# ---- sqrt_arbiter ----
Figure 1. Nets reached from selected ports (sqrt_arbiter).
Scale: 4 px per um.
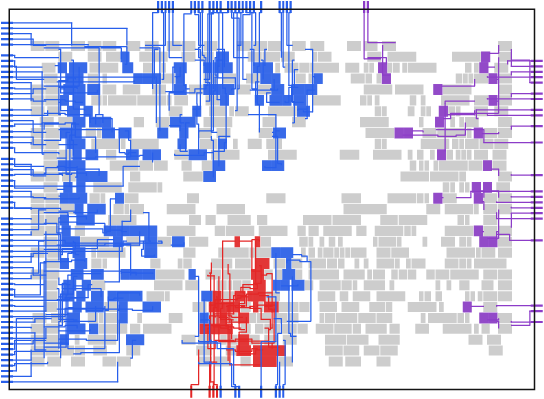

File: config.mk
export PLATFORM = sky130hd
export DESIGN_NAME = sqrt_arbiter
export DESIGN_NICKNAME = d
export VERILOG_FILES = /design/src/rtl/sqrt_arb_pkg.sv /design/src/rtl/sqrt_arb_rr_pick.sv /design/src/rtl/sqrt_arbiter.sv
export SDC_FILE = /design/constraint.sdc
export NUM_CORES = 1
export LEC_CHECK = 0
export ABC_AREA = 0
export CAP_MARGIN = 20
export CORE_ASPECT_RATIO = 0.7
export CORE_MARGIN = 5
export CORE_UTILIZATION = 38
export CTS_BUF_LIST = sky130_fd_sc_hd__clkbuf_2 sky130_fd_sc_hd__clkbuf_4 sky130_fd_sc_hd__clkbuf_8
export CTS_CLUSTER_SIZE = 12
export DETAILED_ROUTE_END_ITERATION = 7
export PLACE_DENSITY = 0.79
export SYNTH_ARGS = -nofsm -noshare
export SYNTH_HDL_FRONTEND = slang
export SYNTH_SLANG_ARGS = --single-unit
File: constraint.sdc
create_clock -name clk -period 4 [get_ports clk]
set_input_delay 1.2 -clock clk [delete_from_list [all_inputs] [get_ports clk]]
set_output_delay 1.2 -clock clk [all_outputs]
set_load 0.05 [all_outputs]
File: src/rtl/sqrt_arb_pkg.sv
// Shared types, default widths and helpers for the sqrt_arbiter slice.
package sqrt_arb_pkg;

  localparam int unsigned DEF_NUM_REQ         = 4;
  localparam int unsigned DEF_DATA_IN_WIDTH   = 24;
  localparam int unsigned DEF_FINAL_OUT_WIDTH = 24;

  typedef enum logic [1:0] {
    IDLE,
    ISSUE,
    WAIT,
    RESP
  } arb_state_t;

  // Width of a requester index; never below one bit.
  function automatic int unsigned idx_width(input int unsigned n);
    return (n <= 1) ? 1 : $clog2(n);
  endfunction

endpackage

File: src/rtl/sqrt_arb_rr_pick.sv
// Combinational round-robin priority picker: first set bit of req at or above ptr, wrapping.
module sqrt_arb_rr_pick
  import sqrt_arb_pkg::*;
#(
  parameter int unsigned NUM_REQ = DEF_NUM_REQ,
  parameter int unsigned IDX_W   = idx_width(DEF_NUM_REQ)
) (
  input  logic [NUM_REQ-1:0] req,
  input  logic [IDX_W-1:0]   ptr,
  output logic [NUM_REQ-1:0] grant_oh,
  output logic [IDX_W-1:0]   grant_idx,
  output logic               any_valid
);

  logic [IDX_W-1:0] idx;

  // Scan NUM_REQ positions starting at ptr; the first valid one wins.
  always_comb begin
    grant_oh  = '0;
    grant_idx = '0;
    any_valid = 1'b0;
    idx       = '0;
    for (int unsigned k = 0; k < NUM_REQ; k++) begin
      idx = IDX_W'((32'(ptr) + k) % NUM_REQ);
      if (!any_valid && req[idx]) begin
        any_valid     = 1'b1;
        grant_idx     = idx;
        grant_oh[idx] = 1'b1;
      end
    end
  end

endmodule

File: src/rtl/sqrt_arbiter.sv
// Round-robin front end sharing one iterative sqrt unit among NUM_REQ requesters.
// Optional feature: define SQRT_ARB_ZERO_BYPASS_EN to answer a zero radicand
// directly (IDLE -> RESP) without using the sqrt unit.
module sqrt_arbiter
  import sqrt_arb_pkg::*;
#(
  parameter int unsigned NUM_REQ         = DEF_NUM_REQ,
  parameter int unsigned DATA_IN_WIDTH   = DEF_DATA_IN_WIDTH,
  parameter int unsigned FINAL_OUT_WIDTH = DEF_FINAL_OUT_WIDTH
) (
  input  logic                               clk,
  input  logic                               rst,
  input  logic [NUM_REQ-1:0]                 req_valid,
  output logic [NUM_REQ-1:0]                 req_ready,
  input  logic [NUM_REQ*DATA_IN_WIDTH-1:0]   req_radicand,
  output logic [NUM_REQ-1:0]                 rsp_valid,
  input  logic [NUM_REQ-1:0]                 rsp_ready,
  output logic [FINAL_OUT_WIDTH-1:0]         rsp_data,
  output logic                               sq_valid_in,
  output logic [DATA_IN_WIDTH-1:0]           sq_radicand,
  input  logic                               sq_valid_out,
  input  logic [FINAL_OUT_WIDTH-1:0]         sq_result,
  output logic                               busy
);

  localparam int unsigned IW = idx_width(NUM_REQ);

  arb_state_t                 state, state_nxt;
  logic [IW-1:0]              ptr;
  logic [IW-1:0]              grant_q;
  logic [DATA_IN_WIDTH-1:0]   radicand_q;
  logic [FINAL_OUT_WIDTH-1:0] result_q;

  logic [NUM_REQ-1:0]         pick_oh;
  logic [IW-1:0]              pick_idx;
  logic                       pick_any;
  logic [DATA_IN_WIDTH-1:0]   pick_radicand;
  logic [IW-1:0]              ptr_nxt;
  logic                       accept;
  logic                       zero_bypass;

  sqrt_arb_rr_pick #(
    .NUM_REQ (NUM_REQ),
    .IDX_W   (IW)
  ) u_pick (
    .req       (req_valid),
    .ptr       (ptr),
    .grant_oh  (pick_oh),
    .grant_idx (pick_idx),
    .any_valid (pick_any)
  );

  assign pick_radicand = req_radicand[pick_idx*DATA_IN_WIDTH +: DATA_IN_WIDTH];
  assign accept        = (state == IDLE) && pick_any;
  assign ptr_nxt       = (pick_idx == IW'(NUM_REQ - 1)) ? '0 : pick_idx + 1'b1;
  assign sq_radicand   = radicand_q;
  assign busy          = (state != IDLE);

  // Decide whether an accepted request may skip the sqrt unit.
  always_comb begin
    zero_bypass = 1'b0;
`ifdef SQRT_ARB_ZERO_BYPASS_EN
    zero_bypass = accept && (pick_radicand == '0);
`endif
  end

  // State register.
  always_ff @(posedge clk) begin
    if (rst) state <= IDLE;
    else     state <= state_nxt;
  end

  // Next-state and output decode; outputs are zero unless the state drives them.
  always_comb begin
    state_nxt   = state;
    req_ready   = '0;
    rsp_valid   = '0;
    rsp_data    = '0;
    sq_valid_in = 1'b0;
    unique case (state)
      IDLE: begin
        req_ready = pick_oh;
        if (pick_any) state_nxt = zero_bypass ? RESP : ISSUE;
      end
      ISSUE: begin
        sq_valid_in = 1'b1;
        state_nxt   = WAIT;
      end
      WAIT: begin
        if (sq_valid_out) state_nxt = RESP;
      end
      RESP: begin
        rsp_valid[grant_q] = 1'b1;
        rsp_data           = result_q;
        if (rsp_ready[grant_q]) state_nxt = IDLE;
      end
      default: state_nxt = IDLE;
    endcase
  end

  // Request/result latches and round-robin pointer.
  always_ff @(posedge clk) begin
    if (rst) begin
      ptr        <= '0;
      grant_q    <= '0;
      radicand_q <= '0;
      result_q   <= '0;
    end else begin
      if (accept) begin
        radicand_q <= pick_radicand;
        grant_q    <= pick_idx;
        ptr        <= ptr_nxt;
        if (zero_bypass) result_q <= '0;
      end
      if ((state == WAIT) && sq_valid_out) result_q <= sq_result;
    end
  end

endmodule

# ---- lvda_phase_timing ----
### config.mk
export PLATFORM = sky130hd
export DESIGN_NAME = lvda_phase_timing
export DESIGN_NICKNAME = d
export VERILOG_FILES = /design/src/rtl/lvda_phase_timing.sv
export SDC_FILE = /design/constraint.sdc
export NUM_CORES = 1
export LEC_CHECK = 0
export ABC_AREA = 1
export CORE_MARGIN = 5
export CORE_UTILIZATION = 30
export CTS_CLUSTER_SIZE = 28
export DETAILED_ROUTE_END_ITERATION = 10
export GPL_TIMING_DRIVEN = 0
export PLACE_DENSITY = 0.46
export SKIP_CTS_REPAIR_TIMING = 1
export SYNTH_ARGS = -nofsm -noshare
export SYNTH_HDL_FRONTEND = slang
export SYNTH_SLANG_ARGS = --single-unit
### constraint.sdc
create_clock -name SIM_CLK -period 4.7 [get_ports SIM_CLK]
set_input_delay 0.705 -clock SIM_CLK [delete_from_list [all_inputs] [get_ports SIM_CLK]]
set_output_delay 0.705 -clock SIM_CLK [all_outputs]
set_load 0.01 [all_outputs]
### src/rtl/lvda_phase_timing.sv
// LVDA phase timing: divides SIM_CLK into bit times of four phases (W,X,Y,Z)
// of STEPS_PER_PHASE steps, decodes strobes, and controls run/halt/step.
module lvda_phase_timing #(
   parameter int STEPS_PER_PHASE = 6,
   parameter int BITS_PER_WORD   = 28,
   parameter int BIT_W           = 6
) (
   input  logic             SIM_CLK,
   input  logic             SIM_RST,
   input  logic             RUN,
   input  logic             STEP,
   output logic             V1,
   output logic             V5,
   output logic             W4,
   output logic             X4,
   output logic             Y5,
   output logic             Y6,
   output logic             Z4,
   output logic [BIT_W-1:0] BIT,
   output logic             WORD_END,
   output logic             BUSY
);

   typedef enum logic [2:0] {
      S_HALT, S_SYNC, S_RUN, S_DRAIN, S_SSTEP
   } state_t;

   localparam logic [3:0]       LAST_STEP = 4'(STEPS_PER_PHASE);
   localparam logic [BIT_W-1:0] LAST_BIT  = BIT_W'(BITS_PER_WORD - 1);
   localparam logic [1:0]       PH_W = 2'd0;
   localparam logic [1:0]       PH_X = 2'd1;
   localparam logic [1:0]       PH_Y = 2'd2;
   localparam logic [1:0]       PH_Z = 2'd3;

   state_t           state_q, state_d;
   logic [3:0]       step_q, step_d;
   logic [1:0]       phase_q, phase_d;
   logic [BIT_W-1:0] bit_q, bit_d;

   logic             last_step, bit_end, word_end;
   logic [BIT_W-1:0] bit_inc;
   logic [3:0]       step_a;
   logic [1:0]       phase_a;
   logic [BIT_W-1:0] bit_a;
   logic             op_d;

   // Free-running advance of step/phase/bit used by all operating states
   always_comb begin
      last_step = (step_q == LAST_STEP);
      bit_end   = last_step && (phase_q == PH_Z);
      word_end  = bit_end && (bit_q == LAST_BIT);
      bit_inc   = (bit_q == LAST_BIT) ? '0 : bit_q + BIT_W'(1);
      step_a    = last_step ? 4'd1 : step_q + 4'd1;
      phase_a   = last_step ? phase_q + 2'd1 : phase_q;
      bit_a     = bit_end ? bit_inc : bit_q;
   end

   // Next-state: run/halt/single-step sequencing of the counters
   always_comb begin
      state_d = state_q;
      step_d  = step_q;
      phase_d = phase_q;
      bit_d   = bit_q;
      unique case (state_q)
         S_HALT: begin
            if (RUN) begin
               state_d = S_SYNC;
            end else if (STEP) begin
               state_d = S_SSTEP;
               step_d  = 4'd1;
               phase_d = PH_W;
            end
         end
         S_SYNC: begin
            state_d = S_RUN;
            step_d  = 4'd1;
            phase_d = PH_W;
            bit_d   = '0;
         end
         S_RUN, S_DRAIN: begin
            if (!RUN && word_end) begin
               state_d = S_HALT;
               step_d  = 4'd0;
               phase_d = PH_W;
               bit_d   = '0;
            end else begin
               state_d = RUN ? S_RUN : S_DRAIN;
               step_d  = step_a;
               phase_d = phase_a;
               bit_d   = bit_a;
            end
         end
         S_SSTEP: begin
            if (bit_end) begin
               state_d = S_HALT;
               step_d  = 4'd0;
               phase_d = PH_W;
               bit_d   = bit_inc;
            end else begin
               step_d  = step_a;
               phase_d = phase_a;
               bit_d   = bit_a;
            end
         end
         default: begin
            state_d = S_HALT;
            step_d  = 4'd0;
            phase_d = PH_W;
            bit_d   = '0;
         end
      endcase
      op_d = (state_d == S_RUN) || (state_d == S_DRAIN) ||
             (state_d == S_SSTEP);
   end

   // State registers and outputs decoded from next state, so they stay aligned
   always_ff @(posedge SIM_CLK) begin
      if (SIM_RST) begin
         state_q  <= S_HALT;
         step_q   <= 4'd0;
         phase_q  <= PH_W;
         bit_q    <= '0;
         V1       <= 1'b0;
         V5       <= 1'b0;
         W4       <= 1'b0;
         X4       <= 1'b0;
         Y5       <= 1'b0;
         Y6       <= 1'b0;
         Z4       <= 1'b0;
         WORD_END <= 1'b0;
         BUSY     <= 1'b0;
      end else begin
         state_q  <= state_d;
         step_q   <= step_d;
         phase_q  <= phase_d;
         bit_q    <= bit_d;
         V1       <= op_d && !(phase_d == PH_W && step_d == 4'd1);
         V5       <= op_d && (step_d == 4'd5);
         W4       <= op_d && (phase_d == PH_W) && (step_d == 4'd4);
         X4       <= op_d && (phase_d == PH_X) && (step_d == 4'd4);
         Y5       <= op_d && (phase_d == PH_Y) && (step_d == 4'd5);
         Y6       <= op_d && (phase_d == PH_Y) && (step_d == 4'd6);
         Z4       <= op_d && (phase_d == PH_Z) && (step_d == 4'd4);
         WORD_END <= op_d && (phase_d == PH_Z) && (step_d == LAST_STEP) &&
                     (bit_d == LAST_BIT);
         BUSY     <= (state_d != S_HALT);
      end
   end

   assign BIT = bit_q;

endmodule

# ---- mbist_march_ctrl_flat ----
## src/rtl/mbist_march_if.sv

```systemverilog
// Memory-test bus between the March controller and the memory under test,
// together with the controller's status and first-failure report.
interface mbist_march_if #(
  parameter int DATA_WIDTH = 8,
  parameter int ADDR_WIDTH = 4
);
  logic                  start;
  logic [DATA_WIDTH-1:0] rdata;
  logic                  write_read;
  logic [ADDR_WIDTH-1:0] address;
  logic [DATA_WIDTH-1:0] wdata;
  logic                  busy;
  logic                  done;
  logic                  fail;
  logic [ADDR_WIDTH-1:0] fail_addr;
  logic [2:0]            fail_elem;
  logic [DATA_WIDTH-1:0] fail_data;
  logic [7:0]            err_cnt;

  modport master (
    input  start, rdata,
    output write_read, address, wdata, busy, done,
    output fail, fail_addr, fail_elem, fail_data, err_cnt
  );

  modport slave (
    output start, rdata,
    input  write_read, address, wdata, busy, done,
    input  fail, fail_addr, fail_elem, fail_data, err_cnt
  );
endinterface

```

## src/rtl/mbist_march_ctrl.sv

```systemverilog
// March C- memory BIST controller: one op per cycle, reads compared two
// cycles after issue, sticky fail flag with first-failure capture.
module mbist_march_ctrl #(
  parameter int DATA_WIDTH = 8,
  parameter int ADDR_WIDTH = 4,
  parameter int CAPACITY   = 15
) (
  input logic           clk,
  input logic           rst,
  mbist_march_if.master bus
);
  typedef enum logic [2:0] {IDLE, SETUP, RUN, DRAIN, DONE} state_t;

  localparam logic [ADDR_WIDTH-1:0] LAST = ADDR_WIDTH'(CAPACITY);

  state_t                state, state_nxt;
  logic [2:0]            elem, elem_nxt;
  logic [ADDR_WIDTH-1:0] addr, addr_nxt;
  logic [DATA_WIDTH-1:0] bg, bg_nxt;
  logic                  phase, phase_nxt;   // 1 = write slot of the current address
  logic                  drain_cnt, drain_nxt;
  logic                  clear;
  logic                  rd_issue;

  logic                  v1, v2;
  logic [DATA_WIDTH-1:0] exp1, exp2;
  logic [ADDR_WIDTH-1:0] a1, a2;
  logic [2:0]            e1, e2;
  logic                  mismatch;

  logic                  fail_flag;
  logic [ADDR_WIDTH-1:0] bad_addr;
  logic [2:0]            bad_elem;
  logic [DATA_WIDTH-1:0] bad_data;
  logic [7:0]            err_count;

  function automatic logic is_down(input logic [2:0] e);
    return (e == 3'd3) || (e == 3'd4);
  endfunction

  function automatic logic has_read(input logic [2:0] e);
    return e != 3'd0;
  endfunction

  function automatic logic has_write(input logic [2:0] e);
    return e != 3'd5;
  endfunction

  function automatic logic [DATA_WIDTH-1:0] bg_of(input logic [2:0] e);
    return ((e == 3'd1) || (e == 3'd3)) ? {DATA_WIDTH{1'b1}} : {DATA_WIDTH{1'b0}};
  endfunction

  function automatic logic [DATA_WIDTH-1:0] exp_of(input logic [2:0] e);
    return ((e == 3'd2) || (e == 3'd4)) ? {DATA_WIDTH{1'b1}} : {DATA_WIDTH{1'b0}};
  endfunction

  function automatic logic [ADDR_WIDTH-1:0] first_addr(input logic [2:0] e);
    return is_down(e) ? LAST : '0;
  endfunction

  always_comb begin
    state_nxt = state;
    elem_nxt  = elem;
    addr_nxt  = addr;
    bg_nxt    = bg;
    phase_nxt = phase;
    drain_nxt = drain_cnt;
    clear     = 1'b0;
    case (state)
      IDLE, DONE: begin
        if (bus.start) begin
          state_nxt = SETUP;
          elem_nxt  = 3'd0;
          addr_nxt  = '0;
          bg_nxt    = '0;
          clear     = 1'b1;
        end
      end
      SETUP: begin
        state_nxt = RUN;
        phase_nxt = !has_read(elem);
      end
      RUN: begin
        if (phase || !has_write(elem)) begin
          if (addr == (is_down(elem) ? '0 : LAST)) begin
            if (elem == 3'd5) begin
              state_nxt = DRAIN;
              drain_nxt = 1'b0;
            end else begin
              state_nxt = SETUP;
              elem_nxt  = elem + 3'd1;
              addr_nxt  = first_addr(elem + 3'd1);
              bg_nxt    = bg_of(elem + 3'd1);
            end
          end else begin
            addr_nxt  = is_down(elem) ? addr - 1'b1 : addr + 1'b1;
            phase_nxt = !has_read(elem);
          end
        end else begin
          phase_nxt = 1'b1;
        end
      end
      DRAIN: begin
        drain_nxt = 1'b1;
        if (drain_cnt) state_nxt = DONE;
      end
      default: state_nxt = IDLE;
    endcase
  end

  assign rd_issue = (state == RUN) && !phase;
  assign mismatch = v2 && (bus.rdata != exp2);

  always_ff @(posedge clk or posedge rst) begin
    if (rst) begin
      state     <= IDLE;
      elem      <= '0;
      addr      <= '0;
      bg        <= '0;
      phase     <= 1'b0;
      drain_cnt <= 1'b0;
      v1        <= 1'b0;
      v2        <= 1'b0;
      exp1      <= '0;
      exp2      <= '0;
      a1        <= '0;
      a2        <= '0;
      e1        <= '0;
      e2        <= '0;
      fail_flag <= 1'b0;
      bad_addr  <= '0;
      bad_elem  <= '0;
      bad_data  <= '0;
      err_count <= '0;
    end else begin
      state     <= state_nxt;
      elem      <= elem_nxt;
      addr      <= addr_nxt;
      bg        <= bg_nxt;
      phase     <= phase_nxt;
      drain_cnt <= drain_nxt;
      v1        <= rd_issue;
      exp1      <= exp_of(elem);
      a1        <= addr;
      e1        <= elem;
      v2        <= v1;
      exp2      <= exp1;
      a2        <= a1;
      e2        <= e1;
      if (clear) begin
        fail_flag <= 1'b0;
        bad_addr  <= '0;
        bad_elem  <= '0;
        bad_data  <= '0;
        err_count <= '0;
      end else if (mismatch) begin
        fail_flag <= 1'b1;
        if (err_count != 8'hFF) err_count <= err_count + 8'd1;
        // Only the first mismatch of a run is reported in detail.
        if (!fail_flag) begin
          bad_addr <= a2;
          bad_elem <= e2;
          bad_data <= bus.rdata;
        end
      end
    end
  end

  assign bus.write_read = (state == RUN) && phase;
  assign bus.address    = addr;
  assign bus.wdata      = bg;
  assign bus.busy       = (state == SETUP) || (state == RUN) || (state == DRAIN);
  assign bus.done       = (state == DONE);
  assign bus.fail       = fail_flag;
  assign bus.fail_addr  = bad_addr;
  assign bus.fail_elem  = bad_elem;
  assign bus.fail_data  = bad_data;
  assign bus.err_cnt    = err_count;
endmodule
```

## src/flat_wrapper.sv

```systemverilog
// flat-port wrapper written by rule: the top's interface ports become plain ports
module mbist_march_ctrl_flat 
#(
  parameter int DATA_WIDTH = 8,
  parameter int ADDR_WIDTH = 4,
  parameter int CAPACITY   = 15
)
  (clk, rst, bus_start, bus_rdata, bus_write_read, bus_address, bus_wdata, bus_busy, bus_done, bus_fail, bus_fail_addr, bus_fail_elem, bus_fail_data, bus_err_cnt);
  mbist_march_if #(.DATA_WIDTH(DATA_WIDTH), .ADDR_WIDTH(ADDR_WIDTH)) bus_i ();
  input logic clk;
  input logic rst;
  input wire logic [$bits(bus_i.start)-1:0] bus_start;
  input wire logic [$bits(bus_i.rdata)-1:0] bus_rdata;
  output wire logic [$bits(bus_i.write_read)-1:0] bus_write_read;
  output wire logic [$bits(bus_i.address)-1:0] bus_address;
  output wire logic [$bits(bus_i.wdata)-1:0] bus_wdata;
  output wire logic [$bits(bus_i.busy)-1:0] bus_busy;
  output wire logic [$bits(bus_i.done)-1:0] bus_done;
  output wire logic [$bits(bus_i.fail)-1:0] bus_fail;
  output wire logic [$bits(bus_i.fail_addr)-1:0] bus_fail_addr;
  output wire logic [$bits(bus_i.fail_elem)-1:0] bus_fail_elem;
  output wire logic [$bits(bus_i.fail_data)-1:0] bus_fail_data;
  output wire logic [$bits(bus_i.err_cnt)-1:0] bus_err_cnt;
  assign bus_i.start = bus_start;
  assign bus_i.rdata = bus_rdata;
  assign bus_write_read = bus_i.write_read;
  assign bus_address = bus_i.address;
  assign bus_wdata = bus_i.wdata;
  assign bus_busy = bus_i.busy;
  assign bus_done = bus_i.done;
  assign bus_fail = bus_i.fail;
  assign bus_fail_addr = bus_i.fail_addr;
  assign bus_fail_elem = bus_i.fail_elem;
  assign bus_fail_data = bus_i.fail_data;
  assign bus_err_cnt = bus_i.err_cnt;
  mbist_march_ctrl #(.DATA_WIDTH(DATA_WIDTH), .ADDR_WIDTH(ADDR_WIDTH), .CAPACITY(CAPACITY)) u_core (.clk(clk), .rst(rst), .bus(bus_i));
endmodule
```

## config.mk

```make
export PLATFORM = sky130hd
export DESIGN_NAME = mbist_march_ctrl_flat
export DESIGN_NICKNAME = d
export VERILOG_FILES = /design/src/rtl/mbist_march_if.sv /design/src/rtl/mbist_march_ctrl.sv /design/src/flat_wrapper.sv
export SDC_FILE = /design/constraint.sdc
export NUM_CORES = 1
export LEC_CHECK = 0
export ABC_AREA = 1
export CORE_MARGIN = 8
export CORE_UTILIZATION = 56
export DETAILED_ROUTE_END_ITERATION = 8
export PLACE_DENSITY = 0.84
export SYNTH_ARGS = -nofsm -noshare
export SYNTH_HDL_FRONTEND = slang
export SYNTH_SLANG_ARGS = --single-unit
```

## constraint.sdc

```tcl
create_clock -name clk -period 6.8 [get_ports clk]
set_input_delay 0.68 -clock clk [delete_from_list [all_inputs] [get_ports clk]]
set_output_delay 0.68 -clock clk [all_outputs]
set_load 0.02 [all_outputs]
```

# ---- neuron_seq ----
<file path="src/rtl/neuron_seq.sv">
// Time-multiplexed neuron: o = act(sat(sum(a[i]*w[i]) + bias)), one MAC per cycle.
// Ports:
//   clk, rst                 clock; synchronous active-high reset
//   in_valid / in_ready      input vector handshake (a[], w[], bias)
//   a[], w[], bias           signed fixed-point operands, FRAC_BITS fractional bits
//   out_valid / out_ready    result handshake
//   o                        activated, saturated result
//   busy                     high whenever the FSM is not IDLE
module neuron_seq #(
    parameter int unsigned DATA_WIDTH = 16,
    parameter int unsigned FRAC_BITS  = 0,
    parameter int unsigned NUM_INPUTS = 4,
    parameter bit          RELU_EN    = 1'b1
) (
    input  logic                         clk,
    input  logic                         rst,
    input  logic                         in_valid,
    output logic                         in_ready,
    input  logic signed [DATA_WIDTH-1:0] a [NUM_INPUTS],
    input  logic signed [DATA_WIDTH-1:0] w [NUM_INPUTS],
    input  logic signed [DATA_WIDTH-1:0] bias,
    output logic                         out_valid,
    input  logic                         out_ready,
    output logic signed [DATA_WIDTH-1:0] o,
    output logic                         busy
);

    localparam int unsigned ACC_WIDTH = 2 * DATA_WIDTH + $clog2(NUM_INPUTS) + 1;
    localparam int unsigned IDX_W     = (NUM_INPUTS > 1) ? $clog2(NUM_INPUTS) : 1;

    localparam logic signed [ACC_WIDTH-1:0] SAT_MAX =
        {{(ACC_WIDTH - DATA_WIDTH + 1){1'b0}}, {(DATA_WIDTH - 1){1'b1}}};
    localparam logic signed [ACC_WIDTH-1:0] SAT_MIN =
        {{(ACC_WIDTH - DATA_WIDTH + 1){1'b1}}, {(DATA_WIDTH - 1){1'b0}}};

    typedef enum logic [1:0] {
        IDLE   = 2'd0,
        MAC    = 2'd1,
        FINISH = 2'd2,
        HOLD   = 2'd3
    } state_e;

    state_e                        state_q, state_d;
    logic        [IDX_W-1:0]       idx_q, idx_d;
    logic signed [ACC_WIDTH-1:0]   acc_q, acc_d;
    logic signed [DATA_WIDTH-1:0]  o_q, o_d;
    logic                          out_valid_q, out_valid_d;
    logic signed [DATA_WIDTH-1:0]  a_q [NUM_INPUTS];
    logic signed [DATA_WIDTH-1:0]  w_q [NUM_INPUTS];
    logic signed [DATA_WIDTH-1:0]  bias_q;
    logic                          load_c;

    logic signed [2*DATA_WIDTH-1:0] prod_c;
    logic signed [ACC_WIDTH-1:0]    bias_ext_c;
    logic signed [ACC_WIDTH-1:0]    sum_c;
    logic signed [ACC_WIDTH-1:0]    shr_c;
    logic signed [DATA_WIDTH-1:0]   sat_c;
    logic signed [DATA_WIDTH-1:0]   act_c;

    // Single shared multiplier over the registered operand vectors
    assign prod_c     = a_q[idx_q] * w_q[idx_q];
    // Bias is aligned to the product's 2*FRAC_BITS scale before the add
    assign bias_ext_c = ACC_WIDTH'(bias_q) <<< FRAC_BITS;
    assign sum_c      = acc_q + bias_ext_c;
    // Arithmetic shift back to the output scale; rounds toward -inf
    assign shr_c      = sum_c >>> FRAC_BITS;

    // Saturation to the output range, then optional ReLU
    always_comb begin
        if (shr_c > SAT_MAX) begin
            sat_c = {1'b0, {(DATA_WIDTH - 1){1'b1}}};
        end else if (shr_c < SAT_MIN) begin
            sat_c = {1'b1, {(DATA_WIDTH - 1){1'b0}}};
        end else begin
            sat_c = shr_c[DATA_WIDTH-1:0];
        end
        act_c = (RELU_EN && sat_c[DATA_WIDTH-1]) ? '0 : sat_c;
    end

    // Next-state and datapath control
    always_comb begin
        state_d     = state_q;
        idx_d       = idx_q;
        acc_d       = acc_q;
        o_d         = o_q;
        out_valid_d = out_valid_q;
        load_c      = 1'b0;
        unique case (state_q)
            IDLE: begin
                if (in_valid) begin
                    load_c  = 1'b1;
                    acc_d   = '0;
                    idx_d   = '0;
                    state_d = MAC;
                end
            end
            MAC: begin
                acc_d = acc_q + ACC_WIDTH'(prod_c);
                if (idx_q == IDX_W'(NUM_INPUTS - 1)) begin
                    idx_d   = '0;
                    state_d = FINISH;
                end else begin
                    idx_d = idx_q + IDX_W'(1);
                end
            end
            FINISH: begin
                o_d         = act_c;
                out_valid_d = 1'b1;
                state_d     = HOLD;
            end
            HOLD: begin
                if (out_ready) begin
                    out_valid_d = 1'b0;
                    state_d     = IDLE;
                end
            end
            default: state_d = IDLE;
        endcase
    end

    // Control and result registers
    always_ff @(posedge clk) begin
        if (rst) begin
            state_q     <= IDLE;
            idx_q       <= '0;
            acc_q       <= '0;
            o_q         <= '0;
            out_valid_q <= 1'b0;
        end else begin
            state_q     <= state_d;
            idx_q       <= idx_d;
            acc_q       <= acc_d;
            o_q         <= o_d;
            out_valid_q <= out_valid_d;
        end
    end

    // Operand capture; contents are only consumed after a fresh load
    always_ff @(posedge clk) begin
        if (load_c) begin
            a_q    <= a;
            w_q    <= w;
            bias_q <= bias;
        end
    end

    assign in_ready  = (state_q == IDLE);
    assign busy      = (state_q != IDLE);
    assign o         = o_q;
    assign out_valid = out_valid_q;

endmodule

</file>
<file path="config.mk">
export PLATFORM = sky130hd
export DESIGN_NAME = neuron_seq
export DESIGN_NICKNAME = d
export VERILOG_FILES = /design/src/rtl/neuron_seq.sv
export SDC_FILE = /design/constraint.sdc
export NUM_CORES = 1
export LEC_CHECK = 0
export ABC_AREA = 1
export CAP_MARGIN = 20
export CORE_MARGIN = 2
export CORE_UTILIZATION = 45
export CTS_CLUSTER_DIAMETER = 80
export DETAILED_ROUTE_END_ITERATION = 6
export MAX_ROUTING_LAYER = met4
export PLACE_DENSITY_LB_ADDON = 0.3
export SLEW_MARGIN = 20
export SYNTH_ARGS = -nofsm -noshare
export SYNTH_HDL_FRONTEND = slang
export SYNTH_SLANG_ARGS = --single-unit
</file>
<file path="constraint.sdc">
create_clock -name clk -period 15.15 [get_ports clk]
set_input_delay 2.2725 -clock clk [delete_from_list [all_inputs] [get_ports clk]]
set_output_delay 2.2725 -clock clk [all_outputs]
set_load 0.05 [all_outputs]
</file>

## Gallery

Clock nets.
panel A
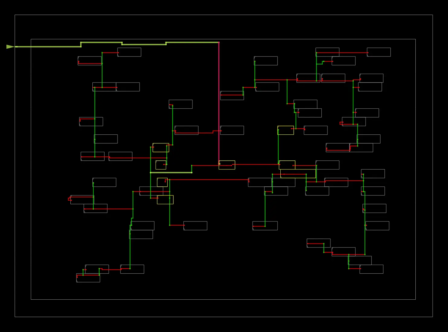
panel B
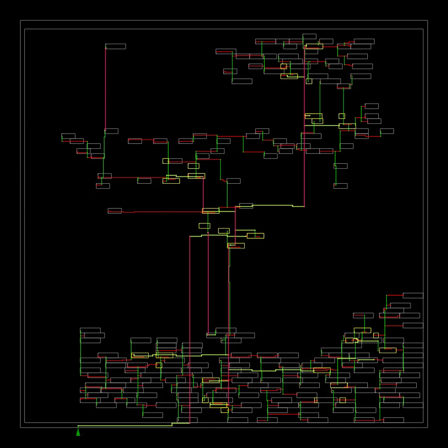
panel C
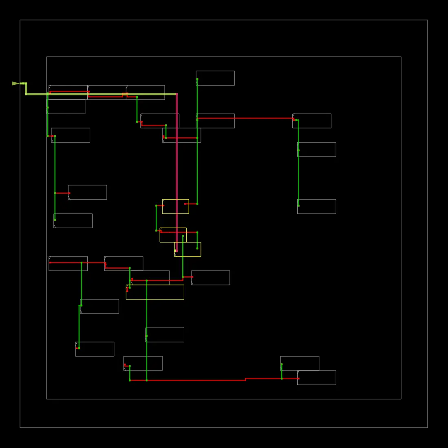
panel D
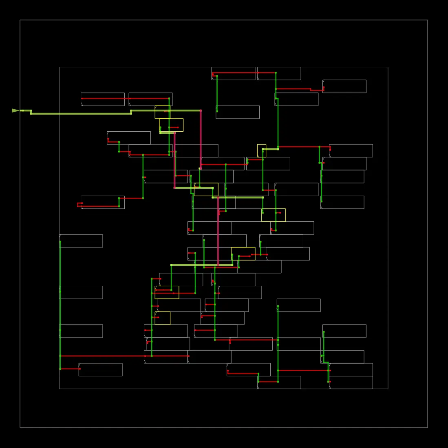
- lvda_phase_timing = panel C
- neuron_seq = panel B
- sqrt_arbiter = panel A
- mbist_march_ctrl_flat = panel D
Of these, most sequential cells: panel B
Of these, fewest sequential cells: panel C

Figure 2. M3 wires (sqrt_arbiter).
Scale: 3 px per um. Cells faint in the background.
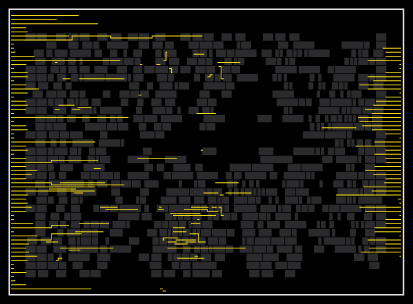
The wires run mostly horizontal. The layer holds 9.8% of the routed length. The longest straight run is 38.9 um. 162 nets have wire on it.
GR met3 Demand/Resource: 0.0644
Via Count: 4,382
total detailed-routing wirelength: 14,100 um

Figure 3. Cells colored by class (sqrt_arbiter).
Scale: 2 px per um.
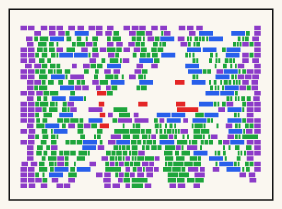
Key: sequential cells = blue [cells 54, share of their area 18%]; clock drivers and dummy loads = red [cells 8, share of their area 1.9%]; combinational and other logic = green [cells 372, share of their area 44%]; remaining buffers and delay cells = purple [cells 217, share of their area 36%]
total non-filler cell area in the finished layout: 6190 um^2
sequential fraction of total cell area: 0.175
Core Footprint: 9830 um^2
share of the core filled with cells: 0.629
num rows: 30

About Figure 1:
Key: `req_valid` = red [bits 4, direction input, edge bottom, end cells 22, buffers 11, wire 459 um]; `req_radicand` = blue [bits 96, direction input, edge 63 left, 26 top, 7 bottom, end cells 121, buffers 96, wire 2,880 um]; `rsp_data` = purple [bits 24, direction output, edge 22 right, 2 top, end cells 24, buffers 24, wire 395 um]
Top-Level Pins: 189
Buffers on Ports: 188

==> results.py, sqrt_arbiter <==
# Metrics from the implementation run
metrics = {
    "global_routing": {
        "grt_antenna_before_repair": 0,
        "grt_max_degree": 33,
        "global_route.peak_usage_layer": "met2",
    },
    "synth": {
        "synthesis.nets": 615,
        "mappedNetlistArea_um2": 3890,
        "numSynthFlops": 54,
        "enable_flop_cells": 0,
        "synthesis.instances": 472,
        "synth.comb.largest_family": "AND-OR/OR-AND gates",
        "synth.cellmix.xorXnorShare": 0.00225,
        "synth_stat.cells": 472,
    },
    "cts": {
        "cts_tree": "yes",
        "cts.hold.buffers_added": 0,
        "postCtsSetupBuffers": 1,
        "cts_sinks": 54,
    },
    "placed_design": {
        "dp_hpwl_um": 10400,
        "dp_cells": 770,
    },
    "floorplanning": {
        "well_tap_count": 128,
        "die_height_um": 94.7,
    },
    "setup_path": {
        "arrival_time_worst_endpoint_ps": 2800,
        "r2r_setup_slack_ps": 910,
        "cp_max_fo": 7,
        "crit_path_end": "req_ready[1]",
    },
    "cells_and_area": {
        "comb_area_share": 0.424,
        "layout.cells.non_filler": 779,
        "most_frequent_standard_cell_in_the_layout_excluding_fill_and_tap_cells": "clkdlybuf4s50_1",
        "antenna_cells": 0,
        "fill_cell_count": 796,
        "count_of_clock_net_buffers_in_the_final_layout": 5,
    },
    "min_path": {
        "worst_hold_path_type": "reg -> reg",
    },
    "detailed_routing": {
        "top_layer_used": "met4",
        "drcViolationCount": 0,
        "drt-vias-per-instance": 5.63,
        "route.detailed.wl_per_inst_um": 18.1,
    },
    "sta": {
        "timing_worst_slew_pin_value_ps": 1110,
        "maxSlewHeadroom": 0.258,
    },
    "job": {
        "drv_cap": 0,
    },
    "run_status": {
        "run_status": "completed",
    },
}
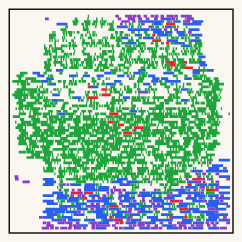
Figure 4: neuron_seq, cells colored by class.
Scale: 1 px per um.
Key: remaining buffers and delay cells = purple [cells 194, share of their area 8.0%]; sequential cells = blue [cells 199, share of their area 23%]; clock drivers and dummy loads = red [cells 32, share of their area 2.5%]; combinational and other logic = green [cells 2,270, share of their area 67%]
Core Footprint: 46,800 um^2
share of the core filled with cells: 0.523

Figure 5. Nets reached from selected ports (neuron_seq).
Scale: 2 px per um.
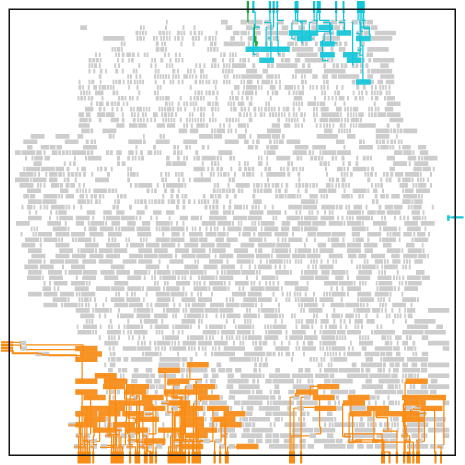
Key: `o` = cyan [bits 16, direction output, edge 15 top, 1 right, end cells 16, buffers 15, wire 408 um]; `a` = orange [bits 64, direction input, edge 60 bottom, 4 left, end cells 64, buffers 64, wire 2,050 um]; `out_ready` = green [bits 1, direction input, edge top, end cells 2, buffers 1, wire 17.5 um]
Buffers on Ports: 165
Top-Level Pins: 167

==> results.py, neuron_seq <==
# Metrics from the implementation run
metrics = {
    "run_status": {
        "run_status": "completed",
    },
    "cts": {
        "cts_tree": "yes",
        "cts.hold.buffers_added": 0,
    },
    "synth": {
        "synth.cellmix.xorXnorShare": 0.0121,
        "enable_flop_cells": 144,
        "cell_with_the_most_instances_after_synthesis": "nand2_1",
        "synthesis.area_per_instance_um2": 8.49,
        "mappedNetlistArea_um2": 21400,
        "numSynthFlops": 199,
        "chip_area_estimate_from_yosys_synthesis_um2": 21400,
        "largest_area_cell": "fa_1",
        "synth_seq_share": 0.253,
        "netlist_top_cells_count": "nand2_1 (579), inv_1 (541), fa_1 (311), nor2_1 (242), a21oi_1 (168)",
    },
    "sta": {
        "finalSetupViolCount": 0,
        "maxSlewHeadroom": 0.306,
        "post-route-period-util": 0.541,
        "final_max_slew_viol_count": 0,
        "hold_ws_ps": 519,
        "timing_worst_slew_pin_value_ps": 1040,
        "fmaxAchievable_ghz": 0.122,
        "fin_worst_skew_ps": 17.1,
    },
    "global_routing": {
        "grt_use_met1": 0.321,
        "grt_util_met2": 0.417,
    },
    "placed_design": {
        "detailedPlace.worstSlack_ps": 7100,
    },
    "detailed_routing": {
        "detail_route.wirelength.met1_um": 24000,
        "route.detailed.wl_per_inst_um": 17.5,
        "top_layer_used": "met4",
        "drcViolationCount": 0,
        "drt-vias-per-instance": 5.18,
        "routed_wl_um": 57800,
        "detail_route.first_pass.iterations": 6,
    },
    "setup_path": {
        "count_of_buffering_cells_on_the_critical_path_with_inverters_included": 9,
        "reg2regPathDepth": 28,
        "crit_path_end": "acc_q[31]$_SDFFE_PP0P_",
        "end_kind": "register",
    },
    "floorplanning": {
        "die-width_um": 222,
        "placementRows": 79,
        "initial_utilization": 0.459,
    },
    "cells_and_area": {
        "seq_area_frac": 0.222,
        "design.final.nets": 3284,
        "seqCellArea_um2": 5430,
    },
    "min_path": {
        "timing.hold.worst.start": "acc_q[2]$_SDFFE_PP0P_",
    },
}
Figure 6. Cells colored by class (mbist_march_ctrl_flat).
Scale: 3 px per um.
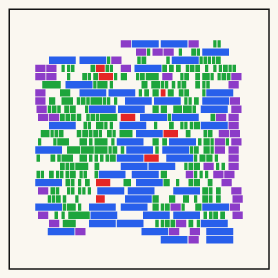
Key: combinational and other logic = green [cells 247, share of their area 39%]; clock drivers and dummy loads = red [cells 8, share of their area 2.8%]; sequential cells = blue [cells 55, share of their area 43%]; remaining buffers and delay cells = purple [cells 50, share of their area 15%]
Core Footprint: 4720 um^2
share of the core filled with cells: 0.703
sequential fraction of total cell area: 0.414
total non-filler cell area in the finished layout: 3320 um^2
num rows: 25

==> results.py, mbist_march_ctrl_flat <==
# Metrics from the implementation run
metrics = {
    "run_status": {
        "run_status": "completed",
    },
    "synth": {
        "synth_seq_share": 0.500,
        "numSynthFlops": 55,
        "post_synth_mux_area_share": 0,
        "synth.cellmix.xorXnorShare": 0.0127,
        "async_set_reset_flop_share_out_of_synthesis": 1.00,
        "enable_flop_cells": 0,
        "post-synth-top-area-fraction": 0.500,
        "post_synth_ao_oa_area_fraction": 0.0373,
        "synthesis.nets": 339,
        "biggest_area_contributors_in_the_synthesized_netlist": "dfrtp_1 (50%), nand2_1 (10%), nand3_1 (8.4%)",
        "mappedNetlistArea_um2": 2750,
    },
    "cts": {
        "clock.latency.late_pin_ps": 310,
        "cts-root-buf": "clkbuf_8",
        "cts-root-to-sink-buffers": 2,
        "clock_buffer_count_from_cts": 5,
        "postCtsSetupBuffers": 0,
        "cts_sinks": 55,
        "cts.hold.buffers_added": 0,
    },
    "sta": {
        "tns_ps": 0,
        "hold_ws_ps": 348,
        "post-route-period-util": 0.370,
        "rsz_0062_raised_after_global_routing": "no",
    },
    "setup_path": {
        "arrival_time_worst_endpoint_ps": 2710,
        "startpoint_type": "register",
        "worstSetupPathDepth": 16,
        "critical-path-top-delay-family": "simple AND/OR/NAND/NOR gates",
        "reg2regPathDepth": 16,
        "crit_path_end": "u_core.elem[2]$_DFFE_PP0P_",
        "max_stage_delay_ps": 430,
    },
    "global_routing": {
        "grt_use_met1": 0.182,
        "grt_pass1_wl_um": 9520,
        "grt_max_degree": 56,
        "grt_overflow": 0,
    },
    "cells_and_area": {
        "clock_area_frac": 0.0275,
        "comb_area_share": 0.349,
        "antenna_cells": 0,
        "most_frequent_standard_cell_in_the_layout_excluding_fill_and_tap_cells": "nand2_1",
        "fill_cell_count": 383,
        "post_route_cells_drive_above_1_share": 0.0778,
        "design.final.nets": 379,
    },
    "detailed_routing": {
        "drcViolationCount": 0,
        "dr_total_vias": 2255,
        "route.detailed.wl_per_inst_um": 13.3,
        "top_layer_used": "met4",
        "routed_wl_um": 5670,
        "detailedRoute.firstIterationViolations": 142,
        "detail_route.first_pass.iterations": 4,
        "ant_nets": 0,
        "wl_met3_um": 371,
    },
    "job": {
        "number_of_warnings_the_tools_reported": 30,
        "drv_cap": 0,
    },
    "floorplanning": {
        "floorplan.die_area_um2": 7410,
        "initial_utilization": 0.583,
        "die_height_um": 86.1,
        "die-width_um": 86.1,
    },
    "placed_design": {
        "postPlaceCellArea_um2": 3230,
        "placement.io_buffers": 49,
    },
    "min_path": {
        "worst_hold_path_type": "reg -> reg",
    },
}
Figure 7. M3 wires (lvda_phase_timing).
Scale: 4 px per um. Cells faint in the background.
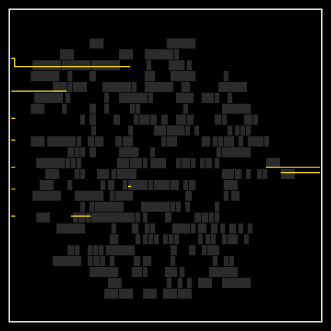
10 nets have wire on it. The wires run mostly horizontal. The layer holds 2.3% of the routed length.
Via Count: 1,222
GR met3 Demand/Resource: 0.0220
total detailed-routing wirelength: 3250 um

==> results.py, lvda_phase_timing <==
# Metrics from the implementation run
metrics = {
    "run_status": {
        "run_status": "completed",
    },
    "floorplanning": {
        "io-pin-count": 19,
        "placementRows": 24,
    },
    "sta": {
        "min_period_ps": 2130,
        "tns_ps": 0,
        "rsz_0062_raised_after_global_routing": "no",
    },
    "detailed_routing": {
        "top_layer_used": "met4",
        "ant_nets": 0,
    },
    "global_routing": {
        "grt_pass1_vias": 1196,
    },
    "cts": {
        "cts-root-to-sink-buffers": 2,
        "clock_buffer_count_from_cts": 3,
    },
    "cells_and_area": {
        "n_sequential_cell": 24,
        "most_frequent_standard_cell_in_the_layout_excluding_fill_and_tap_cells": "nand2_1",
        "inverters_excl_clock": 33,
        "flow.area_growth_from_synthesis_pct": 23.0,
        "area_dominant_class": "multi-input combinational cells",
    },
    "synth": {
        "enable_flop_cells": 0,
        "synthesis.nets": 207,
        "post_synth_mux_area_share": 0,
        "ys_sh_simple": 0.383,
        "synth.comb.largest_family": "simple AND/OR/NAND/NOR gates",
        "largest_area_cell": "dfxtp_1",
        "netlist-cell-type-count": 31,
    },
    "placed_design": {
        "globalplace.congestion": 0.811,
        "placement.io_buffers": 18,
    },
    "min_path": {
        "worst_hold_path_type": "reg -> reg",
    },
    "setup_path": {
        "critPathKind": "in -> reg",
    },
}

# ---- wb_port_arbiter ----
Figure 8. Clock nets (wb_port_arbiter).
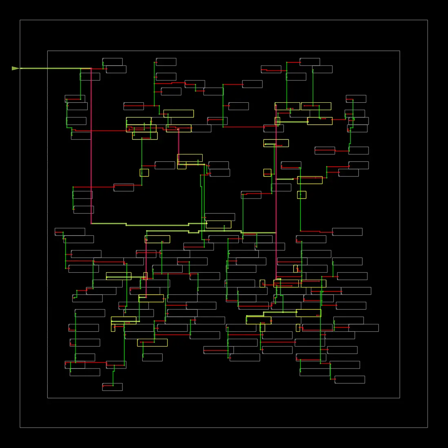

===== src/rtl/wb_arb_pkg.sv =====
// Shared types and constants for the register-file write-port arbiter.
package wb_arb_pkg;

    typedef enum logic [1:0] {
        IDLE   = 2'd0,
        QUEUED = 2'd1,
        FORCE  = 2'd2
    } wb_arb_state_t;

    typedef struct packed {
        logic [4:0]  rd;
        logic [31:0] data;
    } wb_req_t;

    localparam logic [4:0] REG_ZERO = 5'd0;

endpackage


===== src/rtl/wb_result_fifo.sv =====
// MDU result buffer: DEPTH-entry circular FIFO, head visible combinationally.
// Latency: push visible at head one edge later. Backpressure: push ignored when full, pop ignored when empty.
// Pointers wrap by power-of-two masking.
module wb_result_fifo
    import wb_arb_pkg::*;
#(
    parameter int DEPTH = 2
) (
    input  logic                       clk,
    input  logic                       rst,
    input  logic                       push,
    input  wb_req_t                    push_req,
    input  logic                       pop,
    output wb_req_t                    head,
    output logic                       full,
    output logic                       empty,
    output logic [$clog2(DEPTH):0]     count
);

    localparam int AW = $clog2(DEPTH);
    localparam logic [AW-1:0] MASK = AW'(DEPTH - 1);

    wb_req_t       mem [DEPTH];
    logic [AW-1:0] wr_ptr;
    logic [AW-1:0] rd_ptr;
    logic          do_push;
    logic          do_pop;

    assign full    = (count == (AW + 1)'(DEPTH));
    assign empty   = (count == '0);
    assign head    = mem[rd_ptr];
    assign do_push = push && !full;
    assign do_pop  = pop && !empty;

    always_ff @(posedge clk) begin
        if (rst) begin
            wr_ptr <= '0;
            rd_ptr <= '0;
            count  <= '0;
            for (int i = 0; i < DEPTH; i++) begin
                mem[i] <= '0;
            end
        end else begin
            if (do_push) begin
                mem[wr_ptr] <= push_req;
                wr_ptr      <= (wr_ptr + AW'(1)) & MASK;
            end
            if (do_pop) begin
                rd_ptr <= (rd_ptr + AW'(1)) & MASK;
            end
            if (do_push && !do_pop) begin
                count <= count + (AW + 1)'(1);
            end else if (do_pop && !do_push) begin
                count <= count - (AW + 1)'(1);
            end
        end
    end

endmodule


===== src/rtl/wb_port_arbiter.sv =====
// Shares the register-file write port between pipeline writeback (priority) and buffered MDU results.
// Latency: granted write on rf_* one edge after grant; MDU min 2 edges (1 with WB_ARB_MDU_BYPASS_EN).
// Backpressure: mdu_ready drops when FIFO full; pipe_stall holds the pipeline while a starved head is forced.
module wb_port_arbiter
    import wb_arb_pkg::*;
#(
    parameter int DEPTH        = 2,
    parameter int STARVE_LIMIT = 4
) (
    input  logic        clk,
    input  logic        rst,
    input  logic        pipe_valid,
    input  logic [4:0]  pipe_rd,
    input  logic [31:0] pipe_data,
    output logic        pipe_stall,
    input  logic        mdu_valid,
    output logic        mdu_ready,
    input  logic [4:0]  mdu_rd,
    input  logic [31:0] mdu_data,
    output logic        rf_wr_enable,
    output logic [4:0]  rf_rd,
    output logic [31:0] rf_wr_data,
    output logic        mdu_pending
);

    localparam int CW = $clog2(STARVE_LIMIT + 1);
    localparam int NW = $clog2(DEPTH) + 1;
    localparam logic [CW-1:0] LIMIT = CW'(STARVE_LIMIT);

    wb_arb_state_t state;
    logic [CW-1:0] starve_cnt;
    logic [CW-1:0] cnt_next;
    wb_req_t       head;
    wb_req_t       win;
    logic          fifo_full;
    logic          fifo_empty;
    logic [NW-1:0] fifo_cnt;
    logic          grant_pipe;
    logic          grant_fifo;
    logic          grant_byp;
    logic          push;
    logic          empty_next;

    always_comb begin
        grant_pipe = 1'b0;
        grant_fifo = 1'b0;
        grant_byp  = 1'b0;
        pipe_stall = 1'b0;
        if (state == FORCE) begin
            grant_fifo = 1'b1;
            pipe_stall = pipe_valid;
        end else if (pipe_valid) begin
            grant_pipe = 1'b1;
        end else if (!fifo_empty) begin
            grant_fifo = 1'b1;
`ifdef WB_ARB_MDU_BYPASS_EN
        end else if (state == IDLE && mdu_valid) begin
            grant_byp = 1'b1;
`endif
        end
    end

    assign mdu_ready   = !fifo_full && !rst;
    assign mdu_pending = !fifo_empty;
    assign push        = mdu_valid && mdu_ready && !grant_byp;

    always_comb begin
        win = '{rd: mdu_rd, data: mdu_data};
        if (grant_pipe) begin
            win = '{rd: pipe_rd, data: pipe_data};
        end else if (grant_fifo) begin
            win = head;
        end
    end

    // Only cycles where a buffered result is actually passed over count as starvation.
    always_comb begin
        cnt_next = starve_cnt;
        if (grant_fifo) begin
            cnt_next = '0;
        end else if (grant_pipe && !fifo_empty && starve_cnt != LIMIT) begin
            cnt_next = starve_cnt + CW'(1);
        end
    end

    assign empty_next = !push && (fifo_empty || (grant_fifo && fifo_cnt == NW'(1)));

    wb_result_fifo #(.DEPTH(DEPTH)) u_fifo (
        .clk      (clk),
        .rst      (rst),
        .push     (push),
        .push_req ('{rd: mdu_rd, data: mdu_data}),
        .pop      (grant_fifo),
        .head     (head),
        .full     (fifo_full),
        .empty    (fifo_empty),
        .count    (fifo_cnt)
    );

    always_ff @(posedge clk) begin
        if (rst) begin
            state        <= IDLE;
            starve_cnt   <= '0;
            rf_wr_enable <= 1'b0;
            rf_rd        <= '0;
            rf_wr_data   <= '0;
        end else begin
            starve_cnt <= cnt_next;
            unique case (state)
                IDLE:    state <= empty_next ? IDLE : QUEUED;
                QUEUED:  state <= empty_next ? IDLE : ((cnt_next == LIMIT) ? FORCE : QUEUED);
                FORCE:   state <= empty_next ? IDLE : QUEUED;
                default: state <= IDLE;
            endcase
            // x0 writes still consume the grant but never reach the register file.
            rf_wr_enable <= (grant_pipe || grant_fifo || grant_byp) && (win.rd != REG_ZERO);
            if ((grant_pipe || grant_fifo || grant_byp) && (win.rd != REG_ZERO)) begin
                rf_rd      <= win.rd;
                rf_wr_data <= win.data;
            end
        end
    end

endmodule


===== config.mk =====
export PLATFORM = sky130hd
export DESIGN_NAME = wb_port_arbiter
export DESIGN_NICKNAME = d
export VERILOG_FILES = /design/src/rtl/wb_arb_pkg.sv /design/src/rtl/wb_result_fifo.sv /design/src/rtl/wb_port_arbiter.sv
export SDC_FILE = /design/constraint.sdc
export NUM_CORES = 1
export LEC_CHECK = 0
export CORE_MARGIN = 10
export CORE_UTILIZATION = 40
export DETAILED_ROUTE_END_ITERATION = 10
export PLACE_DENSITY_LB_ADDON = 0.08
export SYNTH_ARGS = -nofsm -noshare
export SYNTH_HDL_FRONTEND = slang
export SYNTH_HIERARCHICAL = 1
export SYNTH_SLANG_ARGS = --single-unit

===== constraint.sdc =====
create_clock -name clk -period 6.9 [get_ports clk]
set_input_delay 1.035 -clock clk [delete_from_list [all_inputs] [get_ports clk]]
set_output_delay 1.035 -clock clk [all_outputs]
set_load 0.005 [all_outputs]

# ---- axilite_regfile ----
$ cat src/rtl/axilite_pkg.sv
// Shared AXI-Lite definitions: response codes, write-join FSM states and
// the helper that picks the next join state from the buffer occupancy.
package axilite_pkg;

    localparam logic [1:0] RESP_OKAY   = 2'b00;
    localparam logic [1:0] RESP_SLVERR = 2'b10;

    typedef enum logic [2:0] {
        IDLE,
        HAVE_AW,
        HAVE_W,
        COMMIT,
        RESP
    } wstate_t;

    // Next waiting state given which halves of the write are buffered.
    function automatic wstate_t join_state(input logic aw_full, input logic w_full);
        if (aw_full && w_full) begin
            return COMMIT;
        end else if (aw_full) begin
            return HAVE_AW;
        end else if (w_full) begin
            return HAVE_W;
        end
        return IDLE;
    endfunction

endpackage

$ cat src/rtl/axilite_regfile_wjoin.sv
// Joins the AXI-Lite AW and W channels through one-entry buffers, sequences
// the commit and owns the B channel response.
module axilite_regfile_wjoin
    import axilite_pkg::*;
#(
    parameter int AW = 64,
    parameter int DW = 64
) (
    input  logic            i_clk,
    input  logic            i_reset,
    input  logic [AW-1:0]   i_awaddr,
    input  logic            i_awvalid,
    output logic            o_awready,
    input  logic [DW-1:0]   i_wdata,
    input  logic [DW/8-1:0] i_wstrb,
    input  logic            i_wvalid,
    output logic            o_wready,
    output logic [1:0]      o_bresp,
    output logic            o_bvalid,
    input  logic            i_bready,
    input  logic            i_slverr,
    output logic            o_commit,
    output logic [AW-1:0]   o_addr,
    output logic [DW-1:0]   o_wdata,
    output logic [DW/8-1:0] o_wstrb
);

    wstate_t          r_state;
    logic             r_aw_full;
    logic             r_w_full;
    logic [AW-1:0]    r_awaddr;
    logic [DW-1:0]    r_wdata;
    logic [DW/8-1:0]  r_wstrb;
    logic             r_bvalid;
    logic [1:0]       r_bresp;

    logic             w_aw_hs;
    logic             w_w_hs;
    logic             w_aw_pend;
    logic             w_w_pend;

    // Ready is simply "buffer empty", held low while reset is asserted.
    assign o_awready = ~r_aw_full & ~i_reset;
    assign o_wready  = ~r_w_full & ~i_reset;
    assign w_aw_hs   = i_awvalid & o_awready;
    assign w_w_hs    = i_wvalid & o_wready;
    assign w_aw_pend = r_aw_full | w_aw_hs;
    assign w_w_pend  = r_w_full | w_w_hs;

    assign o_commit = (r_state == COMMIT);
    assign o_addr   = r_awaddr;
    assign o_wdata  = r_wdata;
    assign o_wstrb  = r_wstrb;
    assign o_bvalid = r_bvalid;
    assign o_bresp  = r_bresp;

    // Buffer capture plus the join FSM; commit clears both buffers and raises bvalid.
    always_ff @(posedge i_clk or posedge i_reset) begin
        if (i_reset) begin
            r_state   <= IDLE;
            r_aw_full <= 1'b0;
            r_w_full  <= 1'b0;
            r_awaddr  <= '0;
            r_wdata   <= '0;
            r_wstrb   <= '0;
            r_bvalid  <= 1'b0;
            r_bresp   <= RESP_OKAY;
        end else begin
            if (w_aw_hs) begin
                r_aw_full <= 1'b1;
                r_awaddr  <= i_awaddr;
            end
            if (w_w_hs) begin
                r_w_full <= 1'b1;
                r_wdata  <= i_wdata;
                r_wstrb  <= i_wstrb;
            end
            case (r_state)
                IDLE, HAVE_AW, HAVE_W: begin
                    r_state <= join_state(w_aw_pend, w_w_pend);
                end
                COMMIT: begin
                    r_aw_full <= 1'b0;
                    r_w_full  <= 1'b0;
                    r_bvalid  <= 1'b1;
                    r_bresp   <= i_slverr ? RESP_SLVERR : RESP_OKAY;
                    r_state   <= RESP;
                end
                RESP: begin
                    // Beats buffered while the response waited go straight on.
                    if (i_bready) begin
                        r_bvalid <= 1'b0;
                        r_state  <= join_state(w_aw_pend, w_w_pend);
                    end
                end
                default: r_state <= IDLE;
            endcase
        end
    end

endmodule

$ cat src/rtl/axilite_regfile.sv
// AXI-Lite slave register file: byte-addressed array of NREG DW-bit
// registers with strobed writes, SLVERR on out-of-range accesses and a
// flat view of every register for the surrounding logic.
module axilite_regfile
    import axilite_pkg::*;
#(
    parameter int AW   = 64,
    parameter int DW   = 64,
    parameter int NREG = 16
) (
    input  logic               clk,
    input  logic               reset,
    input  logic [AW-1:0]      axi_awaddr,
    input  logic [2:0]         axi_awprot,
    input  logic               axi_awvalid,
    output logic               axi_awready,
    input  logic [DW-1:0]      axi_wdata,
    input  logic [DW/8-1:0]    axi_wstrb,
    input  logic               axi_wvalid,
    output logic               axi_wready,
    output logic [1:0]         axi_bresp,
    output logic               axi_bvalid,
    input  logic               axi_bready,
    input  logic [AW-1:0]      axi_araddr,
    input  logic [2:0]         axi_arprot,
    input  logic               axi_arvalid,
    output logic               axi_arready,
    output logic [DW-1:0]      axi_rdata,
    output logic [1:0]         axi_rresp,
    output logic               axi_rvalid,
    input  logic               axi_rready,
    output logic [NREG*DW-1:0] reg_out,
    output logic [NREG-1:0]    reg_wr
);

    // BW byte-lane bits are dropped from the address, IW bits select the register.
    localparam int BW = $clog2(DW / 8);
    localparam int IW = $clog2(NREG);

    logic [DW-1:0]   r_regs [NREG];
    logic            r_rvalid;
    logic [DW-1:0]   r_rdata;
    logic [1:0]      r_rresp;

    logic            w_commit;
    logic [AW-1:0]   w_waddr;
    logic [DW-1:0]   w_wdata;
    logic [DW/8-1:0] w_wstrb;
    logic [IW-1:0]   w_wr_idx;
    logic            w_wr_oor;
    logic [IW-1:0]   w_rd_idx;
    logic            w_rd_oor;
    logic            w_ar_hs;
    logic            w_unused_ok;

    axilite_regfile_wjoin #(
        .AW (AW),
        .DW (DW)
    ) u_wjoin (
        .i_clk     (clk),
        .i_reset   (reset),
        .i_awaddr  (axi_awaddr),
        .i_awvalid (axi_awvalid),
        .o_awready (axi_awready),
        .i_wdata   (axi_wdata),
        .i_wstrb   (axi_wstrb),
        .i_wvalid  (axi_wvalid),
        .o_wready  (axi_wready),
        .o_bresp   (axi_bresp),
        .o_bvalid  (axi_bvalid),
        .i_bready  (axi_bready),
        .i_slverr  (w_wr_oor),
        .o_commit  (w_commit),
        .o_addr    (w_waddr),
        .o_wdata   (w_wdata),
        .o_wstrb   (w_wstrb)
    );

    // Any set bit above the index field puts the address past the array.
    assign w_wr_idx = w_waddr[BW +: IW];
    assign w_wr_oor = |w_waddr[AW-1:BW+IW];
    assign w_rd_idx = axi_araddr[BW +: IW];
    assign w_rd_oor = |axi_araddr[AW-1:BW+IW];

    // A pending read response blocks the next AR, including its handshake cycle.
    assign axi_arready = ~r_rvalid & ~reset;
    assign w_ar_hs     = axi_arvalid & axi_arready;
    assign axi_rvalid  = r_rvalid;
    assign axi_rdata   = r_rdata;
    assign axi_rresp   = r_rresp;

    // Protection bits and byte-lane address bits carry no meaning here.
    assign w_unused_ok = ^{axi_awprot, axi_arprot, w_waddr[BW-1:0], axi_araddr[BW-1:0]};

    // Per-register write pulse during the commit cycle of an in-range write.
    always_comb begin
        reg_wr = '0;
        if (w_commit && !w_wr_oor) begin
            reg_wr[w_wr_idx] = 1'b1;
        end
    end

    // Strobed byte update of the target register at commit.
    always_ff @(posedge clk or posedge reset) begin
        if (reset) begin
            for (int i = 0; i < NREG; i++) begin
                r_regs[i] <= '0;
            end
        end else if (w_commit && !w_wr_oor) begin
            for (int k = 0; k < DW / 8; k++) begin
                if (w_wstrb[k]) begin
                    r_regs[w_wr_idx][k*8 +: 8] <= w_wdata[k*8 +: 8];
                end
            end
        end
    end

    // Read response capture; sampling before the write lands returns pre-write data.
    always_ff @(posedge clk or posedge reset) begin
        if (reset) begin
            r_rvalid <= 1'b0;
            r_rdata  <= '0;
            r_rresp  <= RESP_OKAY;
        end else if (w_ar_hs) begin
            r_rvalid <= 1'b1;
            r_rdata  <= w_rd_oor ? '0 : r_regs[w_rd_idx];
            r_rresp  <= w_rd_oor ? RESP_SLVERR : RESP_OKAY;
        end else if (r_rvalid && axi_rready) begin
            r_rvalid <= 1'b0;
        end
    end

    // Flat register view for the surrounding logic.
    for (genvar gi = 0; gi < NREG; gi++) begin : g_out
        assign reg_out[gi*DW +: DW] = r_regs[gi];
    end

endmodule

$ cat config.mk
export PLATFORM = sky130hd
export DESIGN_NAME = axilite_regfile
export DESIGN_NICKNAME = d
export VERILOG_FILES = /design/src/rtl/axilite_pkg.sv /design/src/rtl/axilite_regfile_wjoin.sv /design/src/rtl/axilite_regfile.sv
export SDC_FILE = /design/constraint.sdc
export NUM_CORES = 2
export LEC_CHECK = 0
export CORE_AREA = 3 3 510 512
export CTS_CLUSTER_DIAMETER = 40
export DETAILED_ROUTE_END_ITERATION = 8
export DIE_AREA = 0 0 513 515
export DONT_BUFFER_PORTS = 1
export PLACE_DENSITY = 0.36
export SETUP_SLACK_MARGIN = 0.15
export SYNTH_ARGS = -nofsm -noshare
export SYNTH_HDL_FRONTEND = slang
export SYNTH_SLANG_ARGS = --single-unit
$ cat constraint.sdc
create_clock -name clk -period 92 [get_ports clk]
set_input_delay 23 -clock clk [delete_from_list [all_inputs] [get_ports clk]]
set_output_delay 23 -clock clk [all_outputs]
set_load 0.01 [all_outputs]

## Gallery

Clock network drawn from the DEF.
(a)
Scale: 1 px per um.
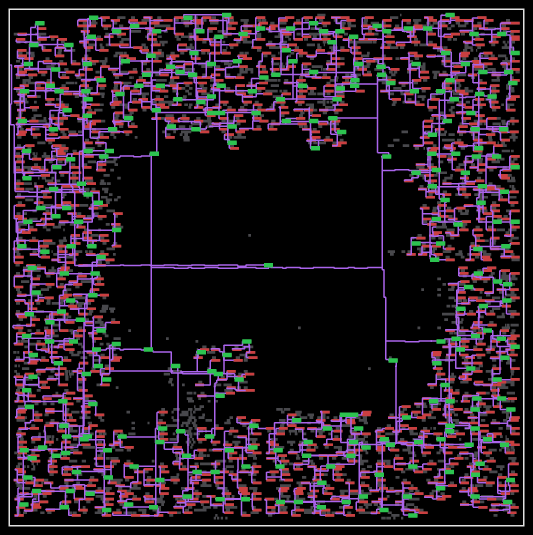
(b)
Scale: 3 px per um.
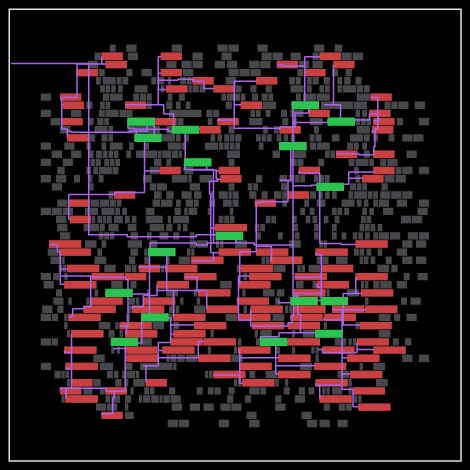
- (b) = wb_port_arbiter
- (a) = axilite_regfile

Figure 9. Clock nets (axilite_regfile).
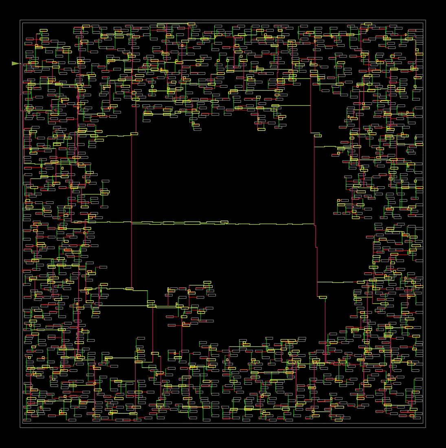
flip-flops: 1,230
clock buffer count from CTS: 294
count of clock-net buffers in the final layout: 382
number of clock sinks: 1,230
clock distribution power: 1.09 mW

==> results.py, axilite_regfile <==
# Metrics from the implementation run
metrics = {
    "run_status": {
        "run_status": "completed",
    },
    "synth": {
        "post_synth_ao_oa_area_fraction": 0.0302,
        "mappedNetlistArea_um2": 54700,
        "cell_with_the_most_instances_after_synthesis": "dfrtp_1",
        "ys_sh_simple": 0.0441,
        "synth_seq_share": 0.563,
        "synthesis.instances": 3368,
        "post-synth-top-area-fraction": 0.563,
    },
    "sta": {
        "min_period_ps": 46360,
        "rsz_0062_raised_after_global_routing": "no",
    },
    "power_and_ir_drop": {
        "power.density_nw_per_um2": 27.5,
        "power.net_switching_mw": 0.536,
        "pwr-share-seq": 0.366,
    },
    "setup_path": {
        "critPathRequiredTime_ps": 69000,
        "timing.rr.start": "u_wjoin.o_addr[10]$_DFFE_PP0P_",
        "max_stage_delay_ps": 350,
        "startpoint_type": "input port",
        "count_of_buffering_cells_on_the_critical_path_with_inverters_included": 0,
        "startpoint": "reset",
    },
    "placed_design": {
        "placement.io_buffers": 0,
        "dp_hpwl_um": 202000,
        "detailedPlace.worstSlack_ps": 45640,
    },
    "cells_and_area": {
        "logic_area_um2": 23000,
        "most_frequent_standard_cell_in_the_layout_excluding_fill_and_tap_cells": "dfrtp_1",
        "design.final.nets": 3713,
        "mi_comb_count": 1908,
        "area_dominant_class": "flip-flops and latches",
        "flow.area_growth_from_synthesis_pct": 26.0,
        "post_route_cells_drive_above_1_share": 0.502,
    },
    "min_path": {
        "worst_hold_path_type": "reg -> reg",
        "timing.hold.worst.start": "u_wjoin.o_addr[21]$_DFFE_PP0P_",
    },
    "global_routing": {
        "grt_antenna_before_repair": 35,
        "grt_pass1_vias": 36400,
        "grt_overflow": 0,
        "grt_util_met2": 0.341,
    },
    "cts": {
        "cts-root-buf": "clkbuf_16",
    },
    "detailed_routing": {
        "wl_met3_um": 31100,
        "drt-vias-per-instance": 4.84,
        "detail_route.first_pass.iterations": 5,
        "routed_wl_um": 279000,
    },
    "floorplanning": {
        "well_tap_count": 3384,
    },
}
Figure 10. Nets reached from selected ports (wb_port_arbiter).
Scale: 3 px per um.
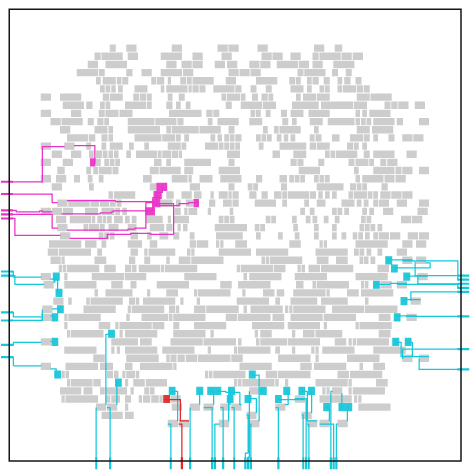
Key: `mdu_valid` = red [bits 1, direction input, edge bottom, end cells 1, buffers 1, wire 28.1 um]; `pipe_rd` = magenta [bits 5, direction input, edge left, end cells 6, buffers 5, wire 300 um]; `mdu_data` = cyan [bits 32, direction input, edge 18 bottom, 8 right, 6 left, end cells 32, buffers 32, wire 790 um]
Top-Level Pins: 119
Buffers on Ports: 118

## Picture notes: Figure 8
Clock Latency Late Sink: 410 ps
flip-flops: 122

==> results.py, wb_port_arbiter <==
# Metrics from the implementation run
metrics = {
    "run_status": {
        "run_status": "completed",
    },
    "cts": {
        "cts-root-to-sink-buffers": 2,
        "cts.htree.levels": 4,
        "cts.hold.buffers_added": 0,
    },
    "detailed_routing": {
        "ant_nets": 0,
        "wl_met2_um": 9800,
    },
    "global_routing": {
        "grt_pass1_wl_um": 31300,
        "grt_antenna_before_repair": 0,
    },
    "setup_path": {
        "startpoint_type": "input port",
        "r2r_setup_slack_ps": 3440,
        "startpoint": "pipe_valid",
        "critPathKind": "in -> reg",
    },
    "placed_design": {
        "detailedPlace.worstSlack_ps": 2330,
        "globalplace.congestion": 0.855,
    },
    "job": {
        "drv_cap": 0,
    },
    "synth": {
        "biggest_area_contributors_in_the_synthesized_netlist": "edfxtp_1 (33%), dfxtp_1 (14%), mux2_2 (6.2%)",
        "mappedNetlistArea_um2": 6770,
        "netlist_top_cells_count": "nor2_1 (91), edfxtp_1 (74), nand3_1 (70), o21ai_0 (60), dfxtp_1 (48)",
    },
    "cells_and_area": {
        "comb_area_share": 0.375,
        "seq_area_frac": 0.370,
    },
    "power_and_ir_drop": {
        "power.clock.fraction": 0.360,
        "seq_cell_power_mw": 0.926,
        "power.net_switching_mw": 0.779,
    },
}

# ---- mage_loop_age ----
**config.mk**
```make
export PLATFORM = sky130hd
export DESIGN_NAME = mage_loop_age
export DESIGN_NICKNAME = d
export VERILOG_FILES = /design/src/rtl/mage_loop_age.sv
export SDC_FILE = /design/constraint.sdc
export NUM_CORES = 1
export LEC_CHECK = 0
export CAP_MARGIN = 10
export CELL_PAD_IN_SITES_DETAIL_PLACEMENT = 0
export CELL_PAD_IN_SITES_GLOBAL_PLACEMENT = 1
export CORE_AREA = 2 2 220 222
export CTS_CLUSTER_SIZE = 14
export DETAILED_ROUTE_END_ITERATION = 16
export DIE_AREA = 0 0 222 224
export PLACE_DENSITY_LB_ADDON = 0.3
export SYNTH_ARGS = -nofsm -noshare
export SYNTH_HDL_FRONTEND = slang
export SYNTH_SLANG_ARGS = --single-unit
export TNS_END_PERCENT = 10
```
**constraint.sdc**
```tcl
create_clock -name clk_i -period 18.68 [get_ports clk_i]
set_input_delay 4.67 -clock clk_i [delete_from_list [all_inputs] [get_ports clk_i]]
set_output_delay 4.67 -clock clk_i [all_outputs]
set_load 0.05 [all_outputs]
```
**src/rtl/mage_loop_age.sv**
```systemverilog
// MAGE stream address generation engine: walks an affine loop nest and
// emits block-interleaved (bank, address) pairs at a programmable II.
module mage_loop_age #(
    parameter int N_LP            = 4,
    parameter int NBIT_LP_IV      = 8,
    parameter int NBIT_COEF       = 8,
    parameter int NBIT_IV_CONST   = 8,
    parameter int NBIT_FLAT_ADDR  = 10,
    parameter int N_BANKS         = 8,
    parameter int NBIT_BLOCK_SIZE = 2,
    parameter int NBIT_N_BANKS    = 2,
    parameter int NBIT_II         = 4
) (
    input  logic                               clk_i,
    input  logic                               rst_ni,
    input  logic                               cfg_valid_i,
    output logic                               cfg_ready_o,
    input  logic [$clog2(N_LP):0]              cfg_n_loops_i,
    input  logic [N_LP*NBIT_LP_IV-1:0]         cfg_iv_i,
    input  logic [N_LP*NBIT_LP_IV-1:0]         cfg_fv_i,
    input  logic [N_LP*NBIT_LP_IV-1:0]         cfg_inc_i,
    input  logic [N_LP*NBIT_COEF-1:0]          cfg_coef_i,
    input  logic [NBIT_IV_CONST-1:0]           cfg_const_i,
    input  logic [NBIT_BLOCK_SIZE-1:0]         cfg_bs_i,
    input  logic [NBIT_N_BANKS-1:0]            cfg_nb_i,
    input  logic [$clog2(N_BANKS)-1:0]         cfg_bank_start_i,
    input  logic [NBIT_II-1:0]                 cfg_ii_i,
    input  logic                               start_i,
    input  logic                               abort_i,
    output logic                               out_valid_o,
    input  logic                               out_ready_i,
    output logic [$clog2(N_BANKS)-1:0]         out_bank_o,
    output logic [NBIT_FLAT_ADDR-1:0]          out_addr_o,
    output logic                               out_last_o,
    output logic                               busy_o,
    output logic                               done_o
);
    localparam int NLW = $clog2(N_LP) + 1;
    localparam int BW  = $clog2(N_BANKS);
    localparam int FW  = NBIT_FLAT_ADDR;
    localparam int PW  = NBIT_COEF + NBIT_LP_IV;

    typedef logic [N_LP-1:0][NBIT_LP_IV-1:0] iv_vec_t;
    typedef logic [N_LP-1:0][NBIT_COEF-1:0]  coef_vec_t;
    typedef enum logic [1:0] {IDLE, RUN, WAIT} state_t;

    state_t                     state_q;
    logic [NLW-1:0]             nl_q;
    iv_vec_t                    iv0_q, fv_q, inc_q, iv_q;
    coef_vec_t                  coef_q;
    logic [NBIT_IV_CONST-1:0]   const_q;
    logic [NBIT_BLOCK_SIZE-1:0] bs_q;
    logic [NBIT_N_BANKS-1:0]    nb_q;
    logic [BW-1:0]              bank0_q, bank_q;
    logic [NBIT_II-1:0]         ii_q, wcnt_q;
    logic [FW-1:0]              addr_q;
    logic                       valid_q, last_q, done_q;

    int                         n_act;
    iv_vec_t                    src_iv;
    logic                       src_last;
    logic [FW-1:0]              flat, sel, bs_mask, nb_mask, addr_n;
    logic [BW-1:0]              bank_n;
    logic [7:0]                 shamt;

    // Loop step is done at one bit wider than iv so iv+inc never overflows.
    function automatic logic [NBIT_LP_IV:0] lp_sum(input iv_vec_t v, input int l);
        logic [NBIT_LP_IV:0] inc_e;
        inc_e = {1'b0, inc_q[l]};
        if (inc_q[l] == '0) inc_e = (NBIT_LP_IV+1)'(1);
        return {1'b0, v[l]} + inc_e;
    endfunction

    function automatic iv_vec_t adv(input iv_vec_t v, input int na);
        iv_vec_t             nv;
        logic                c;
        logic [NBIT_LP_IV:0] s;
        nv = v;
        c  = 1'b1;
        for (int l = 0; l < N_LP; l++) begin
            s = lp_sum(v, l);
            if (c && l < na) begin
                if (s > {1'b0, fv_q[l]}) begin
                    nv[l] = iv0_q[l];
                end else begin
                    nv[l] = s[NBIT_LP_IV-1:0];
                    c     = 1'b0;
                end
            end
        end
        return nv;
    endfunction

    function automatic logic all_wrap(input iv_vec_t v, input int na);
        logic w;
        w = 1'b1;
        for (int l = 0; l < N_LP; l++) begin
            if (l < na && !(lp_sum(v, l) > {1'b0, fv_q[l]})) w = 1'b0;
        end
        return w;
    endfunction

    always_comb begin
        if (nl_q == '0)               n_act = 1;
        else if (int'(nl_q) > N_LP)   n_act = N_LP;
        else                          n_act = int'(nl_q);
    end

    // The next iteration to present: the initial point on start, else the successor.
    always_comb begin
        src_iv   = (state_q == IDLE) ? iv0_q : adv(iv_q, n_act);
        src_last = all_wrap(src_iv, n_act);
        flat     = FW'(const_q);
        for (int l = 0; l < N_LP; l++) begin
            if (l < n_act)
                flat = flat + FW'(PW'(coef_q[l]) * PW'(src_iv[l]));
        end
        shamt   = 8'(bs_q) + 8'(nb_q);
        bs_mask = ~({FW{1'b1}} << bs_q);
        nb_mask = ~({FW{1'b1}} << nb_q);
        sel     = flat >> bs_q;
        bank_n  = bank0_q + BW'(sel & nb_mask);
        addr_n  = ((flat >> shamt) << bs_q) | (flat & bs_mask);
    end

    always_ff @(posedge clk_i or negedge rst_ni) begin
        if (!rst_ni) begin
            state_q <= IDLE;
            nl_q    <= '0;
            iv0_q   <= '0;
            fv_q    <= '0;
            inc_q   <= '0;
            iv_q    <= '0;
            coef_q  <= '0;
            const_q <= '0;
            bs_q    <= '0;
            nb_q    <= '0;
            bank0_q <= '0;
            ii_q    <= '0;
            wcnt_q  <= '0;
            bank_q  <= '0;
            addr_q  <= '0;
            valid_q <= 1'b0;
            last_q  <= 1'b0;
            done_q  <= 1'b0;
        end else begin
            done_q <= 1'b0;
            if (abort_i) begin
                state_q <= IDLE;
                valid_q <= 1'b0;
                last_q  <= 1'b0;
            end else begin
                unique case (state_q)
                    IDLE: begin
                        if (cfg_valid_i) begin
                            nl_q    <= cfg_n_loops_i;
                            iv0_q   <= cfg_iv_i;
                            fv_q    <= cfg_fv_i;
                            inc_q   <= cfg_inc_i;
                            coef_q  <= cfg_coef_i;
                            const_q <= cfg_const_i;
                            bs_q    <= cfg_bs_i;
                            nb_q    <= cfg_nb_i;
                            bank0_q <= cfg_bank_start_i;
                            ii_q    <= cfg_ii_i;
                        end
                        if (start_i) begin
                            state_q <= RUN;
                            iv_q    <= src_iv;
                            bank_q  <= bank_n;
                            addr_q  <= addr_n;
                            last_q  <= src_last;
                            valid_q <= 1'b1;
                        end
                    end
                    RUN: begin
                        if (out_ready_i) begin
                            if (last_q) begin
                                state_q <= IDLE;
                                valid_q <= 1'b0;
                                last_q  <= 1'b0;
                                done_q  <= 1'b1;
                            end else begin
                                iv_q   <= src_iv;
                                bank_q <= bank_n;
                                addr_q <= addr_n;
                                last_q <= src_last;
                                if (ii_q > NBIT_II'(1)) begin
                                    state_q <= WAIT;
                                    valid_q <= 1'b0;
                                    wcnt_q  <= ii_q - NBIT_II'(2);
                                end
                            end
                        end
                    end
                    WAIT: begin
                        if (wcnt_q == '0) begin
                            state_q <= RUN;
                            valid_q <= 1'b1;
                        end else begin
                            wcnt_q <= wcnt_q - NBIT_II'(1);
                        end
                    end
                    default: state_q <= IDLE;
                endcase
            end
        end
    end

    assign cfg_ready_o = (state_q == IDLE);
    assign busy_o      = (state_q != IDLE);
    assign out_valid_o = valid_q;
    assign out_bank_o  = bank_q;
    assign out_addr_o  = addr_q;
    assign out_last_o  = last_q;
    assign done_o      = done_q;

endmodule

```
# ---- mvb_encode ----
$ cat src/rtl/mvb_encode.sv
// mvb_encode: MVB Manchester frame encoder. Sends a start delimiter, data
// words, 7-bit CRC + parity check fields and an end delimiter.
// Ports: clk, rst (async, active-low); start, frame_type and frame_length
// request a frame; word_in, word_valid and word_ack fetch payload words;
// tx_out and tx_en drive the line; busy, frame_done, length_error and
// underrun_error report status.
module mvb_encode (
  input  logic        clk,
  input  logic        rst,
  input  logic        start,
  input  logic        frame_type,
  input  logic [4:0]  frame_length,
  input  logic [15:0] word_in,
  input  logic        word_valid,
  output logic        word_ack,
  output logic        tx_out,
  output logic        tx_en,
  output logic        busy,
  output logic        frame_done,
  output logic        length_error,
  output logic        underrun_error
);
  typedef enum logic [2:0] {
    IDLE, DELIM, DATA, CHECK, ENDF
  } state_t;

  // Delimiter half-bits, first half-bit in the MSB.
  localparam logic [17:0] M_DEL = 18'b101100011100010101;
  localparam logic [17:0] S_DEL = 18'b101010001110001101;
  localparam logic [6:0]  POLY  = 7'b1100101;

  state_t      state, state_d;
  logic [3:0]  cyc, bitn;
  logic [4:0]  left;
  logic [1:0]  grp;
  logic        slave;
  logic [15:0] sreg;
  logic [6:0]  crc, crc_d;
  logic        par, par_d;
  logic [7:0]  chk;
  logic        done;

  logic       bit_end, half, dbit, legal;
  logic       go, bad, fetch, abort;
  logic       last_bit, to_check, lvl;
  logic [4:0] dix;

  assign bit_end  = cyc == 4'd15;
  assign half     = cyc[3];
  assign dbit     = sreg[4'd15 - bitn];
  assign dix      = 5'd17 - {bitn, half};
  assign legal    = !frame_type ||
    (frame_length inside {5'd1, 5'd2, 5'd4, 5'd8, 5'd16});
  assign go       = state == IDLE && start && legal;
  assign bad      = state == IDLE && start && !legal;
  assign to_check = left == 5'd0 || grp == 2'd3;
  assign crc_d    = {crc[5:0], 1'b0} ^
                    ((crc[6] ^ dbit) ? POLY : 7'd0);
  assign par_d    = par ^ dbit;

  always_comb begin
    last_bit = 1'b0;
    unique case (state)
      DELIM:   last_bit = bitn == 4'd8;
      DATA:    last_bit = bitn == 4'd15;
      CHECK:   last_bit = bitn == 4'd7;
      ENDF:    last_bit = 1'b1;
      default: last_bit = 1'b0;
    endcase
  end

  // A word is fetched on the last clk of the bit before its first bit.
  assign fetch = bit_end && last_bit && (
    state == DELIM ||
    (state == DATA && !to_check) ||
    (state == CHECK && left != 5'd0));
  assign abort    = fetch && !word_valid;
  assign word_ack = fetch && word_valid;

  always_comb begin
    state_d = state;
    unique case (state)
      IDLE:  if (go) state_d = DELIM;
      DELIM: if (bit_end && last_bit) state_d = DATA;
      DATA:
        if (bit_end && last_bit)
          state_d = to_check ? CHECK : DATA;
      CHECK:
        if (bit_end && last_bit)
          state_d = (left != 5'd0) ? DATA : ENDF;
      ENDF:  if (bit_end) state_d = IDLE;
      default: state_d = IDLE;
    endcase
    if (abort) state_d = IDLE;
  end

  always_comb begin
    lvl = 1'b0;
    unique case (state)
      DELIM:   lvl = slave ? S_DEL[dix] : M_DEL[dix];
      DATA:    lvl = dbit ^ half;
      CHECK:   lvl = ~chk[3'd7 - bitn[2:0]] ^ half;
      default: lvl = 1'b0;
    endcase
  end

  assign tx_en      = state != IDLE;
  assign busy       = state != IDLE;
  assign tx_out     = lvl;
  assign frame_done = done;

  always_ff @(posedge clk or negedge rst) begin
    if (!rst) state <= IDLE;
    else      state <= state_d;
  end

  always_ff @(posedge clk or negedge rst) begin
    if (!rst) begin
      cyc            <= '0;
      bitn           <= '0;
      left           <= '0;
      grp            <= '0;
      slave          <= 1'b0;
      sreg           <= '0;
      crc            <= '0;
      par            <= 1'b0;
      chk            <= '0;
      done           <= 1'b0;
      length_error   <= 1'b0;
      underrun_error <= 1'b0;
    end else begin
      done <= 1'b0;
      if (state == IDLE) begin
        cyc  <= '0;
        bitn <= '0;
      end else begin
        cyc <= cyc + 4'd1;
        if (bit_end)
          bitn <= last_bit ? 4'd0 : bitn + 4'd1;
      end
      if (go || bad) begin
        length_error   <= bad;
        underrun_error <= 1'b0;
      end
      if (bad) done <= 1'b1;
      if (go) begin
        slave <= frame_type;
        left  <= frame_type ? frame_length : 5'd1;
        grp   <= '0;
        crc   <= '0;
        par   <= 1'b0;
      end
      if (word_ack) begin
        sreg <= word_in;
        left <= left - 5'd1;
      end
      if (state == DATA && bit_end) begin
        crc <= crc_d;
        par <= par_d;
        if (last_bit) begin
          grp <= grp + 2'd1;
          if (to_check) begin
            // Parity covers data and CRC bits, so fold in ^crc_d.
            chk <= {crc_d, par_d ^ (^crc_d)};
            crc <= '0;
            par <= 1'b0;
            grp <= '0;
          end
        end
      end
      if (abort) begin
        underrun_error <= 1'b1;
        done           <= 1'b1;
      end
      if (state == ENDF && bit_end) done <= 1'b1;
    end
  end
endmodule

$ cat config.mk
export PLATFORM = sky130hd
export DESIGN_NAME = mvb_encode
export DESIGN_NICKNAME = d
export VERILOG_FILES = /design/src/rtl/mvb_encode.sv
export SDC_FILE = /design/constraint.sdc
export NUM_CORES = 1
export LEC_CHECK = 0
export CAP_MARGIN = 25
export CORE_MARGIN = 2
export CORE_UTILIZATION = 25
export DETAILED_ROUTE_END_ITERATION = 8
export GPL_TIMING_DRIVEN = 1
export PLACE_DENSITY = 0.43
export REMOVE_ABC_BUFFERS = 1
export SYNTH_ARGS = -nofsm -noshare
export SYNTH_HDL_FRONTEND = slang
export SYNTH_SLANG_ARGS = --single-unit
$ cat constraint.sdc
create_clock -name clk -period 3.27 [get_ports clk]
set_input_delay 0.654 -clock clk [delete_from_list [all_inputs] [get_ports clk]]
set_output_delay 0.654 -clock clk [all_outputs]
set_load 0.01 [all_outputs]
# ---- qam_rx_seq ----
[config.mk]
export PLATFORM = sky130hd
export DESIGN_NAME = qam_rx_seq
export DESIGN_NICKNAME = d
export VERILOG_FILES = /design/src/rtl/qam_rx_pkg.sv /design/src/rtl/sync_ff2.sv /design/src/rtl/qam_rx_seq.sv
export SDC_FILE = /design/constraint.sdc
export NUM_CORES = 1
export LEC_CHECK = 0
export ABC_AREA = 0
export CORE_MARGIN = 8
export CORE_UTILIZATION = 50
export DETAILED_ROUTE_END_ITERATION = 16
export PLACE_DENSITY_LB_ADDON = 0.25
export SLEW_MARGIN = 15
export SYNTH_ARGS = -nofsm -noshare
export SYNTH_HDL_FRONTEND = slang
export SYNTH_SLANG_ARGS = --single-unit
[constraint.sdc]
create_clock -name clk -period 3.48 [get_ports clk]
set_clock_uncertainty 0.05 [all_clocks]
set_input_delay 0.696 -clock clk [delete_from_list [all_inputs] [get_ports clk]]
set_output_delay 0.696 -clock clk [all_outputs]
set_load 0.03 [all_outputs]
[src/rtl/qam_rx_pkg.sv]
`default_nettype none
// ============================================================================
// Module   : qam_rx_pkg
// Purpose  : State codes, data widths and counter sizing for the QAM16 RX
//            startup/lock sequencer.
// Revision : 1.0 - initial release
// ============================================================================
package qam_rx_pkg;

   localparam int DF_W = 34;

   typedef enum logic [2:0] {
      ST_WAIT_PLL    = 3'd0,
      ST_RESET_DEMOD = 3'd1,
      ST_SETTLE      = 3'd2,
      ST_ACQUIRE     = 3'd3,
      ST_LOCKED      = 3'd4
   } state_t;

   function automatic int max_i(input int a, input int b);
      return (a > b) ? a : b;
   endfunction

   // A counter that stops at n-1 needs clog2(n) bits, never fewer than one.
   function automatic int cnt_w(input int n);
      return (n < 2) ? 1 : $clog2(n);
   endfunction

endpackage
`default_nettype wire

[src/rtl/sync_ff2.sv]
`default_nettype none
// ============================================================================
// Module   : sync_ff2
// Purpose  : Two-flop synchronizer for a single asynchronous level input.
// Revision : 1.0 - initial release
// ============================================================================
module sync_ff2 (
   input  logic clk,
   input  logic rst,
   input  logic d,
   output logic q
);

   logic meta;

   always_ff @(posedge clk or posedge rst) begin
      if (rst) begin
         meta <= 1'b0;
         q    <= 1'b0;
      end else begin
         meta <= d;
         q    <= meta;
      end
   end

endmodule
`default_nettype wire

[src/rtl/qam_rx_seq.sv]
`default_nettype none
// ============================================================================
// Module   : qam_rx_seq
// Purpose  : PLL-wait, demod reset/settle and carrier-lock supervision FSM.
// Revision : 1.0 - initial release
// ============================================================================
module qam_rx_seq
   import qam_rx_pkg::*;
#(
   parameter int              PLL_WAIT    = 1024,
   parameter int              RST_HOLD    = 16,
   parameter int              SETTLE      = 4096,
   parameter logic [DF_W-1:0] DF_THR      = 34'd4096,
   parameter int              LOCK_CNT    = 256,
   parameter int              UNLOCK_CNT  = 64,
   parameter int              ACQ_TIMEOUT = 65536
) (
   input  logic                   clk,
   input  logic                   rst,
   input  logic                   pll_locked,
   input  logic                   sample_en,
   input  logic signed [DF_W-1:0] df,
   output logic                   demod_rst,
   output logic                   out_en,
   output logic                   locked,
   output logic [2:0]             state,
   output logic [7:0]             relock_cnt
);

   localparam int PH_W  = cnt_w(max_i(max_i(PLL_WAIT, RST_HOLD), SETTLE));
   localparam int RUN_W = cnt_w(max_i(LOCK_CNT, UNLOCK_CNT));
   localparam int TO_W  = cnt_w(ACQ_TIMEOUT);

   localparam logic [PH_W-1:0]  PLL_LAST    = PH_W'(PLL_WAIT - 1);
   localparam logic [PH_W-1:0]  HOLD_LAST   = PH_W'(RST_HOLD - 1);
   localparam logic [PH_W-1:0]  SETTLE_LAST = PH_W'(SETTLE - 1);
   localparam logic [RUN_W-1:0] LOCK_LAST   = RUN_W'(LOCK_CNT - 1);
   localparam logic [RUN_W-1:0] UNLK_LAST   = RUN_W'(UNLOCK_CNT - 1);
   localparam logic [TO_W-1:0]  TO_LAST     = TO_W'(ACQ_TIMEOUT - 1);

   state_t            st, nxt;
   logic              pll_sync;
   logic [PH_W-1:0]   ph_cnt, ph_nxt;
   logic [RUN_W-1:0]  run_cnt, run_nxt;
   logic [TO_W-1:0]   to_cnt, to_nxt;
   logic              relock_inc;
   logic [DF_W-1:0]   df_abs;
   logic              good;

   sync_ff2 u_pll_sync (
      .clk (clk),
      .rst (rst),
      .d   (pll_locked),
      .q   (pll_sync)
   );

   // Two's-complement negate in 34 bits maps -2^33 onto 2^33 exactly.
   assign df_abs = df[DF_W-1] ? (~df + DF_W'(1)) : df;
   assign good   = (df_abs <= DF_THR);
   assign state  = st;

   always_comb begin
      nxt        = st;
      ph_nxt     = ph_cnt;
      run_nxt    = run_cnt;
      to_nxt     = to_cnt;
      relock_inc = 1'b0;
      case (st)
         ST_WAIT_PLL: begin
            if (!pll_sync)                ph_nxt = '0;
            else if (ph_cnt == PLL_LAST)  nxt    = ST_RESET_DEMOD;
            else                          ph_nxt = ph_cnt + PH_W'(1);
         end
         ST_RESET_DEMOD: begin
            if (ph_cnt == HOLD_LAST)      nxt    = ST_SETTLE;
            else                          ph_nxt = ph_cnt + PH_W'(1);
         end
         ST_SETTLE: begin
            if (sample_en) begin
               if (ph_cnt == SETTLE_LAST) nxt    = ST_ACQUIRE;
               else                       ph_nxt = ph_cnt + PH_W'(1);
            end
         end
         ST_ACQUIRE: begin
            if (sample_en) begin
               run_nxt = good ? run_cnt + RUN_W'(1) : '0;
               to_nxt  = to_cnt + TO_W'(1);
               // Lock takes precedence when both limits land on one strobe.
               if (good && run_cnt == LOCK_LAST) begin
                  nxt = ST_LOCKED;
               end else if (to_cnt == TO_LAST) begin
                  nxt        = ST_RESET_DEMOD;
                  relock_inc = 1'b1;
               end
            end
         end
         ST_LOCKED: begin
            if (sample_en) begin
               if (good) begin
                  run_nxt = '0;
               end else if (run_cnt == UNLK_LAST) begin
                  nxt        = ST_RESET_DEMOD;
                  relock_inc = 1'b1;
               end else begin
                  run_nxt = run_cnt + RUN_W'(1);
               end
            end
         end
         default: nxt = ST_WAIT_PLL;
      endcase
      if (st != ST_WAIT_PLL && !pll_sync) begin
         nxt        = ST_WAIT_PLL;
         relock_inc = 1'b0;
      end
      if (nxt != st) begin
         ph_nxt  = '0;
         run_nxt = '0;
         to_nxt  = '0;
      end
   end

   always_ff @(posedge clk or posedge rst) begin
      if (rst) begin
         st         <= ST_WAIT_PLL;
         ph_cnt     <= '0;
         run_cnt    <= '0;
         to_cnt     <= '0;
         demod_rst  <= 1'b1;
         out_en     <= 1'b0;
         locked     <= 1'b0;
         relock_cnt <= 8'd0;
      end else begin
         st        <= nxt;
         ph_cnt    <= ph_nxt;
         run_cnt   <= run_nxt;
         to_cnt    <= to_nxt;
         demod_rst <= (nxt == ST_WAIT_PLL) || (nxt == ST_RESET_DEMOD);
         out_en    <= (nxt == ST_LOCKED);
         locked    <= (nxt == ST_LOCKED);
         if (relock_inc && relock_cnt != 8'hFF) relock_cnt <= relock_cnt + 8'd1;
      end
   end

endmodule
`default_nettype wire

# ---- fdiv_ratio_meter ----
$ cat config.mk
export PLATFORM = sky130hd
export DESIGN_NAME = fdiv_ratio_meter
export DESIGN_NICKNAME = d
export VERILOG_FILES = /design/src/rtl/fdiv_ratio_meter.sv
export SDC_FILE = /design/constraint.sdc
export NUM_CORES = 1
export LEC_CHECK = 0
export ABC_AREA = 1
export CORE_MARGIN = 5
export CORE_UTILIZATION = 51
export CTS_CLUSTER_DIAMETER = 40
export CTS_CLUSTER_SIZE = 20
export DETAILED_ROUTE_END_ITERATION = 8
export PLACE_DENSITY_LB_ADDON = 0.25
export SLEW_MARGIN = 30
export SYNTH_ARGS = -nofsm -noshare
export SYNTH_HDL_FRONTEND = slang
export SYNTH_SLANG_ARGS = --single-unit
$ cat constraint.sdc
create_clock -name clk_in -period 1.5 [get_ports clk_in]
set_clock_uncertainty 0.2 [all_clocks]
set_input_delay 0.15 -clock clk_in [delete_from_list [all_inputs] [get_ports clk_in]]
set_output_delay 0.15 -clock clk_in [all_outputs]
set_load 0.005 [all_outputs]
$ cat src/rtl/fdiv_ratio_meter.sv
// ---------------------------------------------------------------------------
// fdiv_ratio_meter
//
// Measures the period of a divided clock (sig_in) in cycles of clk_in. This
// recovers the divide ratio. It also reports how many of those cycles sig_in
// was high. sig_in may be asynchronous to clk_in, so it is first passed
// through a SYNC_STAGES-flop synchronizer and then one history flop.
// A rising edge is "synchronized high and history low".
//
// Parameters
//   SYNC_STAGES : synchronizer depth on sig_in (2 or 3)
//
// Ports
//   clk_in   : sole clock, rising-edge active
//   rst      : asynchronous, active-low reset
//   sig_in   : divided clock under measurement
//   n_meas   : last measured period, in clk_in cycles (2..255)
//   high_cnt : clk_in cycles sig_in was high within that period
//   valid    : one-cycle pulse; n_meas/high_cnt update in the same cycle
//   locked   : the last two consecutive measurements were identical
//   timeout  : no rising edge seen for 255 cycles while measuring
// ---------------------------------------------------------------------------
module fdiv_ratio_meter #(
  parameter int SYNC_STAGES = 2
) (
  input  logic       clk_in,
  input  logic       rst,
  input  logic       sig_in,
  output logic [7:0] n_meas,
  output logic [7:0] high_cnt,
  output logic       valid,
  output logic       locked,
  output logic       timeout
);

  typedef enum logic [1:0] {
    IDLE    = 2'd0,
    MEASURE = 2'd1,
    STALL   = 2'd2
  } state_t;

  state_t                 state_q,    state_d;
  logic [SYNC_STAGES-1:0] sync_q,     sync_d;
  logic                   hist_q,     hist_d;
  logic [7:0]             period_q,   period_d;
  logic [7:0]             high_q,     high_d;
  logic [7:0]             n_meas_q,   n_meas_d;
  logic [7:0]             high_cnt_q, high_cnt_d;
  logic                   valid_q,    valid_d;
  logic                   locked_q,   locked_d;
  logic                   timeout_q,  timeout_d;
  // Set once a measurement exists that a new one may be compared against.
  // It is cleared on reset and on STALL entry. This keeps the first
  // measurement after either event from ever setting locked.
  logic                   have_prev_q, have_prev_d;

  logic sync_hi;
  logic rise;

  // Synchronizer and edge detection
  always_comb begin
    sync_d  = {sync_q[SYNC_STAGES-2:0], sig_in};
    sync_hi = sync_q[SYNC_STAGES-1];
    hist_d  = sync_hi;
    rise    = sync_hi & ~hist_q;
  end

  // Measurement FSM: next state and counters
  always_comb begin
    state_d     = state_q;
    period_d    = period_q;
    high_d      = high_q;
    n_meas_d    = n_meas_q;
    high_cnt_d  = high_cnt_q;
    valid_d     = 1'b0;
    locked_d    = locked_q;
    timeout_d   = timeout_q;
    have_prev_d = have_prev_q;

    case (state_q)
      IDLE: begin
        // The first edge only arms the meter; no period is known yet.
        if (rise) begin
          state_d  = MEASURE;
          period_d = 8'd1;
          high_d   = 8'd1;
        end
      end

      MEASURE: begin
        if (rise) begin
          // An edge takes priority over the 255 limit, so a period of
          // exactly 255 is still reported.
          n_meas_d    = period_q;
          high_cnt_d  = high_q;
          valid_d     = 1'b1;
          locked_d    = have_prev_q && (period_q == n_meas_q) &&
                        (high_q == high_cnt_q);
          have_prev_d = 1'b1;
          period_d    = 8'd1;
          high_d      = 8'd1;
        end else if (period_q == 8'd255) begin
          // Saturate rather than wrap: stop measuring and flag timeout.
          state_d     = STALL;
          timeout_d   = 1'b1;
          locked_d    = 1'b0;
          have_prev_d = 1'b0;
        end else begin
          period_d = period_q + 8'd1;
          if (sync_hi) begin
            high_d = high_q + 8'd1;
          end
        end
      end

      STALL: begin
        // Results are held. The next edge restarts counting without
        // reporting, because the stalled interval is not a valid period.
        if (rise) begin
          state_d   = MEASURE;
          timeout_d = 1'b0;
          period_d  = 8'd1;
          high_d    = 8'd1;
        end
      end

      default: begin
        state_d = IDLE;
      end
    endcase
  end

  // State registers
  always_ff @(posedge clk_in or negedge rst) begin
    if (!rst) begin
      state_q     <= IDLE;
      sync_q      <= '0;
      hist_q      <= 1'b0;
      period_q    <= 8'd0;
      high_q      <= 8'd0;
      n_meas_q    <= 8'd0;
      high_cnt_q  <= 8'd0;
      valid_q     <= 1'b0;
      locked_q    <= 1'b0;
      timeout_q   <= 1'b0;
      have_prev_q <= 1'b0;
    end else begin
      state_q     <= state_d;
      sync_q      <= sync_d;
      hist_q      <= hist_d;
      period_q    <= period_d;
      high_q      <= high_d;
      n_meas_q    <= n_meas_d;
      high_cnt_q  <= high_cnt_d;
      valid_q     <= valid_d;
      locked_q    <= locked_d;
      timeout_q   <= timeout_d;
      have_prev_q <= have_prev_d;
    end
  end

  assign n_meas   = n_meas_q;
  assign high_cnt = high_cnt_q;
  assign valid    = valid_q;
  assign locked   = locked_q;
  assign timeout  = timeout_q;

endmodule

Figure 11. M3 wires (qam_rx_seq).
Scale: 4 px per um. Cells faint in the background.
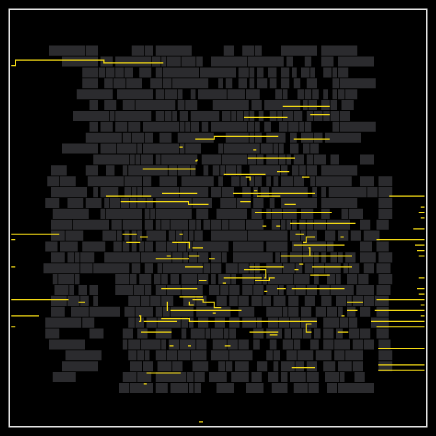
90 nets have wire on it. The layer carries 673 um of wire. The wires run mostly horizontal. The layer holds 5.4% of the routed length.
total detailed-routing wirelength: 12,500 um
GR met3 Demand/Resource: 0.0359
Via Count: 4,393

==> results.py, qam_rx_seq <==
# Metrics from the implementation run
metrics = {
    "placed_design": {
        "postPlaceCellArea_um2": 5060,
        "dp_hpwl_um": 8230,
    },
    "cts": {
        "cts-root-buf": "clkbuf_8",
        "post_cts_resized": 109,
    },
    "run_status": {
        "violated_checks": "negative setup slack",
        "run_status": "finished, violations left",
    },
    "setup_path": {
        "r2r_setup_slack_ps": 480,
        "critPathRequiredTime_ps": 3630,
        "end_kind": "register",
        "reg2reg_to": "relock_cnt[5]$_DFFE_PP0P_",
    },
    "detailed_routing": {
        "wl_met3_um": 673,
        "route.detailed.wl_per_inst_um": 17.4,
        "detailedRoute.firstIterationViolations": 293,
        "ant_nets": 0,
    },
    "sta": {
        "post-route-worst-setup-slack_ps": -241,
        "finalSetupViolCount": 45,
        "post-route-period-util": 1.07,
    },
    "synth": {
        "post_synth_mux_area_share": 0.0220,
        "enable_flop_cells": 0,
    },
    "cells_and_area": {
        "fin_area_um2": 5800,
        "seqCellArea_um2": 1280,
        "inverters_excl_clock": 17,
        "dominant_logic_cell_types_in_the_final_layout": "buf_4 (82), dfrtp_1 (50), nor2_1 (49)",
    },
    "job": {
        "number_of_warnings_the_tools_reported": 29,
    },
    "global_routing": {
        "grt_antenna_before_repair": 0,
    },
    "min_path": {
        "timing.hold.worst.start": "u_pll_sync.meta$_DFF_PP0_",
    },
}
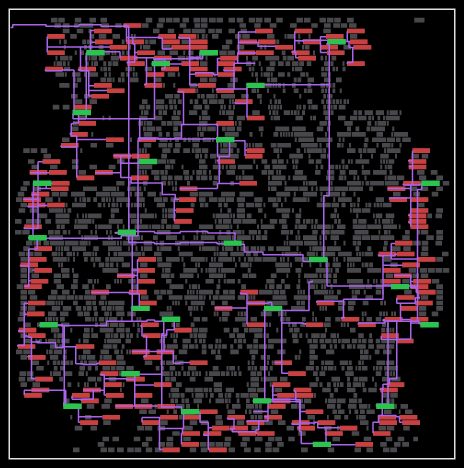
Figure 12: mage_loop_age, clock network drawn from the DEF.
Scale: 2 px per um.
Key: flip-flops = red [count 204]; clock wires = purple [length 3,540 um]; clock drivers = green [count 26]
Position of the flops: spread over the die.
Clock Latency Late Sink: 580 ps

==> results.py, mage_loop_age <==
# Metrics from the implementation run
metrics = {
    "synth": {
        "synthAdderAreaFrac": 0.273,
        "synthesis.yosys.warnings": 0,
        "netlist_top_cells_count": "inv_1 (251), nand2_1 (249), ha_1 (213), dfrtp_1 (204), mux2_2 (168)",
        "synth_seq_share": 0.259,
        "post_synth_mux_area_share": 0.109,
        "enable_flop_cells": 0,
        "async_set_reset_flop_share_out_of_synthesis": 1.00,
        "mappedNetlistArea_um2": 19700,
        "synth-main-ff-cell": "dfrtp_1",
        "chip_area_estimate_from_yosys_synthesis_um2": 19700,
        "synth.cellmix.xorXnorShare": 0.0574,
        "synth_stat.cells": 2051,
        "post-synth-top-area-fraction": 0.259,
    },
    "global_routing": {
        "grt_max_degree": 151,
        "grt_use_met1": 0.287,
        "grt_pass1_vias": 15700,
        "grt_util_met2": 0.368,
        "grt_overflow": 0,
        "grt_antenna_before_repair": 0,
        "grt.total_usage": 0.214,
        "grt_pass1_wl_um": 85100,
    },
    "placed_design": {
        "dp_cells": 2763,
        "placement.io_buffers": 173,
        "globalplace.congestion": 0.896,
    },
    "setup_path": {
        "r2r_setup_slack_ps": 850,
        "worstSetupPathDepth": 68,
        "reg2reg_to": "out_addr_o[4]$_DFFE_PN0P_",
        "startpoint_type": "register",
        "end_kind": "register",
        "cp_max_fo": 10,
        "critPathRequiredTime_ps": 19130,
        "count_of_buffering_cells_on_the_critical_path_with_inverters_included": 16,
    },
    "cells_and_area": {
        "fill_cell_count": 4471,
        "dominant_logic_cell_types_in_the_final_layout": "inv_1 (251), nand2_1 (249), ha_1 (212)",
        "mi_comb_count": 1502,
        "antenna_cells": 0,
        "comb_area_share": 0.582,
        "most_frequent_standard_cell_in_the_layout_excluding_fill_and_tap_cells": "inv_1",
        "nonClkBufAreaFrac": 0.0834,
        "inverters_excl_clock": 254,
        "flow.area_growth_from_synthesis_pct": 16.7,
    },
    "cts": {
        "postCtsSetupBuffers": 0,
        "post_cts_resized": 0,
        "clock_buffer_count_from_cts": 26,
    },
    "sta": {
        "finalSetupViolCount": 0,
        "fmaxAchievable_ghz": 0.0561,
    },
    "floorplanning": {
        "io-pin-count": 174,
        "initial_utilization": 0.417,
        "die_height_um": 224,
    },
    "detailed_routing": {
        "detail_route.first_pass.iterations": 6,
        "detailedRoute.firstIterationViolations": 862,
        "route.detailed.wl_per_inst_um": 18.5,
    },
    "run_status": {
        "run_status": "completed",
    },
    "min_path": {
        "min_path_cells": 2,
    },
}
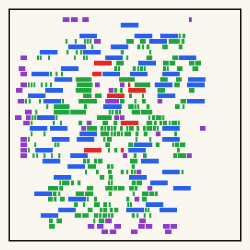
Figure 13: mvb_encode, cells colored by class.
Scale: 2 px per um.
Key: sequential cells = blue [cells 54, share of their area 38%]; clock drivers and dummy loads = red [cells 8, share of their area 4.1%]; combinational and other logic = green [cells 252, share of their area 46%]; remaining buffers and delay cells = purple [cells 48, share of their area 12%]
Core Footprint: 12,000 um^2
share of the core filled with cells: 0.315

Figure 14. M3 wires (mvb_encode).
Scale: 3 px per um. Cells faint in the background.
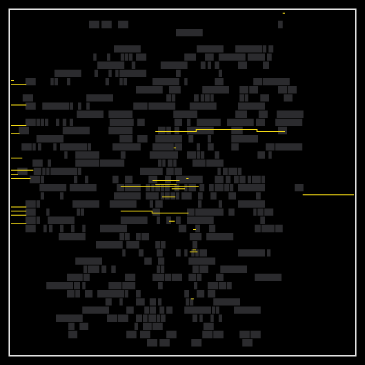
The longest straight run is 25.8 um. The wires run mostly horizontal.
total detailed-routing wirelength: 7570 um
Via Count: 2,376
GR met3 Demand/Resource: 0.0216

==> results.py, mvb_encode <==
# Metrics from the implementation run
metrics = {
    "sta": {
        "fin_worst_skew_ps": 5.79,
        "tns_ps": 0,
        "fmaxAchievable_ghz": 0.322,
    },
    "detailed_routing": {
        "detail_route.first_pass.iterations": 4,
        "ant_nets": 0,
        "wl_met2_um": 3470,
    },
    "cts": {
        "cts-root-buf": "clkbuf_16",
        "postCtsSetupBuffers": 0,
        "post_cts_resized": 3,
    },
    "run_status": {
        "run_status": "completed",
    },
    "setup_path": {
        "critPathKind": "reg -> out",
        "critical_path.slowest_cell": "mux4_2",
        "critPathRequiredTime_ps": 2620,
        "cell_chain_of_the_critical_path": "buf_12, mux4_2, a211oi_2, a221oi_4, a21oi_1, xnor2_1, o22ai_1, dlygate4sd2_1",
        "reg2reg_to": "left[4]$_DFFE_PN0P_",
    },
    "job": {
        "number_of_warnings_the_tools_reported": 27,
        "drv_cap": 0,
    },
    "cells_and_area": {
        "seq_area_frac": 0.358,
        "reg_top3": "sreg: 16 flops, chk: 8 flops, crc: 7 flops",
        "nonClkBufAreaFrac": 0.118,
        "non_clock_buffer_count": 48,
        "comb_area_share": 0.421,
        "max_flop_register": "sreg",
    },
    "global_routing": {
        "grt_antenna_before_repair": 0,
        "grt_util_met2": 0.196,
    },
    "floorplanning": {
        "placementRows": 40,
        "die-width_um": 115,
    },
    "placed_design": {
        "dp_cells": 499,
    },
    "synth": {
        "ys_sh_simple": 0.195,
    },
}
Figure 15. M3 wires (fdiv_ratio_meter).
Scale: 4 px per um. Cells faint in the background.
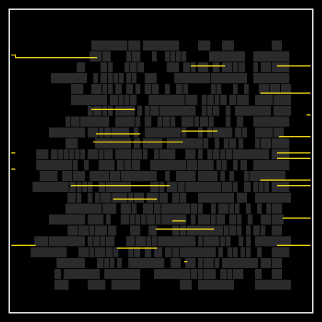
The layer holds 4.7% of the routed length. The longest straight run is 24.4 um. The wires run mostly horizontal.
GR met3 Demand/Resource: 0.0488
total detailed-routing wirelength: 4900 um

==> results.py, fdiv_ratio_meter <==
# Metrics from the implementation run
metrics = {
    "cts": {
        "clock_buffer_count_from_cts": 5,
        "cts_sinks": 41,
        "cts_tree": "yes",
    },
    "synth": {
        "synth-main-ff-cell": "dfrtp_1",
        "synthesis.nets": 283,
        "enable_flop_cells": 0,
        "chip_area_estimate_from_yosys_synthesis_um2": 2190,
        "biggest_area_contributors_in_the_synthesized_netlist": "dfrtp_1 (47%), nand2_1 (13%), o21ai_0 (7.8%)",
        "numSynthFlops": 41,
        "ys_sh_simple": 0.308,
        "synthesis.yosys.warnings": 0,
        "mappedNetlistArea_um2": 2190,
        "synth.comb.largest_family": "simple AND/OR/NAND/NOR gates",
        "netlist-cell-type-count": 25,
    },
    "detailed_routing": {
        "top_layer_used": "met4",
        "detail_route.first_pass.iterations": 4,
        "wl_met3_um": 231,
        "dr_total_vias": 1989,
    },
    "setup_path": {
        "critPathRequiredTime_ps": 1520,
        "startpoint": "period_q[1]$_DFFE_PN0P_",
        "end_kind": "register",
        "count_of_buffering_cells_on_the_critical_path_with_inverters_included": 1,
        "crit_path_end": "period_q[0]$_DFFE_PN0P_",
        "arrival_time_worst_endpoint_ps": 1530,
    },
    "run_status": {
        "run_status": "finished, violations left",
        "violated_checks": "negative setup slack",
    },
    "cells_and_area": {
        "mi_comb_count": 192,
        "area_dominant_class": "multi-input combinational cells",
        "nonClkBufAreaFrac": 0.196,
        "seqCellArea_um2": 1030,
        "logic_area_um2": 1030,
        "design.final.nets": 351,
        "clock_area_frac": 0.0341,
        "non_clock_buffer_count": 64,
    },
    "sta": {
        "post-route-worst-setup-slack_ps": -17.2,
        "finalSetupViolCount": 6,
        "final_max_slew_viol_count": 0,
    },
    "global_routing": {
        "grt_pass1_vias": 1786,
        "grt_pass1_wl_um": 8170,
        "grt_use_met1": 0.269,
    },
    "floorplanning": {
        "core_area_um2": 4090,
        "initial_utilization": 0.536,
    },
    "min_path": {
        "timing.hold.worst.start": "sig_in",
    },
}

# ---- pipe_stage_buffer ----
Figure 16. Clock network drawn from the DEF (pipe_stage_buffer).
Scale: 4 px per um.
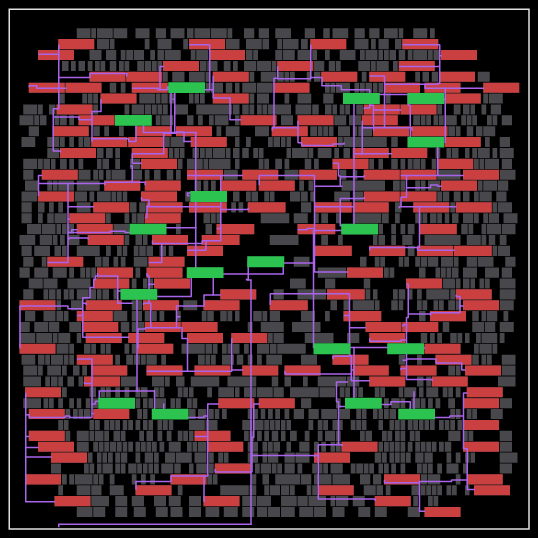
Figure 17. Nets reached from selected ports (pipe_stage_buffer).
Scale: 4 px per um.
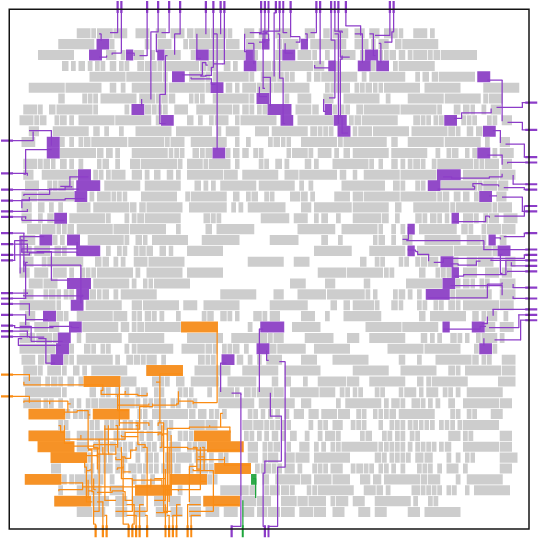
**src/rtl/mips_pipe_pkg.sv**
```systemverilog
// Shared constants and helpers for the elastic pipeline-stage buffers of the MIPS core.
package mips_pipe_pkg;

    localparam logic [5:0] NOP_OPCODE_DEF = 6'd63;
    localparam int         MAX_WIDTH      = 1024;

    function automatic int clog2(input int n);
        int r;
        r = 0;
        while ((1 << r) < n) r++;
        return r;
    endfunction

    // Opcode in the top six bits, everything else zero; callers truncate to their WIDTH.
    function automatic logic [MAX_WIDTH-1:0] nop_word(input int width, input logic [5:0] opcode);
        logic [MAX_WIDTH-1:0] w;
        w = MAX_WIDTH'(opcode) << (width - 6);
        return w;
    endfunction

endpackage

```
**src/rtl/pipe_stage_storage.sv**
```systemverilog
// DEPTH x WIDTH circular buffer with read/write pointers and occupancy count.
module pipe_stage_storage
    import mips_pipe_pkg::*;
#(
    parameter int               WIDTH    = 64,
    parameter int               DEPTH    = 2,
    parameter logic [WIDTH-1:0] NOP_WORD = '0,
    parameter int               CNT_BITS = clog2(DEPTH + 1)
) (
    input  logic                Clk,
    input  logic                Rst,
    input  logic                push,
    input  logic                pop,
    input  logic                clear,
    input  logic [WIDTH-1:0]    wr_data,
    output logic [WIDTH-1:0]    head,
    output logic [CNT_BITS-1:0] count
);

    localparam int PTR_W = (DEPTH > 1) ? clog2(DEPTH) : 1;

    logic [WIDTH-1:0] mem [DEPTH];
    logic [PTR_W-1:0] wr_ptr;
    logic [PTR_W-1:0] rd_ptr;

    // Explicit wrap so non-power-of-two depths never visit unused indices.
    function automatic logic [PTR_W-1:0] advance(input logic [PTR_W-1:0] p);
        return (p == PTR_W'(DEPTH - 1)) ? '0 : p + 1'b1;
    endfunction

    // NOTE: the entries are reset here on purpose so an empty buffer reads back a NOP word,
    // which costs a reset on every storage flop; plain data arrays are normally left unreset.
    always_ff @(posedge Clk or negedge Rst) begin
        if (!Rst) begin
            for (int i = 0; i < DEPTH; i++) mem[i] <= NOP_WORD;
        end else if (push) begin
            mem[wr_ptr] <= wr_data;
        end
    end

    always_ff @(posedge Clk or negedge Rst) begin
        if (!Rst) begin
            wr_ptr <= '0;
            rd_ptr <= '0;
            count  <= '0;
        end else if (clear) begin
            wr_ptr <= '0;
            rd_ptr <= '0;
            count  <= '0;
        end else begin
            if (push) wr_ptr <= advance(wr_ptr);
            if (pop)  rd_ptr <= advance(rd_ptr);
            case ({push, pop})
                2'b10:   count <= count + 1'b1;
                2'b01:   count <= count - 1'b1;
                default: count <= count;
            endcase
        end
    end

    assign head = mem[rd_ptr];

endmodule

```
**src/rtl/pipe_stage_buffer.sv**
```systemverilog
// Elastic pipeline-stage register: valid/ready handshake, skid buffer,
// flush > stall > bubble control and saturating stall/flush counters.
module pipe_stage_buffer
    import mips_pipe_pkg::*;
#(
    parameter int         WIDTH      = 64,
    parameter int         DEPTH      = 2,
    parameter logic [5:0] NOP_OPCODE = NOP_OPCODE_DEF,
    parameter int         CNT_W      = 16
) (
    input  logic                          Clk,
    input  logic                          Rst,
    input  logic                          in_valid,
    output logic                          in_ready,
    input  logic [WIDTH-1:0]              in_data,
    output logic                          out_valid,
    input  logic                          out_ready,
    output logic [WIDTH-1:0]              out_data,
    input  logic                          stall,
    input  logic                          flush,
    input  logic                          bubble,
    output logic [clog2(DEPTH+1)-1:0]     count,
    output logic [CNT_W-1:0]              stall_cnt,
    output logic [CNT_W-1:0]              flush_cnt
);

    localparam int               CNT_BITS = clog2(DEPTH + 1);
    localparam logic [WIDTH-1:0] NOP_WORD = WIDTH'(nop_word(WIDTH, NOP_OPCODE));

    logic             push;
    logic             pop;
    logic             stall_inc;
    logic             flush_inc;
    logic [WIDTH-1:0] head;
    logic             non_empty;

    pipe_stage_storage #(
        .WIDTH    (WIDTH),
        .DEPTH    (DEPTH),
        .NOP_WORD (NOP_WORD),
        .CNT_BITS (CNT_BITS)
    ) u_storage (
        .Clk     (Clk),
        .Rst     (Rst),
        .push    (push),
        .pop     (pop),
        .clear   (flush),
        .wr_data (in_data),
        .head    (head),
        .count   (count)
    );

    assign non_empty = (count != '0);
    // Depends only on registered occupancy and flush, never on out_ready.
    assign in_ready  = (count < CNT_BITS'(DEPTH)) && !flush;
    assign push      = in_valid && in_ready;

    // NOTE: every output of this block gets a default first, so no path leaves one unassigned
    // and no latch is inferred.
    always_comb begin
        out_valid = non_empty;
        out_data  = non_empty ? head : NOP_WORD;
        pop       = 1'b0;
        stall_inc = 1'b0;
        flush_inc = 1'b0;
        if (flush) begin
            out_valid = 1'b0;
            out_data  = NOP_WORD;
            flush_inc = non_empty;
        end else if (stall) begin
            out_valid = 1'b0;
            stall_inc = non_empty;
        end else if (bubble) begin
            out_valid = 1'b1;
            out_data  = NOP_WORD;
        end else begin
            pop       = out_valid && out_ready;
            stall_inc = out_valid && !out_ready;
        end
    end

    always_ff @(posedge Clk or negedge Rst) begin
        if (!Rst) begin
            stall_cnt <= '0;
            flush_cnt <= '0;
        end else begin
            if (stall_inc && (stall_cnt != '1)) stall_cnt <= stall_cnt + 1'b1;
            if (flush_inc && (flush_cnt != '1)) flush_cnt <= flush_cnt + 1'b1;
        end
    end

endmodule

```
**config.mk**
```make
export PLATFORM = sky130hd
export DESIGN_NAME = pipe_stage_buffer
export DESIGN_NICKNAME = d
export VERILOG_FILES = /design/src/rtl/mips_pipe_pkg.sv /design/src/rtl/pipe_stage_storage.sv /design/src/rtl/pipe_stage_buffer.sv
export SDC_FILE = /design/constraint.sdc
export NUM_CORES = 1
export LEC_CHECK = 0
export ABC_AREA = 1
export CAP_MARGIN = 25
export CORE_MARGIN = 2
export CORE_UTILIZATION = 50
export CTS_CLUSTER_SIZE = 16
export DETAILED_ROUTE_END_ITERATION = 10
export PLACE_DENSITY = 0.79
export SLEW_MARGIN = 15
export SYNTH_ARGS = -nofsm -noshare
export SYNTH_HDL_FRONTEND = slang
export SYNTH_SLANG_ARGS = --single-unit
export TNS_END_PERCENT = 20
```
**constraint.sdc**
```tcl
create_clock -name Clk -period 1.87 [get_ports Clk]
set_input_delay 0.374 -clock Clk [delete_from_list [all_inputs] [get_ports Clk]]
set_output_delay 0.374 -clock Clk [all_outputs]
set_load 0.02 [all_outputs]
```
==> results.py <==
# Metrics from the implementation run
metrics = {
    "run_status": {
        "run_status": "finished, violations left",
        "violated_checks": "negative setup slack",
    },
    "cells_and_area": {
        "seqCellArea_um2": 4120,
        "logic_area_um2": 3430,
        "nonClkBufAreaFrac": 0.207,
        "reg_top3": "u_storage.mem: 128 flops, flush_cnt: 16 flops, stall_cnt: 16 flops",
        "clock_area_frac": 0.0509,
        "comb_area_share": 0.310,
    },
    "synth": {
        "synth-main-ff-cell": "dfrtp_1",
        "netlist_top_cells_count": "nand2_1 (425), dfrtp_1 (152), o21ai_0 (145), inv_1 (97), a21oi_1 (61)",
        "synthAdderAreaFrac": 0.00317,
        "ys_sh_simple": 0.247,
        "enable_flop_cells": 0,
        "netlist-cell-type-count": 25,
    },
    "floorplanning": {
        "die_height_um": 130,
    },
    "sta": {
        "hold_ws_ps": 458,
        "rsz_0062_raised_after_global_routing": "yes",
        "post-route-worst-setup-slack_ps": -218,
        "finalSetupViolCount": 65,
    },
    "placed_design": {
        "globalplace.congestion": 0.866,
        "postPlaceCellArea_um2": 10100,
    },
    "detailed_routing": {
        "dr_total_vias": 7406,
        "detail_route.first_pass.iterations": 5,
    },
    "power_and_ir_drop": {
        "p_leak_nw": 5.52,
        "netSwitchingFraction": 0.296,
        "power.share.combinational": 0.197,
    },
    "cts": {
        "cts-root-buf": "clkbuf_16",
        "cts_sinks": 164,
    },
}
## Picture notes: Figure 16
Key: clock drivers = green [count 17]; flip-flops = red [count 164]; clock wires = purple [length 1,990 um]
There are 18 routed clock nets. Position of the flops: spread over the die.
clock share of power: 0.332
worst clock skew: 6.71 ps

## Picture notes: Figure 17
Key: `out_data` = purple [bits 64, direction output, edge 25 top, 19 right, 17 left, 3 bottom, end cells 64, buffers 64, wire 1,410 um]; `stall_cnt` = orange [bits 16, direction output, edge 14 bottom, 2 left, end cells 16, buffers 17, wire 802 um]; `out_ready` = green [bits 1, direction input, edge bottom, end cells 1, buffers 1, wire 12.0 um]
Top-Level Pins: 171
Buffers on Ports: 170



==> screenshots <==
Nets reached from selected ports.
image #1
Scale: 6 px per um.
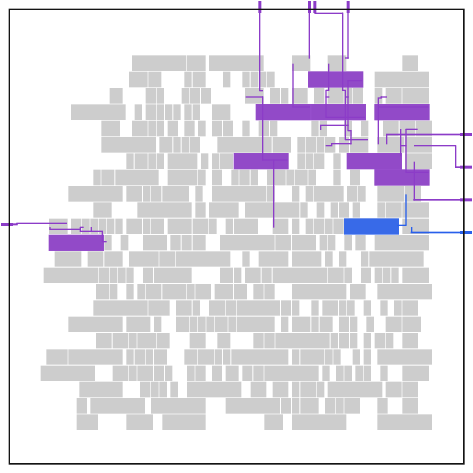
image #2
Scale: 4 px per um.
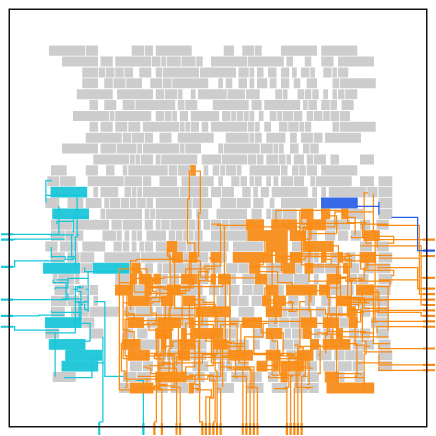
image #3
Scale: 6 px per um.
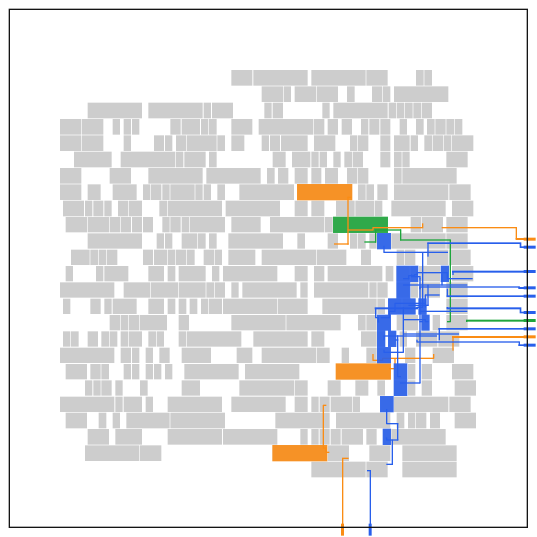
image #4
Scale: 2 px per um.
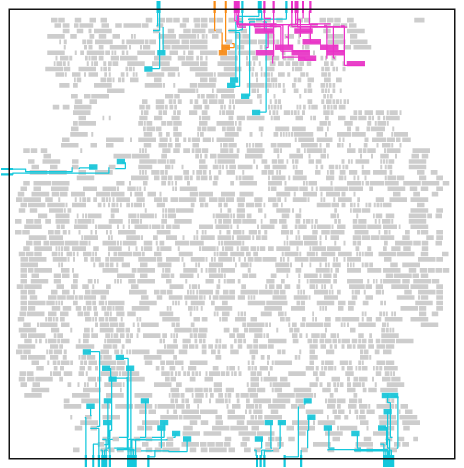
image #5
Scale: 4 px per um.
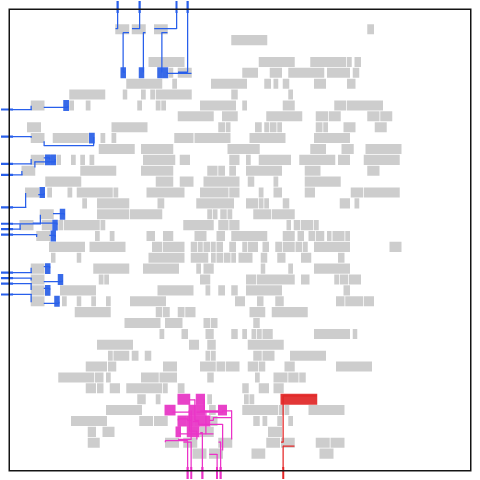
image #6
Scale: 6 px per um.
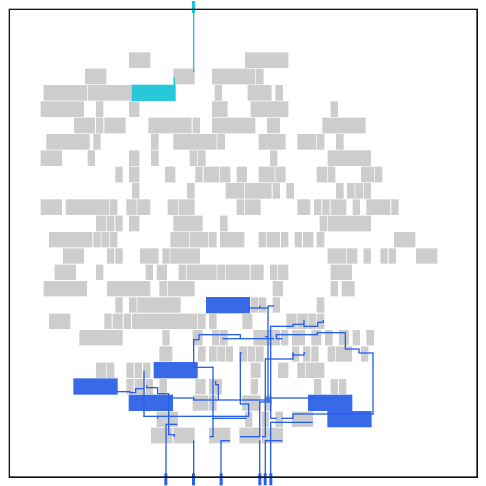
| from | picture |
|---|---|
| fdiv_ratio_meter | image #1 |
| qam_rx_seq | image #2 |
| mage_loop_age | image #4 |
| lvda_phase_timing | image #6 |
| mvb_encode | image #5 |
| mbist_march_ctrl_flat | image #3 |


==> layout pictures side by side <==
Clock nets.
shot_01.png
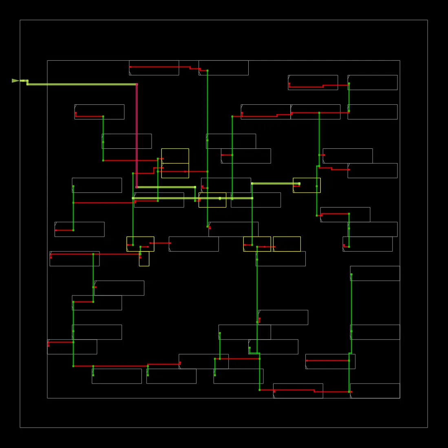
shot_02.png
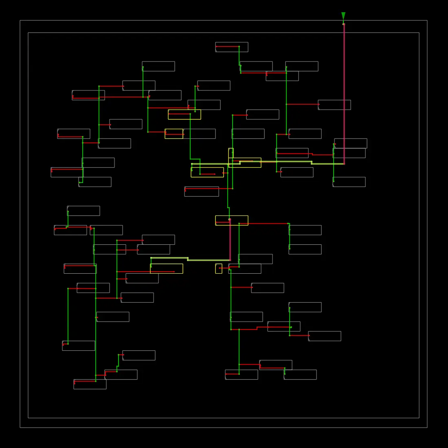
shot_03.png
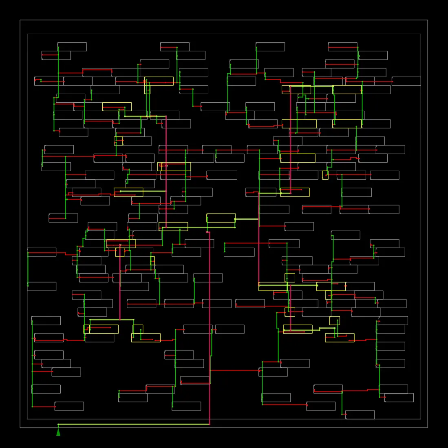
shot_04.png
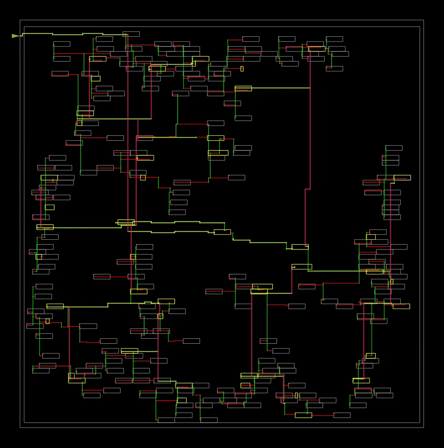
shot_05.png
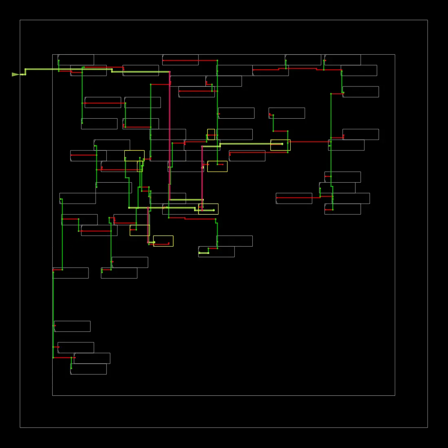
| picture | from |
|---|---|
| shot_04.png | mage_loop_age |
| shot_02.png | mvb_encode |
| shot_05.png | qam_rx_seq |
| shot_03.png | pipe_stage_buffer |
| shot_01.png | fdiv_ratio_meter |
- fewest sequential cells: shot_01.png
- most clock buffers: shot_04.png

No activity file was given, so power comes from the tool's default toggle rates.
